==================== pin_seq_ctrl
**pin_seq_ctrl: wiring heat map**

11 x 20 tiles, from dark blue (low) to red (high), scaled to the fullest tile. Values are wire area over tile area, all layers added.
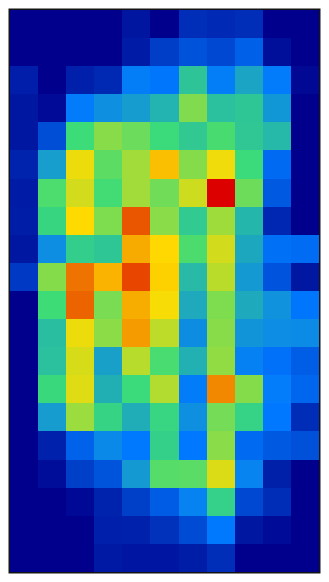

**src/rtl/pin_seq_ctrl.sv**
```systemverilog
// Two-nibble PIN entry controller: checks the entry against a stored PIN,
// counts wrong attempts into a timed lockout, and allows reprogramming after a good entry.
module pin_seq_ctrl #(
    parameter int unsigned MAX_TRIES   = 3,
    parameter int unsigned HOLD_CYC    = 8,
    parameter int unsigned LOCK_CYC    = 16,
    parameter int unsigned TIMEOUT_CYC = 32,
    parameter logic [7:0]  DEFAULT_PIN = 8'hA5
) (
    input  logic       clk,
    input  logic       rst,
    input  logic       key_valid,
    input  logic [3:0] key_nibble,
    input  logic       prog_en,
    output logic       req_access,
    output logic [7:0] pin,
    output logic       first_four_match,
    output logic       last_four_match,
    output logic       busy,
    output logic       locked_out,
    output logic [2:0] tries_left,
    output logic       pin_updated,
    output logic [2:0] state_dbg
);

    // key_valid is a one-cycle strobe with no back-pressure: a nibble is taken
    // only by a state that accepts keys; in any other state it is dropped.

    typedef enum logic [2:0] {
        IDLE    = 3'd0,
        GET_LO  = 3'd1,
        CHECK   = 3'd2,
        HOLD    = 3'd3,
        LOCKOUT = 3'd4,
        PROG_HI = 3'd5,
        PROG_LO = 3'd6
    } state_t;

    localparam logic [15:0] TIMEOUT_LAST = 16'(TIMEOUT_CYC - 1);
    localparam logic [15:0] HOLD_LAST    = 16'(HOLD_CYC - 1);
    localparam logic [15:0] LOCK_LAST    = 16'(LOCK_CYC - 1);
    localparam logic [2:0]  TRIES_INIT   = 3'(MAX_TRIES);

    state_t      state;
    logic [15:0] cnt;
    logic [7:0]  stored_pin;
    logic [3:0]  shadow_hi;

    assign state_dbg = state;

    always_ff @(posedge clk) begin
        if (rst) begin
            state            <= IDLE;
            cnt              <= '0;
            stored_pin       <= DEFAULT_PIN;
            shadow_hi        <= '0;
            req_access       <= 1'b0;
            pin              <= '0;
            first_four_match <= 1'b0;
            last_four_match  <= 1'b0;
            busy             <= 1'b0;
            locked_out       <= 1'b0;
            tries_left       <= TRIES_INIT;
            pin_updated      <= 1'b0;
        end else begin
            req_access  <= 1'b0;
            pin_updated <= 1'b0;
            case (state)
                IDLE: begin
                    if (key_valid) begin
                        pin[7:4]         <= key_nibble;
                        first_four_match <= 1'b0;
                        last_four_match  <= 1'b0;
                        cnt              <= '0;
                        busy             <= 1'b1;
                        state            <= GET_LO;
                    end
                end
                GET_LO: begin
                    if (key_valid) begin
                        pin[3:0]   <= key_nibble;
                        req_access <= 1'b1;
                        cnt        <= '0;
                        state      <= CHECK;
                    end else if (cnt == TIMEOUT_LAST) begin
                        pin   <= '0;
                        cnt   <= '0;
                        busy  <= 1'b0;
                        state <= IDLE;
                    end else begin
                        cnt <= cnt + 16'd1;
                    end
                end
                CHECK: begin
                    cnt              <= '0;
                    first_four_match <= (pin[7:4] == stored_pin[7:4]);
                    last_four_match  <= (pin[3:0] == stored_pin[3:0]);
                    if (pin == stored_pin) begin
                        tries_left <= TRIES_INIT;
                        state      <= HOLD;
                    end else if (tries_left > 3'd1) begin
                        tries_left <= tries_left - 3'd1;
                        state      <= HOLD;
                    end else begin
                        // Lockout reports no match even if one nibble was right.
                        tries_left       <= '0;
                        first_four_match <= 1'b0;
                        last_four_match  <= 1'b0;
                        locked_out       <= 1'b1;
                        state            <= LOCKOUT;
                    end
                end
                HOLD: begin
                    if (cnt == HOLD_LAST) begin
                        cnt <= '0;
                        if (first_four_match && last_four_match && prog_en) begin
                            state <= PROG_HI;
                        end else begin
                            busy  <= 1'b0;
                            state <= IDLE;
                        end
                    end else begin
                        cnt <= cnt + 16'd1;
                    end
                end
                LOCKOUT: begin
                    if (cnt == LOCK_LAST) begin
                        cnt        <= '0;
                        tries_left <= TRIES_INIT;
                        locked_out <= 1'b0;
                        busy       <= 1'b0;
                        state      <= IDLE;
                    end else begin
                        cnt <= cnt + 16'd1;
                    end
                end
                PROG_HI: begin
                    if (key_valid) begin
                        shadow_hi <= key_nibble;
                        cnt       <= '0;
                        state     <= PROG_LO;
                    end else if (cnt == TIMEOUT_LAST) begin
                        cnt   <= '0;
                        busy  <= 1'b0;
                        state <= IDLE;
                    end else begin
                        cnt <= cnt + 16'd1;
                    end
                end
                PROG_LO: begin
                    if (key_valid) begin
                        stored_pin  <= {shadow_hi, key_nibble};
                        pin_updated <= 1'b1;
                        cnt         <= '0;
                        busy        <= 1'b0;
                        state       <= IDLE;
                    end else if (cnt == TIMEOUT_LAST) begin
                        cnt   <= '0;
                        busy  <= 1'b0;
                        state <= IDLE;
                    end else begin
                        cnt <= cnt + 16'd1;
                    end
                end
                default: begin
                    cnt        <= '0;
                    busy       <= 1'b0;
                    locked_out <= 1'b0;
                    state      <= IDLE;
                end
            endcase
        end
    end

endmodule

```
**config.mk**
```make
export PLATFORM = sky130hd
export DESIGN_NAME = pin_seq_ctrl
export DESIGN_NICKNAME = d
export VERILOG_FILES = /design/src/rtl/pin_seq_ctrl.sv
export SDC_FILE = /design/constraint.sdc
export NUM_CORES = 1
export LEC_CHECK = 0
export CAP_MARGIN = 25
export CORE_ASPECT_RATIO = 2
export CORE_MARGIN = 5
export CORE_UTILIZATION = 60
export CTS_CLUSTER_DIAMETER = 120
export DETAILED_ROUTE_END_ITERATION = 8
export PLACE_DENSITY = 0.84
export SLEW_MARGIN = 10
export SYNTH_ARGS = -nofsm -noshare
export SYNTH_HDL_FRONTEND = slang
export SYNTH_SLANG_ARGS = --single-unit
```
**constraint.sdc**
```tcl
create_clock -name clk -period 6.1 [get_ports clk]
set_input_delay 0.61 -clock clk [delete_from_list [all_inputs] [get_ports clk]]
set_output_delay 0.61 -clock clk [all_outputs]
set_load 0.01 [all_outputs]
```
==================== score_requester
$ cat config.mk
export PLATFORM = sky130hd
export DESIGN_NAME = score_requester
export DESIGN_NICKNAME = d
export VERILOG_FILES = /design/src/rtl/score_requester.sv
export SDC_FILE = /design/constraint.sdc
export NUM_CORES = 1
export LEC_CHECK = 0
export ABC_CLOCK_PERIOD_IN_PS = 3200
export CAP_MARGIN = 20
export CORE_UTILIZATION = 25
export DETAILED_ROUTE_END_ITERATION = 10
export DONT_BUFFER_PORTS = 1
export GPL_ROUTABILITY_DRIVEN = 1
export PLACE_DENSITY_LB_ADDON = 0.25
export SYNTH_ARGS = -nofsm -noshare
export SYNTH_HDL_FRONTEND = slang
export SYNTH_SLANG_ARGS = --single-unit
$ cat constraint.sdc
create_clock -name clk -period 3.2 [get_ports clk]
set_clock_uncertainty 0.05 [all_clocks]
set_input_delay 0.48 -clock clk [delete_from_list [all_inputs] [get_ports clk]]
set_output_delay 0.48 -clock clk [all_outputs]
set_load 0.01 [all_outputs]
$ cat src/rtl/score_requester.sv
`default_nettype none
// ============================================================================
// score_requester : issues score requests to the scorer and decodes its verdict
// Rev 1.0
// ============================================================================
module score_requester #(
    parameter logic [4:0] GUEST_ID = 5'd3,
    parameter int         TIMEOUT  = 1023,
    parameter int         HOLD     = 255
) (
    input  logic       clk,
    input  logic       rst,
    input  logic       game_done,
    input  logic [4:0] game_id,
    input  logic [6:0] game_score,
    input  logic       valid,
    input  logic       pwinner,
    input  logic [4:0] gwinner,
    output logic       score_request,
    output logic [4:0] playerID,
    output logic [6:0] score,
    output logic       busy,
    output logic       result_valid,
    output logic       pb_out,
    output logic       gb_out,
    output logic       timeout_err,
    output logic       overflow
);

    localparam int c_WAIT_W = $clog2(TIMEOUT + 1);
    localparam int c_HOLD_W = $clog2(HOLD + 1);
    localparam logic [c_WAIT_W-1:0] c_WAIT_LAST = c_WAIT_W'(TIMEOUT - 1);
    localparam logic [c_HOLD_W-1:0] c_HOLD_LAST = c_HOLD_W'(HOLD - 1);

    typedef enum logic [1:0] {
        S_IDLE = 2'd0,
        S_REQ  = 2'd1,
        S_SHOW = 2'd2
    } state_t;

    state_t              r_state;
    state_t              w_state_next;
    logic                r_req;
    logic [4:0]          r_player_id;
    logic [6:0]          r_score;
    logic                r_pend_full;
    logic [4:0]          r_pend_id;
    logic [6:0]          r_pend_score;
    logic [c_WAIT_W-1:0] r_wait_cnt;
    logic [c_HOLD_W-1:0] r_hold_cnt;
    logic                r_result_valid;
    logic                r_pb;
    logic                r_gb;
    logic                r_timeout_err;
    logic                r_overflow;

    logic w_busy;
    logic w_load_slot;
    logic w_load_in;
    logic w_got_valid;
    logic w_timeout;
    logic w_show_end;
    logic w_slot_store;
    logic w_drop;

    assign w_busy = (r_state != S_IDLE);
    // In IDLE a full slot is drained and a simultaneous game_done refills it.
    assign w_slot_store = game_done & ((w_busy & ~r_pend_full) | w_load_slot);
    assign w_drop       = game_done & w_busy & r_pend_full;

    always_ff @(posedge clk or posedge rst) begin
        if (rst) begin
            r_state <= S_IDLE;
        end else begin
            r_state <= w_state_next;
        end
    end

    always_comb begin
        w_state_next = r_state;
        w_load_slot  = 1'b0;
        w_load_in    = 1'b0;
        w_got_valid  = 1'b0;
        w_timeout    = 1'b0;
        w_show_end   = 1'b0;
        case (r_state)
            S_IDLE: begin
                if (r_pend_full) begin
                    w_load_slot  = 1'b1;
                    w_state_next = S_REQ;
                end else if (game_done) begin
                    w_load_in    = 1'b1;
                    w_state_next = S_REQ;
                end
            end
            S_REQ: begin
                if (valid) begin
                    w_got_valid  = 1'b1;
                    w_state_next = S_SHOW;
                end else if (r_wait_cnt == c_WAIT_LAST) begin
                    w_timeout    = 1'b1;
                    w_state_next = S_IDLE;
                end
            end
            S_SHOW: begin
                if (r_hold_cnt == c_HOLD_LAST) begin
                    w_show_end   = 1'b1;
                    w_state_next = S_IDLE;
                end
            end
            default: w_state_next = S_IDLE;
        endcase
    end

    always_ff @(posedge clk or posedge rst) begin
        if (rst) begin
            r_req          <= 1'b0;
            r_player_id    <= '0;
            r_score        <= '0;
            r_pend_full    <= 1'b0;
            r_pend_id      <= '0;
            r_pend_score   <= '0;
            r_wait_cnt     <= '0;
            r_hold_cnt     <= '0;
            r_result_valid <= 1'b0;
            r_pb           <= 1'b0;
            r_gb           <= 1'b0;
            r_timeout_err  <= 1'b0;
            r_overflow     <= 1'b0;
        end else begin
            if (w_load_slot) begin
                r_player_id <= r_pend_id;
                r_score     <= r_pend_score;
            end else if (w_load_in) begin
                r_player_id <= game_id;
                r_score     <= game_score;
            end

            if (w_slot_store) begin
                r_pend_full  <= 1'b1;
                r_pend_id    <= game_id;
                r_pend_score <= game_score;
            end else if (w_load_slot) begin
                r_pend_full <= 1'b0;
            end

            if (w_load_slot || w_load_in) begin
                r_req      <= 1'b1;
                r_wait_cnt <= '0;
            end else if (w_got_valid || w_timeout) begin
                r_req <= 1'b0;
            end else if (r_state == S_REQ) begin
                r_wait_cnt <= r_wait_cnt + c_WAIT_W'(1);
            end

            if (w_got_valid) begin
                r_hold_cnt     <= '0;
                r_result_valid <= 1'b1;
                r_pb           <= pwinner & (r_player_id != GUEST_ID);
                r_gb           <= (gwinner == r_player_id) &
                                  ((gwinner != 5'd0) | (r_player_id == 5'd0));
            end else if (w_show_end || w_timeout) begin
                r_result_valid <= 1'b0;
                r_pb           <= 1'b0;
                r_gb           <= 1'b0;
            end else if (r_state == S_SHOW) begin
                r_hold_cnt <= r_hold_cnt + c_HOLD_W'(1);
            end

            if (w_timeout) begin
                r_timeout_err <= 1'b1;
            end else if (game_done && !w_drop) begin
                r_timeout_err <= 1'b0;
            end

            if (w_drop) begin
                r_overflow <= 1'b1;
            end
        end
    end

    // Masking with valid stops the scorer re-triggering in the verdict cycle.
    assign score_request = r_req & ~valid;
    assign playerID      = r_player_id;
    assign score         = r_score;
    assign busy          = w_busy;
    assign result_valid  = r_result_valid;
    assign pb_out        = r_pb;
    assign gb_out        = r_gb;
    assign timeout_err   = r_timeout_err;
    assign overflow      = r_overflow;

endmodule
`default_nettype wire

==================== exec_sequencer
==> src/rtl/exec_sequencer_pkg.sv <==
// Shared definitions for the instruction execution sequencer.
//   - function-select (FS) codes understood by func_unit
//       FS[3] = take Cin from the SR carry flag
//       FS[2] = forced carry-in of 1 (two's-complement subtract)
//   - format I / format II opcode values
//   - memory address bus (MAB) source selects
//   - sequencer state encoding
package exec_sequencer_pkg;

    localparam int FS_W_DEF = 6;

    localparam logic [5:0] FS_MOV  = 6'h00;
    localparam logic [5:0] FS_ADD  = 6'h01;
    localparam logic [5:0] FS_SUB  = 6'h06;
    localparam logic [5:0] FS_ADDC = 6'h09;
    localparam logic [5:0] FS_SUBC = 6'h0A;
    localparam logic [5:0] FS_BIC  = 6'h10;
    localparam logic [5:0] FS_BIS  = 6'h11;
    localparam logic [5:0] FS_XOR  = 6'h12;
    localparam logic [5:0] FS_AND  = 6'h13;
    localparam logic [5:0] FS_SWPB = 6'h21;
    localparam logic [5:0] FS_RRA  = 6'h22;
    localparam logic [5:0] FS_SXT  = 6'h23;
    localparam logic [5:0] FS_RRC  = 6'h28;

    // Format I (two-operand)
    localparam logic [3:0] OP_MOV  = 4'h4;
    localparam logic [3:0] OP_ADD  = 4'h5;
    localparam logic [3:0] OP_ADDC = 4'h6;
    localparam logic [3:0] OP_SUBC = 4'h7;
    localparam logic [3:0] OP_SUB  = 4'h8;
    localparam logic [3:0] OP_CMP  = 4'h9;
    localparam logic [3:0] OP_DADD = 4'hA;
    localparam logic [3:0] OP_BIT  = 4'hB;
    localparam logic [3:0] OP_BIC  = 4'hC;
    localparam logic [3:0] OP_BIS  = 4'hD;
    localparam logic [3:0] OP_XOR  = 4'hE;
    localparam logic [3:0] OP_AND  = 4'hF;

    // Format II (single-operand)
    localparam logic [3:0] OP2_RRC  = 4'h0;
    localparam logic [3:0] OP2_SWPB = 4'h1;
    localparam logic [3:0] OP2_RRA  = 4'h2;
    localparam logic [3:0] OP2_SXT  = 4'h3;

    localparam logic [1:0] MAB_PC  = 2'd0;
    localparam logic [1:0] MAB_SRC = 2'd1;
    localparam logic [1:0] MAB_DST = 2'd2;

    typedef enum logic [2:0] {
        ST_IDLE    = 3'd0,
        ST_SRC_EXT = 3'd1,
        ST_SRC_RD  = 3'd2,
        ST_DST_EXT = 3'd3,
        ST_DST_RD  = 3'd4,
        ST_EXEC    = 3'd5,
        ST_WB_MEM  = 3'd6,
        ST_RETIRE  = 3'd7
    } state_t;

endpackage

==> src/rtl/exec_sequencer_fs_decode.sv <==
// fs_decode: combinational decode of {fmt2, opcode} into func_unit controls.
// Ports:
//   fmt2, opcode  in   instruction format and opcode
//   fs            out  function select (FS[3] mirrors cin_ext)
//   cin_ext       out  use SR carry as Cin (ADDC, SUBC, RRC)
//   writes_dst    out  result is written back (not CMP/BIT)
//   writes_sr     out  flags are updated (not MOV/SWPB)
//   reads_dst     out  destination operand must be fetched (format I except MOV)
//   legal         out  opcode is supported
module fs_decode
    import exec_sequencer_pkg::*;
#(
    parameter int FS_W = FS_W_DEF
) (
    input  logic            fmt2,
    input  logic [3:0]      opcode,
    output logic [FS_W-1:0] fs,
    output logic            cin_ext,
    output logic            writes_dst,
    output logic            writes_sr,
    output logic            reads_dst,
    output logic            legal
);

    logic [5:0] code;

    always_comb begin
        code       = FS_MOV;
        legal      = 1'b1;
        writes_dst = 1'b1;
        writes_sr  = 1'b1;
        reads_dst  = !fmt2;
        if (fmt2) begin
            case (opcode)
                OP2_RRC:  code = FS_RRC;
                OP2_SWPB: begin code = FS_SWPB; writes_sr = 1'b0; end
                OP2_RRA:  code = FS_RRA;
                OP2_SXT:  code = FS_SXT;
                default:  legal = 1'b0;
            endcase
        end else begin
            case (opcode)
                OP_MOV:  begin code = FS_MOV; writes_sr = 1'b0; reads_dst = 1'b0; end
                OP_ADD:  code = FS_ADD;
                OP_ADDC: code = FS_ADDC;
                OP_SUBC: code = FS_SUBC;
                OP_SUB:  code = FS_SUB;
                OP_CMP:  begin code = FS_SUB; writes_dst = 1'b0; end
                OP_BIT:  begin code = FS_AND; writes_dst = 1'b0; end
                OP_BIC:  code = FS_BIC;
                OP_BIS:  code = FS_BIS;
                OP_XOR:  code = FS_XOR;
                OP_AND:  code = FS_AND;
                default: legal = 1'b0;   // 0..3 and DADD
            endcase
        end
        if (!legal) begin
            code       = FS_MOV;
            writes_dst = 1'b0;
            writes_sr  = 1'b0;
            reads_dst  = 1'b0;
        end
        fs      = FS_W'(code);
        cin_ext = code[3];
    end

endmodule

==> src/rtl/exec_sequencer.sv <==
// exec_sequencer: multi-cycle controller sequencing func_unit for one decoded
// instruction: optional extension-word / operand fetches, one execute cycle,
// optional memory writeback, then a one-cycle retire.
// Ports:
//   clk, rst                 clock, asynchronous active-high reset
//   instr_valid/instr_ready  instruction handshake (accept = valid & ready)
//   fmt2, opcode, bw, as, ad decoded fields, sampled only at accept
//   mem_req/mem_we/mem_ack   memory bus handshake, mab_sel picks the address
//   ext_ld, src_ld, dst_ld   operand latch enables (pulse with mem_ack)
//   fs, bw_out, cin_ext      func_unit controls
//   rf_we, rf_inc, inc_two   register-file writeback / post-increment
//   pc_inc, sr_we            PC advance after extension word, SR flag load
//   done, illegal            one-cycle retire / reject pulses
module exec_sequencer
    import exec_sequencer_pkg::*;
#(
    parameter int FS_W = FS_W_DEF
) (
    input  logic            clk,
    input  logic            rst,
    input  logic            instr_valid,
    output logic            instr_ready,
    input  logic            fmt2,
    input  logic [3:0]      opcode,
    input  logic            bw,
    input  logic [1:0]      as,
    input  logic            ad,
    output logic            mem_req,
    output logic            mem_we,
    input  logic            mem_ack,
    output logic [1:0]      mab_sel,
    output logic            ext_ld,
    output logic            src_ld,
    output logic            dst_ld,
    output logic [FS_W-1:0] fs,
    output logic            bw_out,
    output logic            cin_ext,
    output logic            rf_we,
    output logic            rf_inc,
    output logic            inc_two,
    output logic            pc_inc,
    output logic            sr_we,
    output logic            done,
    output logic            illegal
);

    state_t          state, nxt;
    logic            fmt2_r, bw_r, ad_r, illegal_r;
    logic [3:0]      opcode_r;
    logic [1:0]      as_r;
    logic            accept;
    logic            dec_fmt2;
    logic [3:0]      dec_opcode;
    logic [FS_W-1:0] dec_fs;
    logic            dec_cin, dec_writes_dst, dec_writes_sr, dec_reads_dst, dec_legal;

    assign accept = instr_valid && (state == ST_IDLE);

    // In IDLE the decoder looks at the live fields so legality is known at
    // accept; once busy it looks at the latched copy.
    assign dec_fmt2   = (state == ST_IDLE) ? fmt2   : fmt2_r;
    assign dec_opcode = (state == ST_IDLE) ? opcode : opcode_r;

    fs_decode #(.FS_W(FS_W)) u_fs_decode (
        .fmt2       (dec_fmt2),
        .opcode     (dec_opcode),
        .fs         (dec_fs),
        .cin_ext    (dec_cin),
        .writes_dst (dec_writes_dst),
        .writes_sr  (dec_writes_sr),
        .reads_dst  (dec_reads_dst),
        .legal      (dec_legal)
    );

    always_ff @(posedge clk or posedge rst) begin
        if (rst) begin
            state     <= ST_IDLE;
            fmt2_r    <= 1'b0;
            opcode_r  <= 4'd0;
            bw_r      <= 1'b0;
            as_r      <= 2'd0;
            ad_r      <= 1'b0;
            illegal_r <= 1'b0;
        end else begin
            state     <= nxt;
            illegal_r <= accept && !dec_legal;
            if (accept) begin
                fmt2_r   <= fmt2;
                opcode_r <= opcode;
                bw_r     <= bw;
                as_r     <= as;
                ad_r     <= ad;
            end
        end
    end

    assign bw_out  = bw_r;
    assign illegal = illegal_r;

    always_comb begin
        nxt         = state;
        instr_ready = 1'b0;
        mem_req     = 1'b0;
        mem_we      = 1'b0;
        mab_sel     = MAB_PC;
        ext_ld      = 1'b0;
        src_ld      = 1'b0;
        dst_ld      = 1'b0;
        fs          = '0;
        cin_ext     = 1'b0;
        rf_we       = 1'b0;
        rf_inc      = 1'b0;
        inc_two     = 1'b0;
        pc_inc      = 1'b0;
        sr_we       = 1'b0;
        done        = 1'b0;
        case (state)
            ST_IDLE: begin
                instr_ready = 1'b1;
                if (accept && dec_legal) begin
                    if (as == 2'b01)       nxt = ST_SRC_EXT;
                    else if (as[1])        nxt = ST_SRC_RD;
                    else if (ad && !fmt2)  nxt = ST_DST_EXT;
                    else                   nxt = ST_EXEC;
                end
            end
            ST_SRC_EXT: begin
                mem_req = 1'b1;
                mab_sel = MAB_PC;
                if (mem_ack) begin
                    ext_ld = 1'b1;
                    pc_inc = 1'b1;
                    nxt    = ST_SRC_RD;
                end
            end
            ST_SRC_RD: begin
                mem_req = 1'b1;
                mab_sel = MAB_SRC;
                if (mem_ack) begin
                    src_ld = 1'b1;
                    if (as_r == 2'b11) begin
                        rf_inc  = 1'b1;
                        inc_two = !bw_r;
                    end
                    // Format II's single operand is the source; no dst fetch.
                    nxt = (ad_r && !fmt2_r) ? ST_DST_EXT : ST_EXEC;
                end
            end
            ST_DST_EXT: begin
                mem_req = 1'b1;
                mab_sel = MAB_PC;
                if (mem_ack) begin
                    ext_ld = 1'b1;
                    pc_inc = 1'b1;
                    nxt    = dec_reads_dst ? ST_DST_RD : ST_EXEC;
                end
            end
            ST_DST_RD: begin
                mem_req = 1'b1;
                mab_sel = MAB_DST;
                if (mem_ack) begin
                    dst_ld = 1'b1;
                    nxt    = ST_EXEC;
                end
            end
            ST_EXEC: begin
                fs      = dec_fs;
                cin_ext = dec_cin;
                sr_we   = dec_writes_sr;
                rf_we   = !ad_r && dec_writes_dst;
                nxt     = (ad_r && dec_writes_dst) ? ST_WB_MEM : ST_RETIRE;
            end
            ST_WB_MEM: begin
                // fs stays on the bus so the write data is stable until ack.
                mem_req = 1'b1;
                mem_we  = 1'b1;
                mab_sel = MAB_DST;
                fs      = dec_fs;
                cin_ext = dec_cin;
                if (mem_ack) nxt = ST_RETIRE;
            end
            ST_RETIRE: begin
                done = 1'b1;
                nxt  = ST_IDLE;
            end
            default: nxt = ST_IDLE;
        endcase
    end

endmodule

==> config.mk <==
export PLATFORM = sky130hd
export DESIGN_NAME = exec_sequencer
export DESIGN_NICKNAME = d
export VERILOG_FILES = /design/src/rtl/exec_sequencer_pkg.sv /design/src/rtl/exec_sequencer_fs_decode.sv /design/src/rtl/exec_sequencer.sv
export SDC_FILE = /design/constraint.sdc
export NUM_CORES = 1
export LEC_CHECK = 0
export CAP_MARGIN = 5
export CORE_MARGIN = 5
export CORE_UTILIZATION = 50
export DETAILED_ROUTE_END_ITERATION = 16
export GPL_TIMING_DRIVEN = 0
export PLACE_DENSITY = 0.85
export SLEW_MARGIN = 20
export SYNTH_ARGS = -nofsm -noshare
export SYNTH_HDL_FRONTEND = slang
export SYNTH_SLANG_ARGS = --single-unit
==> constraint.sdc <==
create_clock -name clk -period 5.38 [get_ports clk]
set_clock_uncertainty 0.05 [all_clocks]
set_input_delay 1.076 -clock clk [delete_from_list [all_inputs] [get_ports clk]]
set_output_delay 1.076 -clock clk [all_outputs]
set_load 0.005 [all_outputs]

==> screenshots <==
Cells by drive strength.
Scale bar: 20 µm.
picture 1
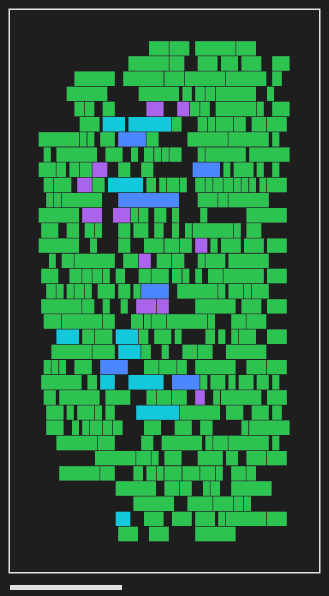
picture 2
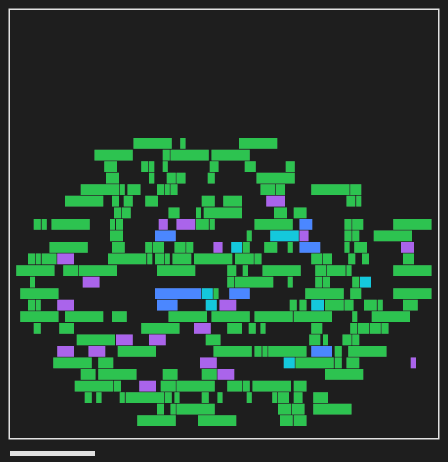
picture 3
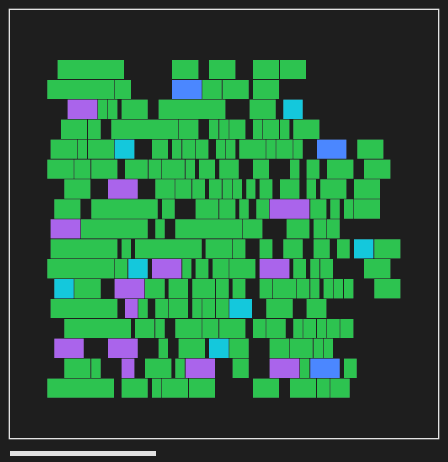
The one with the largest die is picture 2.
The one with the smallest die is picture 3.
pin_seq_ctrl -> picture 1
score_requester -> picture 2
exec_sequencer -> picture 3

**exec_sequencer: placed standard cells**

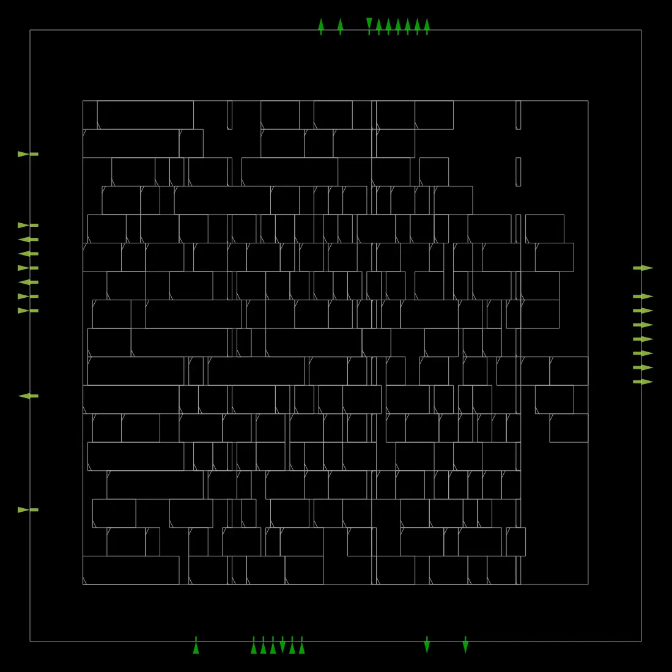
non-filler cells in the finished layout: 215
flop count: 13

**exec_sequencer: routed clock nets over the placement**

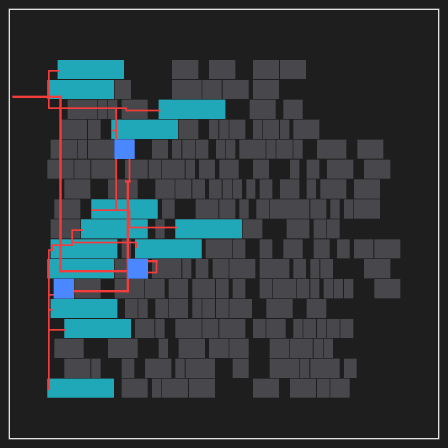
Key: cyan = flip-flops [count 13]; red = clock wires [length 171 µm]; blue = clock-net drivers [count 3]
There are 4 routed clock nets.
clock latency at the later pin of the worst-skew pair: 280 ps
Clk. pwr: 58.8 µW

==> run notes, exec_sequencer <==
Implementation numbers.

- The initial antenna violation count was 0.
- The count of inserted antenna diode cells is 0.
- The residual antenna-violating net count after detailed routing is 0.
- Looking at the clock tree report, the H-tree level count equals 1.
- The total met2 wirelength after detailed routing is 1.56 mm.
- The global-route layer with the greatest usage is met2.
- The post-synthesis cell type with the largest combined area is dfrtp_1.
- The launch instance of the worst register-to-register path is state[1]$_DFFE_PP0P_.
- Derived from the worst setup path, the maximum achievable clock frequency is 0.229 GHz.
- The worst setup path is captured at an output pin.
- The DRC violation count after routing is 0.
- The proportion of register bits with asynchronous set or reset after synthesis is 100%.
- The type of the setup path with the least slack is input port to output pin.
- The final routed wire length divided by cell count is 14.9 µm.
- Counting cells, the worst reg-to-reg path comes to 8.
- Once the floorplan was initialized, standard cells occupied 52.5% of the core.
- The run finished with clean final reports.
- The routing usage on met2 is 32.5%.
- The number of different library cells in the post-synthesis netlist is 38.
- Looking at the max-slew report, the worst-margin pin has a slew of 514 ps.
- The floorplan step defined a die boundary enclosing 3420 µm².
- The synthesis stat section lists a flop and latch total of 13.
- The switching power as a share of total power is 45.4%.
- The flow measured a signed area growth from synthesis to layout of 34.2%.
- The detailed router used layers up to and including met4.
- Once the clock tree was built, the resizer swapped 0 gates to a different size.
[exec_sequencer: cell usage after synthesis (2+ instances only)]
| library cell | number |
|---|---|
| nand2_1 | 16 |
| nand3_1 | 6 |
| a41oi_1 | 2 |
| clkbuf_1 | 4 |
| o32ai_1 | 2 |
| mux2_2 | 10 |
| inv_1 | 6 |
| or3_1 | 2 |
| o21a_1 | 3 |
| and3_1 | 3 |
| a211oi_1 | 3 |
| nor3_1 | 6 |
| a31oi_1 | 2 |
| nand2b_1 | 5 |
| buf_6 | 3 |
| dfrtp_1 | 13 |
| buf_4 | 3 |
| o21ai_0 | 9 |
| mux2i_1 | 6 |
| o211ai_1 | 2 |
| a21oi_1 | 11 |
| nor2_1 | 13 |
| nor3b_1 | 4 |
[exec_sequencer: cells by family after synthesis]
family	after synthesis	share of synthesized area, %
muxes	16	14.7
buffers and inverters	20	9.91
xor gates and xnor gates	1	0.746
DFF	13	27.7
and+or+nand+nor	58	24.0
AOI/OAI and AO/OA	41	22.9
[exec_sequencer: worst max-delay path, cell delays in order]
cell and delay (ps):
clkdlybuf4s50_1 540, nor3b_1 400, nand2_1 120, o21a_1 160
a21o_1 160, a211oi_1 240, clkdlybuf4s50_1 540
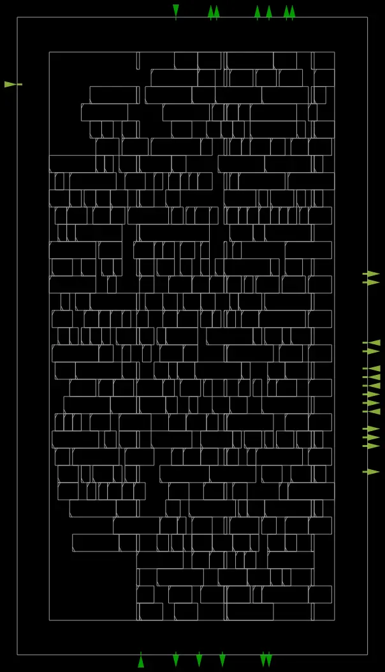
**Above:** pin_seq_ctrl (placed standard cells).
non-filler cells in the finished layout: 362
Seq/total area: 33.9%
standard-cell rows: 33
Well Taps: 52

**pin_seq_ctrl: sequential cells colored by netlist name**

Scale bar: 20 µm. Other sequential cells in the stronger gray, the rest of the logic in the fainter gray.
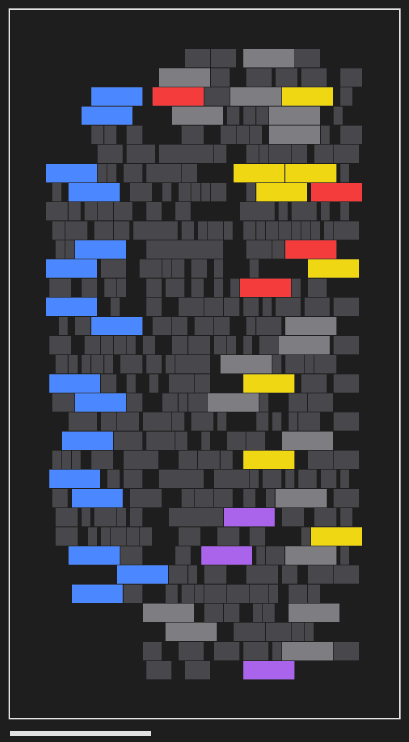
Key: purple = tries_left [placed flops 3]; red = shadow_hi [placed flops 4]; yellow = stored_pin [placed flops 8]; blue = cnt [placed flops 16]
Another 17 sequential cells are not colored.
utilization after layout: 70.1%
Flop+latch power: 340 µW
FF/Latch Area: 961 µm²

## Picture notes: 'wiring heat map' of pin_seq_ctrl
27% of the tiles are over half the peak. The fullest tile reaches 0.59. 19% of the tiles are nearly empty.
Total Routing Usage GR: 23.9%
average detailed-routed wire length per instance: 17.6 µm
Vias: 2310
routed wire length: 6.37 mm

==> run notes, pin_seq_ctrl <==
Implementation numbers.

- The flow ran to the end, and the final reports show no timing, DRC or antenna violations.
- In this run, synthesis inferred 0 flip-flops with an integrated enable.
- The latest clock arrival within the worst-skew pair is 300 ps.
- The number of placed I/O pins is 28.
- The area of the multi-input gates is 1410 µm².
- The tool flagged a number of max-cap violations equal to 0.
- The synthesized design contains 48 register bits.
- Per the OpenROAD floorplan log, the area of the die is around 5600 µm².
- Total power normalized to cell area comes to about 240 nW/µm².
- The final hold slack is 470 ps.
- The final power report lists total power as about 680 µW.
- From synthesis to final layout, the design area changed by 14.9%.
- Entering global routing, the biggest net connects 38 pins.
- The critical path crosses 5 cells after its start point.
- At the pin with the least slew margin, the transition time is 863 ps.
- The area figure in the yosys stat output is 2470 µm².
- The placement-stage cell area is about 2700 µm².
- The die is approximately 55 µm wide.
- The largest cell class by area is logic gates.
- The path with the worst hold slack has its endpoint at stored_pin[6]$_SDFFE_PP0P_.
- The worst min-delay path class is register to register.
pin_seq_ctrl: Yosys cell counts (4+ instances only):
master     n  share of area, %
o21ai_0    8               1.6
a22oi_1    4               1.2
nand3_1    7               1.4
and2_1     4               1.0
nand4_1    6               1.5
o211ai_1   5               1.5
nand3b_1   8               2.4
nor4_1     8               2.0
clkbuf_1  10               1.5
mux2i_1    5               2.0
dfxtp_1   48                39
a21oi_1   19               3.9
nor2_1    31               4.7
or2_2      4               1.0
inv_1      4              0.61
nor3_1     9               1.8
nand2_1   36               5.5
nor2b_1    4               1.0
or4_4      4               1.8
xor2_1    16               5.7
pin_seq_ctrl: routing by layer:
layer | GRT usage, % | vias up | share of wire, %
met1 | 22.2 | 1124 | 35
met5 | 0 | - | 0
met2 | 47.6 | 83 | 58
li1 | - | 1083 | -
met3 | 3.59 | 20 | 3.3
met4 | 13.5 | 0 | 3.9
pin_seq_ctrl: where the power goes:
group	internal (µW)	total, µW	switching, µW
registers	323	340	16.4
clock network	121	224	103
logic	50.5	115	65.0
pin_seq_ctrl: tightest hold or removal path: cells and delay by family, from the launching register on:
kind	cells	cell delay, ps
simple gates	1	50
flops	1	330
compound gates	1	50
**score_requester: wiring heat map**

20 x 20 tiles, from dark blue (low) to red (high), scaled to the fullest tile. Values are wire area over tile area, all layers added.
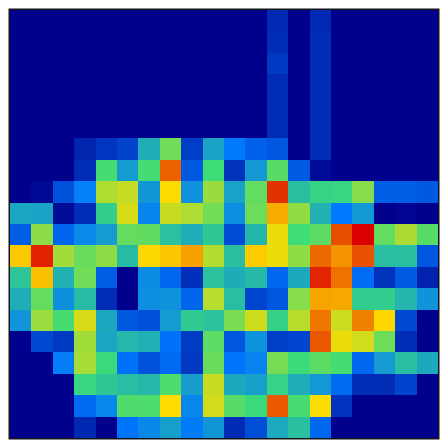
The mean over all tiles is 0.076. The emptiest ninth of the die: top left. 22% of the tiles are over half the peak. The densest ninth of the die: middle. 39% of the tiles are nearly empty.
average detailed-routed wire length per instance: 14.0 µm
Vias: 1690
Total Routing Usage GR: 10.7%
routed wire length: 4.99 mm

==> run notes, score_requester <==
Implementation numbers.

- The run finished with clean final reports.
- The core region is 9330 µm².
- The number of global-route vias before repair is 1654.
- STA on the placed design reports a worst setup slack of between 1000 and 1500 ps.
- The post-cts sizing count is 0.
- The clock tree has to reach around 50 sinks.
- Once placement finished, the instance area stood at 2600 µm².
- The worst slew margin relative to its limit is 49.0%.
- The global route total overflow is 0.
- The final-report max-slew violation count is 0.
- The net count after synthesis is 251.
- The share of Yosys cell area claimed by the top area cell type is 52.3%.
- The post-detailed-route via-to-cell ratio is 4.75.
- After synthesis, the share of cell area in mux cells is a little over a tenth.
- The most frequent logic cell in the layout is dfrtp_1.
- The share of the synthesized netlist area taken by xor and xnor gates is around 3.2%.
- For reference, the clock transition at the flip-flops on the worst setup and hold paths is approximately 110 ps.
- In the final layout, the registers with the most flip-flops are r_wait_cnt x10, r_hold_cnt x8.
- Buffers inserted during clock tree synthesis total 5.
- The final core utilization is 29.1%.
- The synthesized design spends more area on one cell type than any other, namely dfrtp_1.
-- score_requester: final timing paths --
path | end | slack (ps) | cells after the start
max | r_pend_score[2]$_DFFE_PP0P_ | 1050 | 5
min | r_pend_id[0]$_DFFE_PP0P_ | 120 | 1
max reg2reg | r_pend_score[2]$_DFFE_PP0P_ | 1050 | 5
min reg2reg | r_wait_cnt[8]$_DFFE_PP0P_ | 440 | 1
max in group asynchronous | gb_out$_DFFE_PP0P_ | 2260 | 2
min in group clk | r_pend_score[0]$_DFFE_PP0P_ | 250 | 1
-- score_requester: synthesized netlist by cell type, types with 4 or more instances --
library cell / n
clkbuf_1: 4
o21ai_0: 22
nand3_1: 10
a21oi_1: 4
mux2_2: 12
nor3_1: 4
dfrtp_1: 51
ha_1: 5
nand2_1: 21
o31ai_1: 4
mux2i_1: 12
nor2_1: 8
xor2_1: 6
inv_1: 7
-- score_requester: critical path, stage by stage (launching register included) --
cell and delay, ps:
dfrtp_1 480, or2_2 380, inv_1 110, ha_1 230, nand2b_1 410, mux2_2 390
-- score_requester: layer usage --
layer	global-route usage (%)	wire length [µm]	vias up
met5	0	0	-
met2	17.0	2280	30
li1	-	-	816
met1	14.2	2430	836
met3	3.33	226	8
met4	2.68	53	0

==================== count_event_monitor_flat
**count_event_monitor_flat: routed clock nets over the placement**

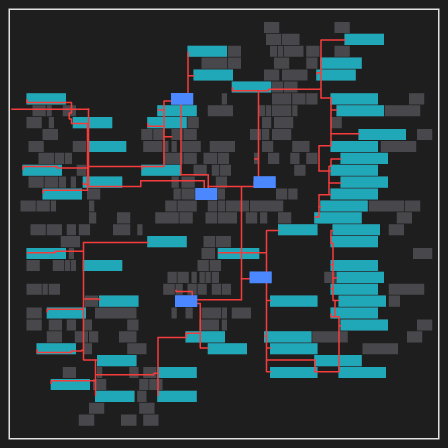

[src/rtl/count_mon_pkg.sv]
// Shared types for the count event monitor.
//   evt_type_t  : event classification carried through the event FIFO
//   mon_state_t : monitor tracking state
package count_mon_pkg;

    typedef enum logic [1:0] {
        WRAP_UP    = 2'd0,
        WRAP_DOWN  = 2'd1,
        DIR_CHANGE = 2'd2,
        ILLEGAL    = 2'd3
    } evt_type_t;

    typedef enum logic [1:0] {
        INIT,   // no previous sample yet
        ARMED,  // previous sample held, direction unknown
        TRACK   // previous sample and direction known
    } mon_state_t;

endpackage

[src/rtl/count_event_monitor_if.sv]
// Event stream between the monitor (master) and its consumer (slave).
//   evt_valid : FIFO head holds an event
//   evt_ready : consumer accepts the head event
//   evt_type  : head event type
//   evt_value : count value that caused the head event
interface count_event_monitor_if
    import count_mon_pkg::*;
#(
    parameter int N = 4
);
    logic          evt_valid;
    logic          evt_ready;
    evt_type_t     evt_type;
    logic [N-1:0]  evt_value;

    modport master (
        output evt_valid,
        output evt_type,
        output evt_value,
        input  evt_ready
    );

    modport slave (
        input  evt_valid,
        input  evt_type,
        input  evt_value,
        output evt_ready
    );
endinterface

[src/rtl/count_evt_fifo.sv]
// First-word-fall-through FIFO holding monitor events.
//   clk, reset : clock, asynchronous active-high reset (empties the FIFO)
//   push, din  : write request and data; ignored when full unless popping
//   pop        : read request; ignored when empty
//   dout       : head entry, valid while empty is low
//   full/empty : occupancy flags
module count_evt_fifo #(
    parameter int WIDTH = 8,
    parameter int DEPTH = 4
) (
    input  logic             clk,
    input  logic             reset,
    input  logic             push,
    input  logic [WIDTH-1:0] din,
    input  logic             pop,
    output logic [WIDTH-1:0] dout,
    output logic             full,
    output logic             empty
);
    localparam int AW = $clog2(DEPTH);

    // Pointers carry one extra wrap bit to tell full from empty.
    logic [AW:0]      wr_ptr;
    logic [AW:0]      rd_ptr;
    logic [WIDTH-1:0] mem [DEPTH];
    logic             do_push;
    logic             do_pop;

    assign empty = (wr_ptr == rd_ptr);
    assign full  = (wr_ptr[AW] != rd_ptr[AW]) &&
                   (wr_ptr[AW-1:0] == rd_ptr[AW-1:0]);

    // A simultaneous pop frees the slot, so a push into a full FIFO is taken.
    assign do_pop  = pop && !empty;
    assign do_push = push && (!full || do_pop);

    assign dout = mem[rd_ptr[AW-1:0]];

    always_ff @(posedge clk or posedge reset) begin
        if (reset) begin
            wr_ptr <= '0;
            rd_ptr <= '0;
        end else begin
            if (do_push) wr_ptr <= wr_ptr + 1'b1;
            if (do_pop)  rd_ptr <= rd_ptr + 1'b1;
        end
    end

    always_ff @(posedge clk) begin
        if (do_push) mem[wr_ptr[AW-1:0]] <= din;
    end
endmodule

[src/rtl/count_event_monitor.sv]
// Watches an up/down looping counter (0..MAX_VALUE) and reports wraps,
// direction changes and illegal steps through an event FIFO.
//   clk, reset  : clock, asynchronous active-high reset
//   count       : sampled counter value
//   evt         : event stream (valid/ready/type/value), master side
//   wrap_up_cnt : saturating count of WRAP_UP detections
//   wrap_dn_cnt : saturating count of WRAP_DOWN detections
//   overflow    : sticky, an event was dropped on a full FIFO
module count_event_monitor
    import count_mon_pkg::*;
#(
    parameter int N         = 4,
    parameter int MAX_VALUE = 10,
    parameter int DEPTH     = 4
) (
    input  logic                    clk,
    input  logic                    reset,
    input  logic [N-1:0]            count,
    count_event_monitor_if.master   evt,
    output logic [7:0]              wrap_up_cnt,
    output logic [7:0]              wrap_dn_cnt,
    output logic                    overflow
);
    mon_state_t   state;
    mon_state_t   state_next;
    logic [N-1:0] prev;
    logic         dir_up;
    logic         dir_up_next;

    logic         ev_push;
    evt_type_t    ev_type;

    // One extra bit so prev+1 / prev-1 never alias.
    logic [N:0]   prev_x;
    logic [N:0]   count_x;
    logic [N:0]   max_x;
    logic         is_up;
    logic         is_dn;
    logic         is_wrap_up;
    logic         is_wrap_dn;
    logic         step_up;
    logic         step_dn;
    logic         legal;

    logic         fifo_pop;
    logic         fifo_full;
    logic         fifo_empty;
    logic [N+1:0] fifo_dout;

    assign prev_x  = {1'b0, prev};
    assign count_x = {1'b0, count};
    assign max_x   = (N+1)'(MAX_VALUE);

    assign is_up      = (prev_x < max_x) && (count_x == prev_x + 1'b1);
    assign is_dn      = (prev_x != '0) && (count_x == prev_x - 1'b1);
    assign is_wrap_up = (prev_x == max_x) && (count_x == '0);
    assign is_wrap_dn = (prev_x == '0) && (count_x == max_x);
    assign step_up    = is_up || is_wrap_up;
    assign step_dn    = is_dn || is_wrap_dn;
    assign legal      = step_up || step_dn;

    // Next state, direction and event; priority ILLEGAL > wrap > DIR_CHANGE.
    always_comb begin
        state_next  = state;
        dir_up_next = dir_up;
        ev_push     = 1'b0;
        ev_type     = ILLEGAL;
        case (state)
            INIT: begin
                state_next = ARMED;
            end
            ARMED, TRACK: begin
                if (!legal) begin
                    ev_push    = 1'b1;
                    ev_type    = ILLEGAL;
                    state_next = ARMED;
                end else begin
                    state_next  = TRACK;
                    dir_up_next = step_up;
                    if (is_wrap_up) begin
                        ev_push = 1'b1;
                        ev_type = WRAP_UP;
                    end else if (is_wrap_dn) begin
                        ev_push = 1'b1;
                        ev_type = WRAP_DOWN;
                    end else if (state == TRACK && step_up != dir_up) begin
                        ev_push = 1'b1;
                        ev_type = DIR_CHANGE;
                    end
                end
            end
            default: state_next = INIT;
        endcase
    end

    always_ff @(posedge clk or posedge reset) begin
        if (reset) begin
            state  <= INIT;
            prev   <= '0;
            dir_up <= 1'b1;
        end else begin
            state  <= state_next;
            prev   <= count;
            dir_up <= dir_up_next;
        end
    end

    always_ff @(posedge clk or posedge reset) begin
        if (reset) begin
            wrap_up_cnt <= '0;
            wrap_dn_cnt <= '0;
            overflow    <= 1'b0;
        end else begin
            if (state != INIT && is_wrap_up && wrap_up_cnt != '1)
                wrap_up_cnt <= wrap_up_cnt + 1'b1;
            if (state != INIT && is_wrap_dn && wrap_dn_cnt != '1)
                wrap_dn_cnt <= wrap_dn_cnt + 1'b1;
            if (ev_push && fifo_full && !fifo_pop)
                overflow <= 1'b1;
        end
    end

    assign fifo_pop = evt.evt_valid && evt.evt_ready;

    count_evt_fifo #(
        .WIDTH (N + 2),
        .DEPTH (DEPTH)
    ) u_fifo (
        .clk   (clk),
        .reset (reset),
        .push  (ev_push),
        .din   ({ev_type, count}),
        .pop   (fifo_pop),
        .dout  (fifo_dout),
        .full  (fifo_full),
        .empty (fifo_empty)
    );

    assign evt.evt_valid = !fifo_empty;
    assign evt.evt_type  = evt_type_t'(fifo_dout[N+1:N]);
    assign evt.evt_value = fifo_dout[N-1:0];
endmodule

[src/flat_wrapper.sv]
// flat-port wrapper written by rule: the top's interface ports become plain ports
module count_event_monitor_flat import count_mon_pkg::*;
#(
    parameter int N         = 4,
    parameter int MAX_VALUE = 10,
    parameter int DEPTH     = 4
)
  (clk, reset, count, wrap_up_cnt, wrap_dn_cnt, overflow, evt_evt_valid, evt_evt_type, evt_evt_value, evt_evt_ready);
  count_event_monitor_if #(.N(N)) evt_i ();
  input  logic clk;
  input  logic reset;
  input  logic [N-1:0] count;
  output logic [7:0] wrap_up_cnt;
  output logic [7:0] wrap_dn_cnt;
  output logic overflow;
  output wire logic [$bits(evt_i.evt_valid)-1:0] evt_evt_valid;
  output wire logic [$bits(evt_i.evt_type)-1:0] evt_evt_type;
  output wire logic [$bits(evt_i.evt_value)-1:0] evt_evt_value;
  input wire logic [$bits(evt_i.evt_ready)-1:0] evt_evt_ready;
  assign evt_evt_valid = evt_i.evt_valid;
  assign evt_evt_type = evt_i.evt_type;
  assign evt_evt_value = evt_i.evt_value;
  assign evt_i.evt_ready = evt_evt_ready;
  count_event_monitor #(.N(N), .MAX_VALUE(MAX_VALUE), .DEPTH(DEPTH)) u_core (.clk(clk), .reset(reset), .count(count), .evt(evt_i), .wrap_up_cnt(wrap_up_cnt), .wrap_dn_cnt(wrap_dn_cnt), .overflow(overflow));
endmodule
[config.mk]
export PLATFORM = sky130hd
export DESIGN_NAME = count_event_monitor_flat
export DESIGN_NICKNAME = d
export VERILOG_FILES = /design/src/rtl/count_mon_pkg.sv /design/src/rtl/count_event_monitor_if.sv /design/src/rtl/count_evt_fifo.sv /design/src/rtl/count_event_monitor.sv /design/src/flat_wrapper.sv
export SDC_FILE = /design/constraint.sdc
export NUM_CORES = 1
export LEC_CHECK = 0
export ABC_CLOCK_PERIOD_IN_PS = 2700
export CAP_MARGIN = 20
export CORE_UTILIZATION = 28
export CTS_CLUSTER_SIZE = 25
export DETAILED_ROUTE_END_ITERATION = 6
export PLACE_DENSITY = 0.43
export SYNTH_ARGS = -nofsm -noshare
export SYNTH_HDL_FRONTEND = slang
export SYNTH_SLANG_ARGS = --single-unit
[constraint.sdc]
create_clock -name clk -period 2.7 [get_ports clk]
set_input_delay 0.81 -clock clk [delete_from_list [all_inputs] [get_ports clk]]
set_output_delay 0.81 -clock clk [all_outputs]
set_load 0.005 [all_outputs]
==================== tail_lamp_sequencer_flat
<file path="config.mk">
export PLATFORM = sky130hd
export DESIGN_NAME = tail_lamp_sequencer_flat
export DESIGN_NICKNAME = d
export VERILOG_FILES = /design/src/rtl/tail_lamp_sequencer_if.sv /design/src/rtl/tail_lamp_sequencer.sv /design/src/flat_wrapper.sv
export SDC_FILE = /design/constraint.sdc
export NUM_CORES = 1
export LEC_CHECK = 0
export ABC_AREA = 1
export CAP_MARGIN = 10
export CORE_MARGIN = 4
export CORE_UTILIZATION = 43
export DETAILED_ROUTE_END_ITERATION = 6
export HOLD_SLACK_MARGIN = 0.05
export PLACE_DENSITY = 0.73
export REMOVE_ABC_BUFFERS = 1
export SKIP_LAST_GASP = 1
export SLEW_MARGIN = 15
export SYNTH_ARGS = -nofsm -noshare
export SYNTH_HDL_FRONTEND = slang
export SYNTH_SLANG_ARGS = --single-unit
export TNS_END_PERCENT = 100
</file>
<file path="constraint.sdc">
create_clock -name clk -period 1.3 [get_ports clk]
set_input_delay 0.26 -clock clk [delete_from_list [all_inputs] [get_ports clk]]
set_output_delay 0.26 -clock clk [all_outputs]
set_load 0.005 [all_outputs]
</file>
<file path="src/rtl/tail_lamp_sequencer_if.sv">
//------------------------------------------------------------------------------
// Module   : tail_lamp_if
// Brief    : Request inputs and lamp/mode outputs of the tail lamp sequencer.
// Revision : 1.0
//------------------------------------------------------------------------------
`default_nettype none

interface tail_lamp_if #(
    parameter int LAMPS = 3
);
    logic             turn_left;
    logic             turn_right;
    logic             emergency;
    logic             brake;
    logic [LAMPS-1:0] left_lamp;
    logic [LAMPS-1:0] right_lamp;
    logic [1:0]       mode;

    modport master (
        output turn_left, turn_right, emergency, brake,
        input  left_lamp, right_lamp, mode
    );

    modport slave (
        input  turn_left, turn_right, emergency, brake,
        output left_lamp, right_lamp, mode
    );
endinterface

`default_nettype wire

</file>
<file path="src/rtl/tail_lamp_sequencer.sv">
//------------------------------------------------------------------------------
// Module   : tail_lamp_sequencer
// Brief    : Sequential turn / hazard tail lamp driver with brake override.
// Revision : 1.0
//------------------------------------------------------------------------------
`default_nettype none

module tail_lamp_sequencer #(
    parameter int LAMPS    = 3,
    parameter int TICK_DIV = 4
) (
    input  wire logic   clk,
    input  wire logic   rst,
    tail_lamp_if.slave  bus
);

    typedef enum logic [1:0] {
        MODE_IDLE   = 2'b00,
        MODE_LEFT   = 2'b01,
        MODE_RIGHT  = 2'b10,
        MODE_HAZARD = 2'b11
    } mode_t;

    localparam int STEP_W = 4;
    localparam int PRE_W  = (TICK_DIV > 1) ? $clog2(TICK_DIV) : 1;

    localparam logic [STEP_W-1:0] TURN_LAST = STEP_W'(LAMPS);
    localparam logic [STEP_W-1:0] HAZ_LAST  = STEP_W'(2 * LAMPS - 1);
    localparam logic [STEP_W-1:0] HAZ_SPAN  = STEP_W'(2 * LAMPS);
    localparam logic [PRE_W-1:0]  PRE_LAST  = PRE_W'(TICK_DIV - 1);

    mode_t             req_mode;
    mode_t             mode_q;
    logic              brake_q;
    logic [STEP_W-1:0] step;
    logic [PRE_W-1:0]  prescale;
    logic [STEP_W-1:0] step_last;
    logic [STEP_W-1:0] lit;
    logic [LAMPS-1:0]  pattern;
    logic [LAMPS-1:0]  brake_mask;
    logic [LAMPS-1:0]  left_d;
    logic [LAMPS-1:0]  right_d;

    // Both turn requests at once is treated as no request.
    always_comb begin
        req_mode = MODE_IDLE;
        if (bus.emergency) begin
            req_mode = MODE_HAZARD;
        end else if (bus.turn_left ^ bus.turn_right) begin
            req_mode = bus.turn_left ? MODE_LEFT : MODE_RIGHT;
        end
    end

    assign step_last = (mode_q == MODE_HAZARD) ? HAZ_LAST : TURN_LAST;

    always_ff @(posedge clk or negedge rst) begin
        if (!rst) begin
            mode_q   <= MODE_IDLE;
            brake_q  <= 1'b0;
            step     <= '0;
            prescale <= '0;
        end else begin
            mode_q  <= req_mode;
            brake_q <= bus.brake;
            if ((req_mode != mode_q) || (mode_q == MODE_IDLE)) begin
                step     <= '0;
                prescale <= '0;
            end else if (prescale == PRE_LAST) begin
                prescale <= '0;
                step     <= (step == step_last) ? '0 : step + STEP_W'(1);
            end else begin
                prescale <= prescale + PRE_W'(1);
            end
        end
    end

    // Hazard runs up then back down; the falling half mirrors around LAMPS.
    always_comb begin
        lit = step;
        if ((mode_q == MODE_HAZARD) && (step > TURN_LAST)) begin
            lit = HAZ_SPAN - step;
        end
        pattern = '0;
        for (int i = 0; i < LAMPS; i++) begin
            pattern[i] = (STEP_W'(i) < lit);
        end
    end

    assign brake_mask = {LAMPS{brake_q}};

    always_comb begin
        left_d  = '0;
        right_d = '0;
        case (mode_q)
            MODE_LEFT: begin
                left_d  = pattern;
                right_d = brake_mask;
            end
            MODE_RIGHT: begin
                left_d  = brake_mask;
                right_d = pattern;
            end
            MODE_HAZARD: begin
                left_d  = pattern;
                right_d = pattern;
            end
            default: begin
                left_d  = brake_mask;
                right_d = brake_mask;
            end
        endcase
    end

    assign bus.left_lamp  = left_d;
    assign bus.right_lamp = right_d;
    assign bus.mode       = mode_q;

endmodule

`default_nettype wire

</file>
<file path="src/flat_wrapper.sv">
// flat-port wrapper written by rule: the top's interface ports become plain ports
module tail_lamp_sequencer_flat 
#(
    parameter int LAMPS    = 3,
    parameter int TICK_DIV = 4
)
  (clk, rst, bus_turn_left, bus_turn_right, bus_emergency, bus_brake, bus_left_lamp, bus_right_lamp, bus_mode);
  tail_lamp_if #(.LAMPS(LAMPS)) bus_i ();
  input  wire logic clk;
  input  wire logic rst;
  input wire logic [$bits(bus_i.turn_left)-1:0] bus_turn_left;
  input wire logic [$bits(bus_i.turn_right)-1:0] bus_turn_right;
  input wire logic [$bits(bus_i.emergency)-1:0] bus_emergency;
  input wire logic [$bits(bus_i.brake)-1:0] bus_brake;
  output wire logic [$bits(bus_i.left_lamp)-1:0] bus_left_lamp;
  output wire logic [$bits(bus_i.right_lamp)-1:0] bus_right_lamp;
  output wire logic [$bits(bus_i.mode)-1:0] bus_mode;
  assign bus_i.turn_left = bus_turn_left;
  assign bus_i.turn_right = bus_turn_right;
  assign bus_i.emergency = bus_emergency;
  assign bus_i.brake = bus_brake;
  assign bus_left_lamp = bus_i.left_lamp;
  assign bus_right_lamp = bus_i.right_lamp;
  assign bus_mode = bus_i.mode;
  tail_lamp_sequencer #(.LAMPS(LAMPS), .TICK_DIV(TICK_DIV)) u_core (.clk(clk), .rst(rst), .bus(bus_i));
endmodule
</file>
==================== imem_loader
### config.mk
export PLATFORM = sky130hd
export DESIGN_NAME = imem_loader
export DESIGN_NICKNAME = d
export VERILOG_FILES = /design/src/rtl/imem_loader.sv
export SDC_FILE = /design/constraint.sdc
export NUM_CORES = 1
export LEC_CHECK = 0
export CAP_MARGIN = 20
export CORE_UTILIZATION = 55
export CTS_BUF_LIST = sky130_fd_sc_hd__clkbuf_2
export CTS_CLUSTER_DIAMETER = 40
export DETAILED_ROUTE_END_ITERATION = 8
export GPL_ROUTABILITY_DRIVEN = 0
export PLACE_DENSITY = 0.88
export SYNTH_ARGS = -nofsm -noshare
export SYNTH_HDL_FRONTEND = slang
export SYNTH_SLANG_ARGS = --single-unit
### constraint.sdc
create_clock -name clk -period 6.3 [get_ports clk]
set_clock_uncertainty 0.2 [all_clocks]
set_input_delay 0.63 -clock clk [delete_from_list [all_inputs] [get_ports clk]]
set_output_delay 0.63 -clock clk [all_outputs]
set_load 0.03 [all_outputs]
### src/rtl/imem_loader.sv
// Framed byte-stream loader for the instruction memory: parses LEN/payload/XOR-checksum frames
// and writes little-endian 32-bit words, holding the core in reset until a good frame lands.
module imem_loader #(
    parameter int unsigned ADDR_W = 8
) (
    input  logic              clk,
    input  logic              reset,
    input  logic              start,
    input  logic              in_valid,
    output logic              in_ready,
    input  logic [7:0]        in_data,
    output logic              imem_we,
    output logic [ADDR_W-1:0] imem_addr,
    output logic [31:0]       imem_wdata,
    output logic              cpu_hold,
    output logic              done,
    output logic              error,
    output logic [15:0]       words_loaded
);

    localparam int unsigned Cap = 32'd1 << ADDR_W;

    typedef enum logic [2:0] {StLen0, StLen1, StData, StCsum, StDone, StErr} state_e;

    state_e              r_state, w_state_d;
    logic [15:0]         r_len;
    logic [31:0]         r_word;
    logic [1:0]          r_byte_idx;
    logic [7:0]          r_csum;
    logic [ADDR_W-1:0]   r_widx;
    logic [15:0]         r_words;
    logic                r_we;
    logic [ADDR_W-1:0]   r_addr;
    logic [31:0]         r_wdata;
    logic                r_done;
    logic                r_error;
    logic                r_hold;

    logic                w_busy;
    logic                w_accept;
    logic [15:0]         w_n;
    logic                w_oversize;
    logic                w_last_word;

    assign w_busy      = (r_state != StDone) && (r_state != StErr);
    assign in_ready    = w_busy && !reset;
    assign w_accept    = in_valid && in_ready;
    assign w_n         = {in_data, r_len[7:0]};
    assign w_oversize  = 32'(w_n) > Cap;
    assign w_last_word = (r_words + 16'd1) == r_len;

    always_ff @(posedge clk or posedge reset) begin
        if (reset) r_state <= StLen0;
        else       r_state <= w_state_d;
    end

    always_comb begin
        w_state_d = r_state;
        case (r_state)
            StLen0: if (w_accept) w_state_d = StLen1;
            StLen1: begin
                if (w_accept) begin
                    if (w_oversize)      w_state_d = StErr;
                    else if (w_n == '0)  w_state_d = StCsum;
                    else                 w_state_d = StData;
                end
            end
            StData: if (w_accept && r_byte_idx == 2'd3 && w_last_word) w_state_d = StCsum;
            StCsum: begin
                if (w_accept) w_state_d = (in_data == r_csum) ? StDone : StErr;
            end
            StDone, StErr: if (start) w_state_d = StLen0;
            default: w_state_d = StLen0;
        endcase
    end

    always_ff @(posedge clk or posedge reset) begin
        if (reset) begin
            r_len      <= '0;
            r_word     <= '0;
            r_byte_idx <= '0;
            r_csum     <= '0;
            r_widx     <= '0;
            r_words    <= '0;
            r_we       <= 1'b0;
            r_addr     <= '0;
            r_wdata    <= '0;
            r_done     <= 1'b0;
            r_error    <= 1'b0;
            r_hold     <= 1'b1;
        end else begin
            r_we <= 1'b0;
            case (r_state)
                StLen0: if (w_accept) r_len[7:0] <= in_data;
                StLen1: begin
                    if (w_accept) begin
                        r_len[15:8] <= in_data;
                        if (w_oversize) r_error <= 1'b1;
                    end
                end
                StData: begin
                    if (w_accept) begin
                        r_csum     <= r_csum ^ in_data;
                        r_byte_idx <= r_byte_idx + 2'd1;
                        r_word[8*r_byte_idx +: 8] <= in_data;
                        if (r_byte_idx == 2'd3) begin
                            // Top lane comes straight from the bus; r_word holds lanes 0..2.
                            r_wdata <= {in_data, r_word[23:0]};
                            r_addr  <= r_widx;
                            r_we    <= 1'b1;
                            r_widx  <= r_widx + 1'b1;
                            r_words <= r_words + 16'd1;
                        end
                    end
                end
                StCsum: begin
                    if (w_accept) begin
                        if (in_data == r_csum) begin
                            r_done <= 1'b1;
                            r_hold <= 1'b0;
                        end else begin
                            r_error <= 1'b1;
                            r_hold  <= 1'b1;
                        end
                    end
                end
                StDone, StErr: begin
                    if (start) begin
                        r_done     <= 1'b0;
                        r_error    <= 1'b0;
                        r_words    <= '0;
                        r_csum     <= '0;
                        r_widx     <= '0;
                        r_byte_idx <= '0;
                        r_word     <= '0;
                        r_hold     <= 1'b1;
                    end
                end
                default: ;
            endcase
        end
    end

    assign imem_we      = r_we;
    assign imem_addr    = r_addr;
    assign imem_wdata   = r_wdata;
    assign cpu_hold     = r_hold;
    assign done         = r_done;
    assign error        = r_error;
    assign words_loaded = r_words;

endmodule
==================== tpu_core
File: src/rtl/tpu_pkg.sv
// Shared types and helpers for the weight-stationary matrix engine.
// Widths derive from the core's N / DATA_W / ACC_W parameters.
package tpu_pkg;

  typedef enum logic [2:0] {
    IDLE,
    LOAD_W,
    LOAD_A,
    COMPUTE,
    DRAIN
  } state_t;

  function automatic int sum_width(input int n, input int dw);
    return 2 * dw + $clog2(n);
  endfunction

  function automatic int compute_cycles(input int n);
    return 3 * n;
  endfunction

  // Saturating add of two sign-extended operands into acc_w bits.
  function automatic logic signed [63:0] sat_val(
    input logic signed [63:0] a,
    input logic signed [63:0] b,
    input int                 acc_w
  );
    logic signed [63:0] s;
    logic signed [63:0] hi;
    logic signed [63:0] lo;
    s  = a + b;
    hi = (64'sd1 <<< (acc_w - 1)) - 64'sd1;
    lo = -hi - 64'sd1;
    if (s > hi) return hi;
    if (s < lo) return lo;
    return s;
  endfunction

  function automatic logic sat_hit(
    input logic signed [63:0] a,
    input logic signed [63:0] b,
    input int                 acc_w
  );
    return sat_val(a, b, acc_w) != a + b;
  endfunction

endpackage

File: src/rtl/tpu_core_mac_pe.sv
// One processing element: stationary weight, MAC into the partial sum,
// activation forwarded to the next column.
module mac_pe
  import tpu_pkg::*;
#(
  parameter int DATA_W = 8,
  parameter int SUM_W  = 17
) (
  input  logic                     clk,
  input  logic                     reset,
  input  logic                     w_load,
  input  logic signed [DATA_W-1:0] w_in,
  input  logic signed [DATA_W-1:0] act_in,
  input  logic signed [SUM_W-1:0]  psum_in,
  output logic signed [DATA_W-1:0] act_out,
  output logic signed [SUM_W-1:0]  psum_out
);

  logic signed [DATA_W-1:0]   w_q;
  logic signed [2*DATA_W-1:0] prod;

  assign prod = act_in * w_q;

  always_ff @(posedge clk) begin
    if (reset) begin
      w_q      <= '0;
      act_out  <= '0;
      psum_out <= '0;
    end else begin
      if (w_load) w_q <= w_in;
      act_out  <= act_in;
      psum_out <= psum_in + SUM_W'(prod);
    end
  end

endmodule

File: src/rtl/tpu_core.sv
// Job-driven NxN weight-stationary matmul core with streaming
// weight/activation loads and a retained saturating result buffer.
module tpu_core
  import tpu_pkg::*;
#(
  parameter int N      = 2,
  parameter int DATA_W = 8,
  parameter int ACC_W  = 16
) (
  input  logic                clk,
  input  logic                reset,
  input  logic                start,
  input  logic                accumulate,
  input  logic                w_valid,
  output logic                w_ready,
  input  logic [N*DATA_W-1:0] w_data,
  input  logic                a_valid,
  output logic                a_ready,
  input  logic [N*DATA_W-1:0] a_data,
  output logic                r_valid,
  input  logic                r_ready,
  output logic [N*ACC_W-1:0]  r_data,
  output logic                busy,
  output logic                done,
  output logic                sat_flag
);

  localparam int SUM_W  = sum_width(N, DATA_W);
  localparam int CYCLES = compute_cycles(N);
  localparam int RW     = $clog2(N);
  localparam int CW     = $clog2(CYCLES);

  state_t        state_q, state_d;
  logic [RW-1:0] row_q;
  logic [CW-1:0] cyc_q;
  logic          acc_q, done_q, sat_q;
  logic          row_last, w_fire, a_fire, r_fire;
  logic          any_clamp;

  logic signed [DATA_W-1:0] a_reg    [N][N];
  logic signed [ACC_W-1:0]  c_buf    [N][N];
  logic signed [DATA_W-1:0] act_skew [N];
  logic signed [DATA_W-1:0] act_h    [N][N];
  logic signed [SUM_W-1:0]  psum     [N][N];
  logic signed [63:0]       lhs      [N][N];
  logic signed [63:0]       rhs      [N];
  logic                     wb_en    [N][N];

  assign w_ready  = state_q == LOAD_W;
  assign a_ready  = state_q == LOAD_A;
  assign r_valid  = state_q == DRAIN;
  assign busy     = state_q != IDLE;
  assign done     = done_q;
  assign sat_flag = sat_q;

  assign w_fire   = w_valid && w_ready;
  assign a_fire   = a_valid && a_ready;
  assign r_fire   = r_valid && r_ready;
  assign row_last = row_q == RW'(N - 1);

  always_comb begin
    state_d = state_q;
    unique case (state_q)
      IDLE:    if (start) state_d = LOAD_W;
      LOAD_W:  if (w_fire && row_last) state_d = LOAD_A;
      LOAD_A:  if (a_fire && row_last) state_d = COMPUTE;
      COMPUTE: if (cyc_q == CW'(CYCLES - 1)) state_d = DRAIN;
      DRAIN:   if (r_fire && row_last) state_d = IDLE;
      default: state_d = IDLE;
    endcase
  end

  // Row k enters the array k cycles late so sums meet their activations.
  always_comb begin
    for (int k = 0; k < N; k++) begin
      act_skew[k] = '0;
      for (int i = 0; i < N; i++)
        if (state_q == COMPUTE && cyc_q == CW'(i + k))
          act_skew[k] = a_reg[i][k];
    end
  end

  for (genvar k = 0; k < N; k++) begin : g_row
    for (genvar j = 0; j < N; j++) begin : g_col
      logic signed [DATA_W-1:0] a_in;
      logic signed [SUM_W-1:0]  p_in;
      if (j == 0) begin : g_a0
        assign a_in = act_skew[k];
      end else begin : g_an
        assign a_in = act_h[k][j-1];
      end
      if (k == 0) begin : g_p0
        assign p_in = '0;
      end else begin : g_pn
        assign p_in = psum[k-1][j];
      end
      mac_pe #(
        .DATA_W(DATA_W),
        .SUM_W (SUM_W)
      ) u_pe (
        .clk     (clk),
        .reset   (reset),
        .w_load  (w_fire && row_q == RW'(k)),
        .w_in    (w_data[j*DATA_W +: DATA_W]),
        .act_in  (a_in),
        .psum_in (p_in),
        .act_out (act_h[k][j]),
        .psum_out(psum[k][j])
      );
    end
    logic unused_tail;
    assign unused_tail = ^act_h[k][N-1];
  end

  // Column j emits row i at compute cycle i+N+j; capture it there.
  always_comb begin
    any_clamp = 1'b0;
    for (int j = 0; j < N; j++)
      rhs[j] = 64'(psum[N-1][j]);
    for (int i = 0; i < N; i++)
      for (int j = 0; j < N; j++) begin
        lhs[i][j]   = acc_q ? 64'(c_buf[i][j]) : 64'sd0;
        wb_en[i][j] = state_q == COMPUTE && cyc_q == CW'(i + N + j);
        if (wb_en[i][j] && sat_hit(lhs[i][j], rhs[j], ACC_W))
          any_clamp = 1'b1;
      end
  end

  always_comb begin
    r_data = '0;
    for (int j = 0; j < N; j++)
      r_data[j*ACC_W +: ACC_W] = c_buf[row_q][j];
  end

  always_ff @(posedge clk) begin
    if (reset) begin
      state_q <= IDLE;
      row_q   <= '0;
      cyc_q   <= '0;
      acc_q   <= 1'b0;
      done_q  <= 1'b0;
      sat_q   <= 1'b0;
      for (int i = 0; i < N; i++)
        for (int k = 0; k < N; k++) begin
          a_reg[i][k] <= '0;
          c_buf[i][k] <= '0;
        end
    end else begin
      state_q <= state_d;
      done_q  <= state_q == DRAIN && state_d == IDLE;
      cyc_q   <= state_q == COMPUTE ? cyc_q + 1'b1 : '0;
      if (w_fire || a_fire || r_fire)
        row_q <= row_last ? '0 : row_q + 1'b1;
      if (state_q == IDLE && start) begin
        acc_q <= accumulate;
        sat_q <= 1'b0;
      end else if (any_clamp) begin
        sat_q <= 1'b1;
      end
      for (int i = 0; i < N; i++)
        for (int k = 0; k < N; k++)
          if (a_fire && row_q == RW'(i))
            a_reg[i][k] <= a_data[k*DATA_W +: DATA_W];
      for (int i = 0; i < N; i++)
        for (int j = 0; j < N; j++)
          if (wb_en[i][j])
            c_buf[i][j] <= ACC_W'(sat_val(lhs[i][j], rhs[j], ACC_W));
    end
  end

endmodule

File: config.mk
export PLATFORM = sky130hd
export DESIGN_NAME = tpu_core
export DESIGN_NICKNAME = d
export VERILOG_FILES = /design/src/rtl/tpu_pkg.sv /design/src/rtl/tpu_core_mac_pe.sv /design/src/rtl/tpu_core.sv
export SDC_FILE = /design/constraint.sdc
export NUM_CORES = 1
export LEC_CHECK = 0
export ABC_AREA = 0
export CELL_PAD_IN_SITES_DETAIL_PLACEMENT = 1
export CELL_PAD_IN_SITES_GLOBAL_PLACEMENT = 2
export CORE_MARGIN = 5
export CORE_UTILIZATION = 37
export CTS_CLUSTER_SIZE = 8
export DETAILED_ROUTE_END_ITERATION = 8
export GPL_ROUTABILITY_DRIVEN = 1
export PLACE_DENSITY = 0.77
export SYNTH_ARGS = -nofsm -noshare
export SYNTH_HDL_FRONTEND = slang
export SYNTH_SLANG_ARGS = --single-unit
File: constraint.sdc
create_clock -name clk -period 6.8 [get_ports clk]
set_clock_uncertainty 0.15 [all_clocks]
set_input_delay 1.36 -clock clk [delete_from_list [all_inputs] [get_ports clk]]
set_output_delay 1.36 -clock clk [all_outputs]
set_load 0.005 [all_outputs]

==> notes/layouts.md <==
Pictures saved along the way, in no particular order.

Placed standard cells.
image #1
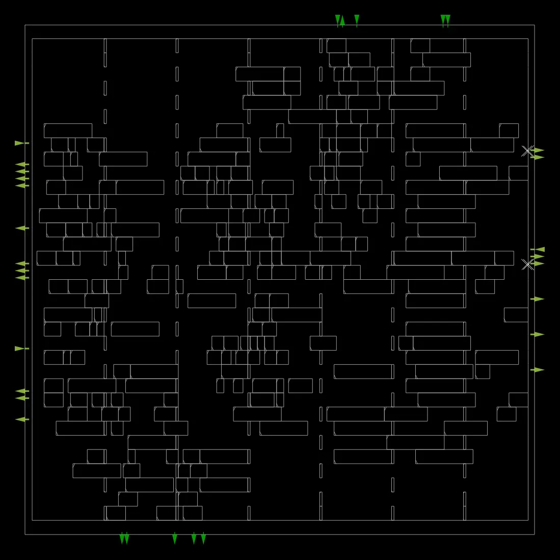
image #2
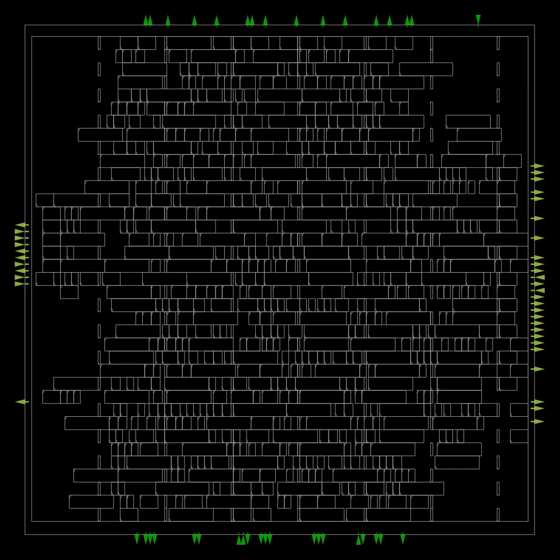
image #3
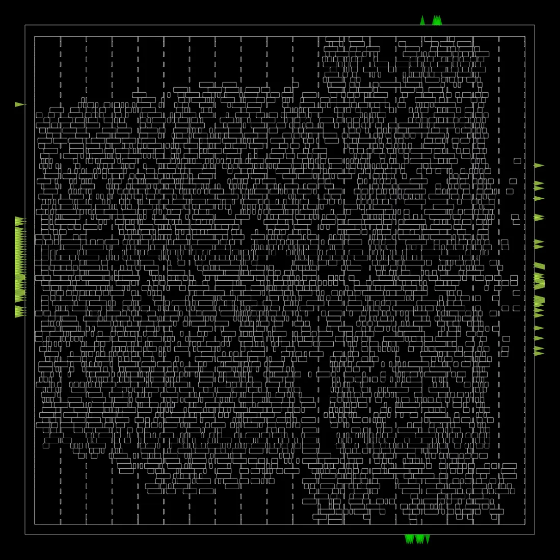
image #4
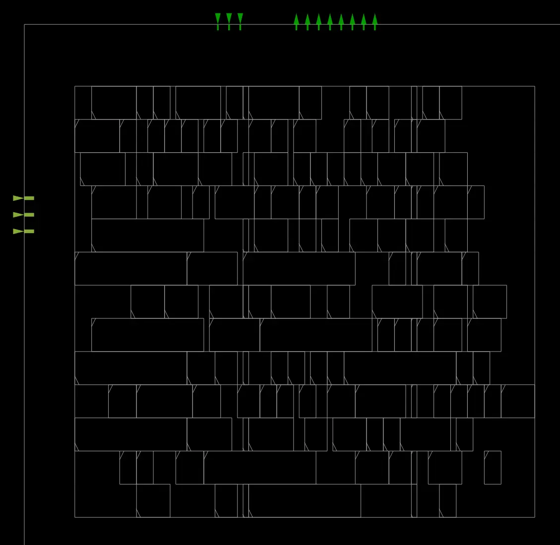
Image #2 is imem_loader.
Image #4 is tail_lamp_sequencer_flat.
Image #3 is tpu_core.
Image #1 is count_event_monitor_flat.
The one with the fewest cells is image #4.

**tail_lamp_sequencer_flat: cells by drive strength**

Scale bar: 10 µm.
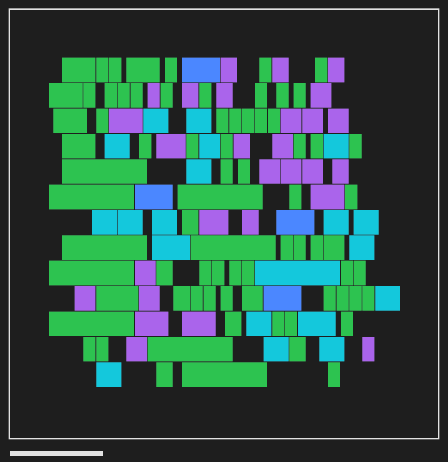
Key: cyan = x3 and x4 [cells 20]; purple = x2 [cells 28]; green = x1 and smaller [cells 75]; blue = x6 and larger [cells 4]
area growth from synthesis to layout: 52.9%
number of ordinary and repair buffers in the finished layout: 29
cell area after layout: 943 µm²
final setup slack of the worst path: -469 ps

==> run notes, tail_lamp_sequencer_flat <==
Implementation numbers.

- The most critical min-delay path falls under input port to asynchronous set/reset pin.
- Of the total synthesized cell area, the portion taken by full adders, half adders and majority gates is 4.06%.
- The run finished, with violations left.
- The routed layout has 664 vias.
- The DRC violation count after routing is 0.
- The later pin in the worst-skew pair is clocked with a latency of ~260 ps.
- The critical path's largest stage delay is 420 ps.
- The standby leakage power is about 0.00052 µW.
- The area of the multi-input gates is about 390 µm².
- The final reports fail on setup timing.
- For this floorplan the total number of well-tap instances is 15.
- The yosys cell count is 94.
- The number of standard cells in the final layout excluding fillers is between 100 and 150.
- The port buffer count is 13.
- The power report attributes to the combinational group a share of 21.7%.
- The count of final setup violators is 6.
- Once routing completed, OpenROAD measured the worst setup slack at -469 ps.
==> tail_lamp_sequencer_flat: per-layer routing <==
| layer | global-route usage [%] | wire, µm | up-vias |
|---|---|---|---|
| met4 | 9.66 | 17 | 0 |
| met1 | 21.3 | 654 | 299 |
| met3 | 1.58 | 21 | 2 |
| met2 | 28.3 | 815 | 5 |
| met5 | 0 | 0 | - |
| li1 | - | - | 358 |
==> tail_lamp_sequencer_flat: placed cells by master (no fill, tap or decap), drive strengths merged <==
cell type,n
a21oi,4
ha,2
clkbuf,4
buf,24
clkinv,1
dfrtp,9
nand4,2
nand2,48
o21ai,1
nor3,2
nand3,5
or2,1
inv,14
clkdlybuf4s50,5
nor2,5
==> tail_lamp_sequencer_flat: stage by stage <==
| step | total power (µW) | hold WS, ps | setup TNS [ps] | utilization [%] | instance area (µm²) |
|---|---|---|---|---|---|
| global placement | 434 | 428 | -3930 | 65.3 | 871 |
| global route | 693 | 303 | -3450 | 70.7 | 943 |
| finish | 652 | 286 | -2750 | 70.7 | 943 |
| floorplan | 355 | -35.6 | -787 | - | 617 |
| CTS | 652 | 298 | -3050 | 69.1 | 922 |
| detailed placement | 437 | 429 | -4360 | 65.3 | 871 |
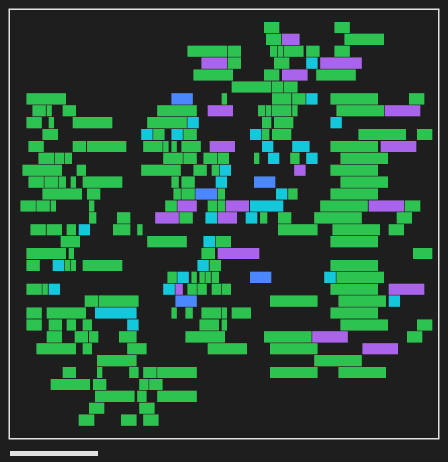
**Above:** count_event_monitor_flat (cells by drive strength).
Scale bar: 20 µm.
Key: blue = x6 and larger [cells 5]; purple = x2 [cells 19]; cyan = x3 and x4 [cells 28]; green = x1 and smaller [cells 190]
number of ordinary and repair buffers in the finished layout: 54
final setup slack of the worst path: 68.1 ps
area growth from synthesis to layout: 27.6%
cell area after layout: 3280 µm²

About 'routed clock nets over the placement' of count_event_monitor_flat:
Key: red = clock wires [length 667 µm]; blue = clock-net drivers [count 5]; cyan = flip-flops [count 54]
Position of the flops: widely spread.
Post-Route Skew: 12.6 ps
Clk. pwr: 442 µW
part of the power in the clock network: 17.0%
clock latency at the later pin of the worst-skew pair: 310 ps

==> run notes, count_event_monitor_flat <==
Implementation numbers.

- The slowest cell on the critical path is mux4_2.
- The run finished, with violations left.
- In the placement report, post-DP HPWL is listed as 3.77 mm.
- The post-synthesis area per instance is approximately 14 µm².
- The via count is between 1500 and 2000.
- The core footprint is 8810 µm².
- The final core utilization is 37.3%.
- The checks that failed: DRC.
- The number of different library cells in the post-synthesis netlist is 41.
- The global route stage reports its total congestion overflow as 0.
- In this run, the synthesized area fraction spent on and/or/nand/nor cells is recorded as around an eighth.
- The synthesis-stage register bit count is 54.
- The fraction of synthesized area in multiplexers is 6.52%.
- The global routing usage on met3 is under 10%.
- The wire length of the first global-routing pass is 8.66 mm.
- The synthesized instance count is 182.
- The main logic family after synthesis is simple AND/OR/NAND/NOR gates.
- The script extracted a net switching power of 813 µW.
- The number of standard cells in the final layout excluding fillers is 350.
- The summed instance area of the synthesized netlist is 2570 µm².
- The buffer_ports step reported a buffer count of 30.
- The kind of end point of the critical path is an output pin.
- The sink of the worst hold path is u_core.overflow$_DFFE_PP0P_.
- The initial antenna violation count was 0.
- The overall routed net length is 4.98 mm.
- Before placement the cells fill slightly below 30% of the core.
- The signal on the critical path passes through mux4_2, clkdlybuf4s50_1.
- For this run, design rule violations remaining after detail routing come to 4.
- The clock root buffer is clkbuf_8.
==> count_event_monitor_flat: sequential cells by signal (all words and copies together) (netlist names) <==
register              flops
u_core.dir_up             1
u_core.overflow           1
u_core.u_fifo.wr_ptr      3
u_core.u_fifo.mem        24
u_core.state              2
u_core.wrap_dn_cnt        8
u_core.wrap_up_cnt        8
u_core.u_fifo.rd_ptr      3
u_core.prev               4
==> count_event_monitor_flat: layout make-up <==
cell class	count	area, µm²
well taps	108	135
clock inverters	3	16.3
repair buffers	54	483
clock buffers	5	68.8
flip-flops and latches	54	1470
inverters	9	33.8
multi-input cells	117	1070
fillers	835	5520
==> count_event_monitor_flat: stage by stage <==
stage / TNS (ps) / power (µW) / setup slack, ps / hold slack, ps
global route: 0 / 2790 / 0.554 / 524
detailed placement: -2710 / 2170 / -170 / 481
floorplan: 0 / 1760 / 631 / 463
CTS: 0 / 2620 / 17.4 / 502
global placement: -2080 / 2180 / -121 / 484
finish: 0 / 2600 / 68.1 / 492
==> count_event_monitor_flat: power by group through the flow <==
stage	sequential, µW	clock [µW]	combinational, µW
final	1220	442	946
after global routing	1240	487	1060
after CTS	1220	462	938
after detailed placement	1240	0	934
after global placement	1240	0	940
after floorplan	1160	0	598
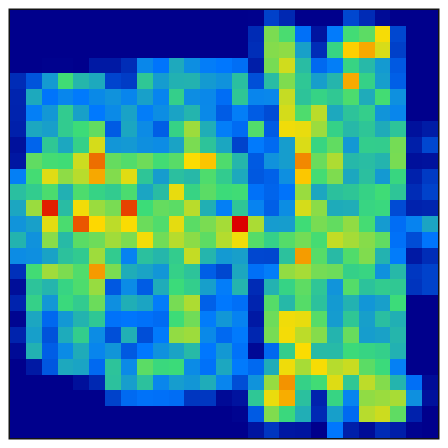
**Above:** tpu_core (wiring heat map).
27 x 27 tiles, from dark blue (low) to red (high), scaled to the fullest tile. Values are wire area over tile area, all layers added.
The mean over all tiles is 0.14. The fullest tile reaches 0.42. The densest ninth of the die: left middle. 25% of the tiles are over half the peak.
Vias: 18921
routed wire length: 66.7 mm
Total Routing Usage GR: 18.0%
average detailed-routed wire length per instance: 17.9 µm

==> run notes, tpu_core <==
Implementation numbers.

- The maximum number of pins on one net before global-route repair is 92.
- Counting every net in the synthesized netlist gives ~3300.
- The part of the total power dissipated in combinational logic is 14.0%.
- The number of clock buffers added by TritonCTS is 34.
- The layout report lists the combined flip-flop and latch area as around 5400 µm².
- In the synthesized netlist, mux cells make up 1.49% of the area.
- The share of the yosys chip area belonging to registers is about a fifth.
- The biggest cell category by area in the final layout is logic gates.
- The power in combinational cells is between 500 and 600 µW.
- The clock slew at the register clock pins of the worst setup and hold paths is around 50 ps.
- The largest registers in the layout are g_row.g_col.u_pe.psum_out x66, c_buf x64.
- The initial antenna violation count was 2.
- Among the non-sequential cells, adder cells take the most area.
- The internal portion of total power is ~2600 µW.
- The horizontal die size is around 270 µm.
- The summed instance area of the synthesized netlist is 25500 µm².
- The flow ran to the end, and the final reports show no timing, DRC or antenna violations.
- At the worst endpoint, the arrival time is 6750 ps.
- The power in sequential cells is 1450 µW.
- The most critical setup path has its startpoint at acc_q$_SDFFE_PP0P_.
- The worst slew margin relative to its limit is 21.4%.
- Per the timing report, the most critical flop-to-flop path originates at acc_q$_SDFFE_PP0P_.
- The report counts max-capacitance violations totalling 0.
- In this run the most used layer during global routing was met2.
- The number of violations reported at the end of detailed-routing iteration 0 is 994.
- After Yosys synthesis, and, or, nand and nor cells account for a little under a fifth of the synthesized area.
- After synthesis, the chip area reported by Yosys is 25500 µm².
- Per the final report, the share of cell area in clock cells is approximately 3.6%.
- The final total negative setup slack is 0 ps.
- The share of the synthesized netlist area taken by xor and xnor gates is 4.12%.
## tpu_core: stage by stage
stage / hold WS [ps] / cells
CTS: 368 / 3729
finish: 366 / 3730
global placement: 327 / 3669
floorplan: 310 / 2709
global route: 384 / 3729
detailed placement: 346 / 3669
## tpu_core: layer usage
layer | wire (µm) | vias up
met5 | 13 | -
met3 | 2100 | 64
li1 | - | 9104
met4 | 1110 | 2
met2 | 31300 | 231
met1 | 32200 | 9520
## tpu_core: cell usage after synthesis (all sizes together), types with 18 or more instances
library cell | instances | share of area (%)
xnor2 | 78 | 2.7
and2 | 218 | 5.3
a21oi | 144 | 2.8
nor2b | 49 | 1.2
fa | 336 | 26
nand2 | 235 | 3.5
xor2 | 42 | 1.4
and3 | 18 | 0.44
a21o | 40 | 1.2
nand2b | 42 | 1.0
dfxtp | 125 | 9.8
edfxtp | 96 | 11
mux2 | 32 | 1.4
inv | 334 | 4.9
ha | 213 | 10
nand3 | 20 | 0.39
nor3 | 37 | 0.73
o21ai | 49 | 0.97
clkbuf | 89 | 1.3
o21a | 39 | 1.1
nor2 | 189 | 2.8
nand4 | 32 | 0.78
**imem_loader: sequential cells colored by netlist name**

Scale bar: 20 µm. Other sequential cells in the stronger gray, the rest of the logic in the fainter gray.
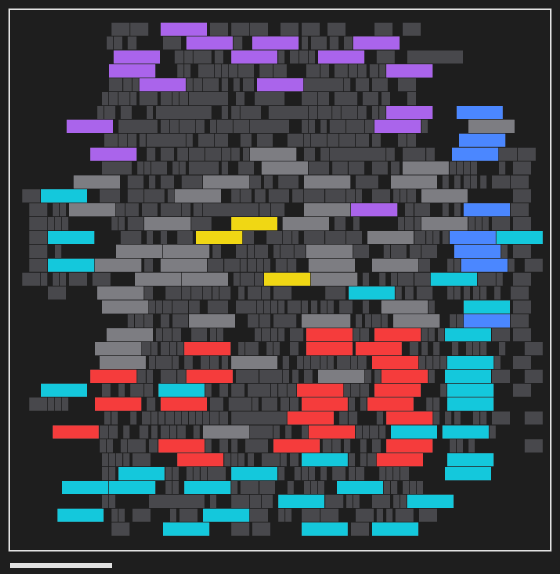
Key: cyan = imem_wdata [placed flops 32]; yellow = r_state [placed flops 3]; blue = imem_addr [placed flops 8]; red = r_word [placed flops 24]; purple = words_loaded [placed flops 16]
Another 38 sequential cells are not colored.
Flop+latch power: 943 µW
Seq/total area: 43.3%
utilization after layout: 67.5%
FF/Latch Area: 3030 µm²

==> run notes, imem_loader <==
Implementation numbers.

- The flow ran to the end, and the final reports show no timing, DRC or antenna violations.
- Post-route period utilization is reported as 51.5%.
- The worst min-delay path class is input port to asynchronous set/reset pin.
- The global-route layer with the greatest usage is met2.
- The report puts the hold buffer count at CTS at 0.
- The clock slew at the register clock pins of the worst setup and hold paths is about 190 ps.
- Per the synthesis report, the AND-OR/OR-AND share of the synthesized area is 10.1%.
- The most used flip-flop cell after synthesis is dfrtp_1.
- The number of standard cells in the final layout excluding fillers is 858.
- Setup violations remaining at the end of the flow were counted as 0.
- Looking at the clock tree report, the maximum root-to-sink buffer count equals 2.
- The final routed wire length divided by cell count is 16.0 µm.
- The run reported a max-capacitance violation count of 0.
- In the layout the commonest cells are 212 x nand2_1, 120 x dfrtp_1, 72 x clkdlybuf4s50_1.
- The endpoint arrival time on the critical path is 2420 ps.
- The number of gates resized after CTS was 0.
- The final route contains 4905 vias.
- After the first detailed-routing iteration, the DRC count stood at 394.
- The global routing usage on met3 is 6.18%.
- The clock period could shrink to about 3200 ps.
- The proportion of register bits with asynchronous set or reset after synthesis is 100%.
- Broken down by cell family, the worst path's largest delay share belongs to buffers and inverters.
- Summing the areas of all xor and xnor instances in the mapped netlist gives 5.45% of the synthesized area.
- In the power breakdown, the internal column shows 1330 µW.
- The startpoint identified for the worst register-to-register timing path is r_state[1]$_DFFE_PP0P_.
- The most frequent cell after synthesis is nand2_1.
- The post-route report lists met1 wire length as around 5.6 mm.
- Setup repair after global routing left no endpoint under its margin.
- Once detailed placement completed, the half-perimeter wirelength came to 9.24 mm.
[imem_loader: sequential cells by signal, summed over array words and instances (netlist names), 2 cells and up]
| signal | cells |
|---|---|
| r_state | 3 |
| r_widx | 8 |
| r_csum | 8 |
| imem_addr | 8 |
| r_byte_idx | 2 |
| r_word | 24 |
| words_loaded | 16 |
| imem_wdata | 32 |
| r_len | 16 |
[imem_loader: power groups by stage]
stage / Sequential, µW / Clock (µW) / Combinational, µW
after floorplan: 932 / 0 / 210
after global placement: 950 / 0 / 259
after detailed placement: 955 / 0 / 275
after CTS: 940 / 639 / 277
after global routing: 953 / 674 / 306
final: 943 / 631 / 278
[imem_loader: logic make-up after synthesis]
kind of cell	Yosys count
simple gates	321
mux	15
xor+xnor	36
buf+inv	46
compound gates	104
flops	121
fa+ha+maj	7
[imem_loader: worst reg2reg max path, delay by kind of cell (launching register included)]
kind / cells / cell delay (ps)
compound gates: 2 / 470
flops: 1 / 680
simple gates: 3 / 1310
[imem_loader: area by class of cell]
type	instances	area, µm²
fill	800	3370
clock buffer	19	95.1
clock inverter	13	225
sequential	121	3030
timing repair buffer	77	758
tap	136	170
inverter	8	32.5
antenna	1	2.50
multi-input combinational	483	2690


==> notes/layouts.md <==
Pictures saved along the way, in no particular order.

Routed clock nets over the placement.
shot_01.png
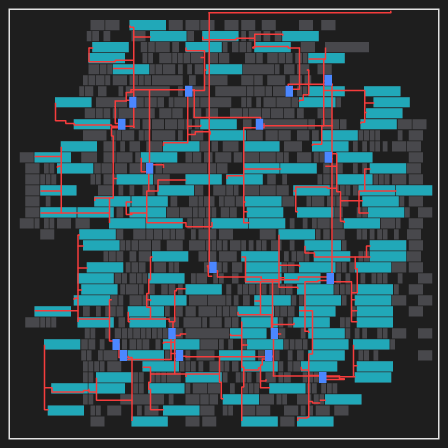
shot_02.png
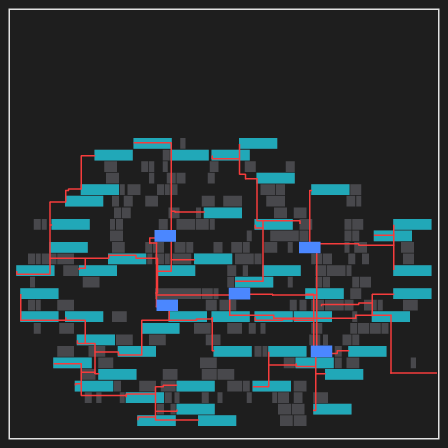
shot_03.png
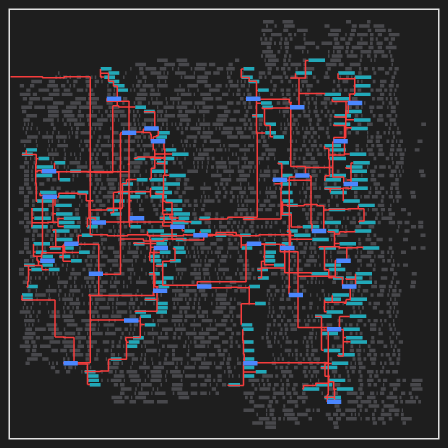
shot_04.png
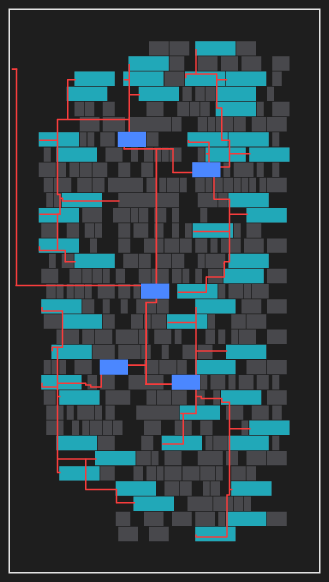
shot_05.png
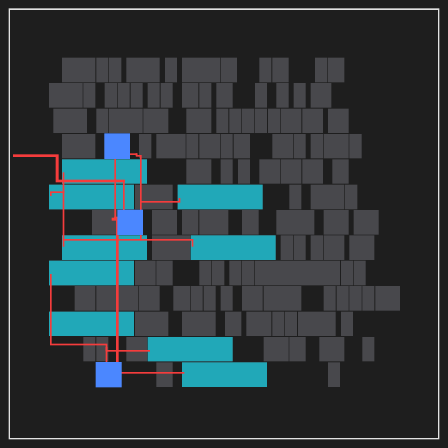
shot_02.png -> score_requester
shot_01.png -> imem_loader
shot_05.png -> tail_lamp_sequencer_flat
shot_03.png -> tpu_core
shot_04.png -> pin_seq_ctrl


==> notes/layouts.md <==
Pictures saved along the way, in no particular order.

Wiring heat map.
panel A
20 x 20 tiles, from dark blue (low) to red (high), scaled to the fullest tile. Values are wire area over tile area, all layers added.
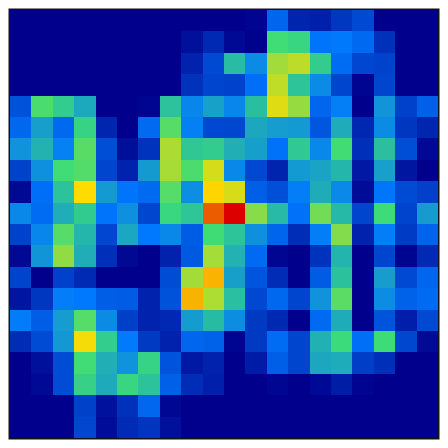
panel B
12 x 12 tiles, from dark blue (low) to red (high), scaled to the fullest tile. Values are wire area over tile area, all layers added.
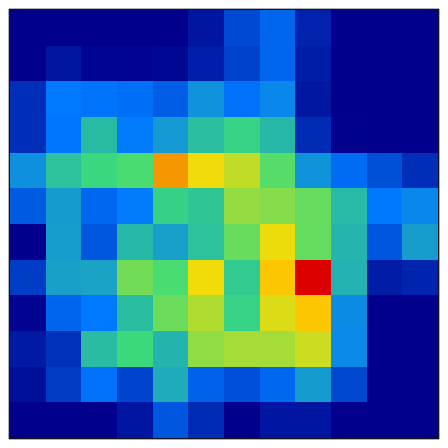
panel C
21 x 21 tiles, from dark blue (low) to red (high), scaled to the fullest tile. Values are wire area over tile area, all layers added.
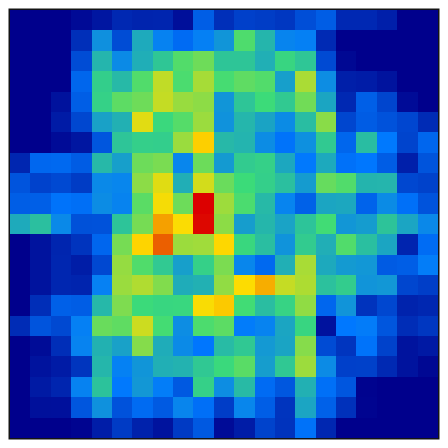
panel D
9 x 9 tiles, from dark blue (low) to red (high), scaled to the fullest tile. Values are wire area over tile area, all layers added.
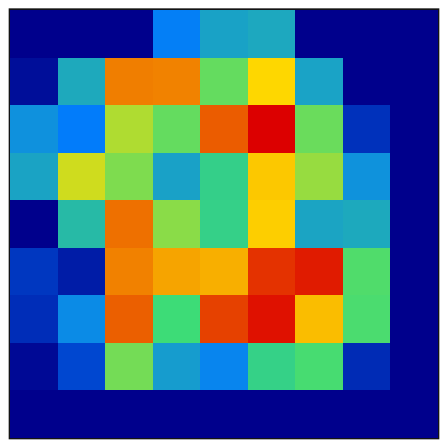
count_event_monitor_flat -> panel A
imem_loader -> panel C
exec_sequencer -> panel B
tail_lamp_sequencer_flat -> panel D

Power figures rest on the tool's default switching activity, not on a simulated workload.
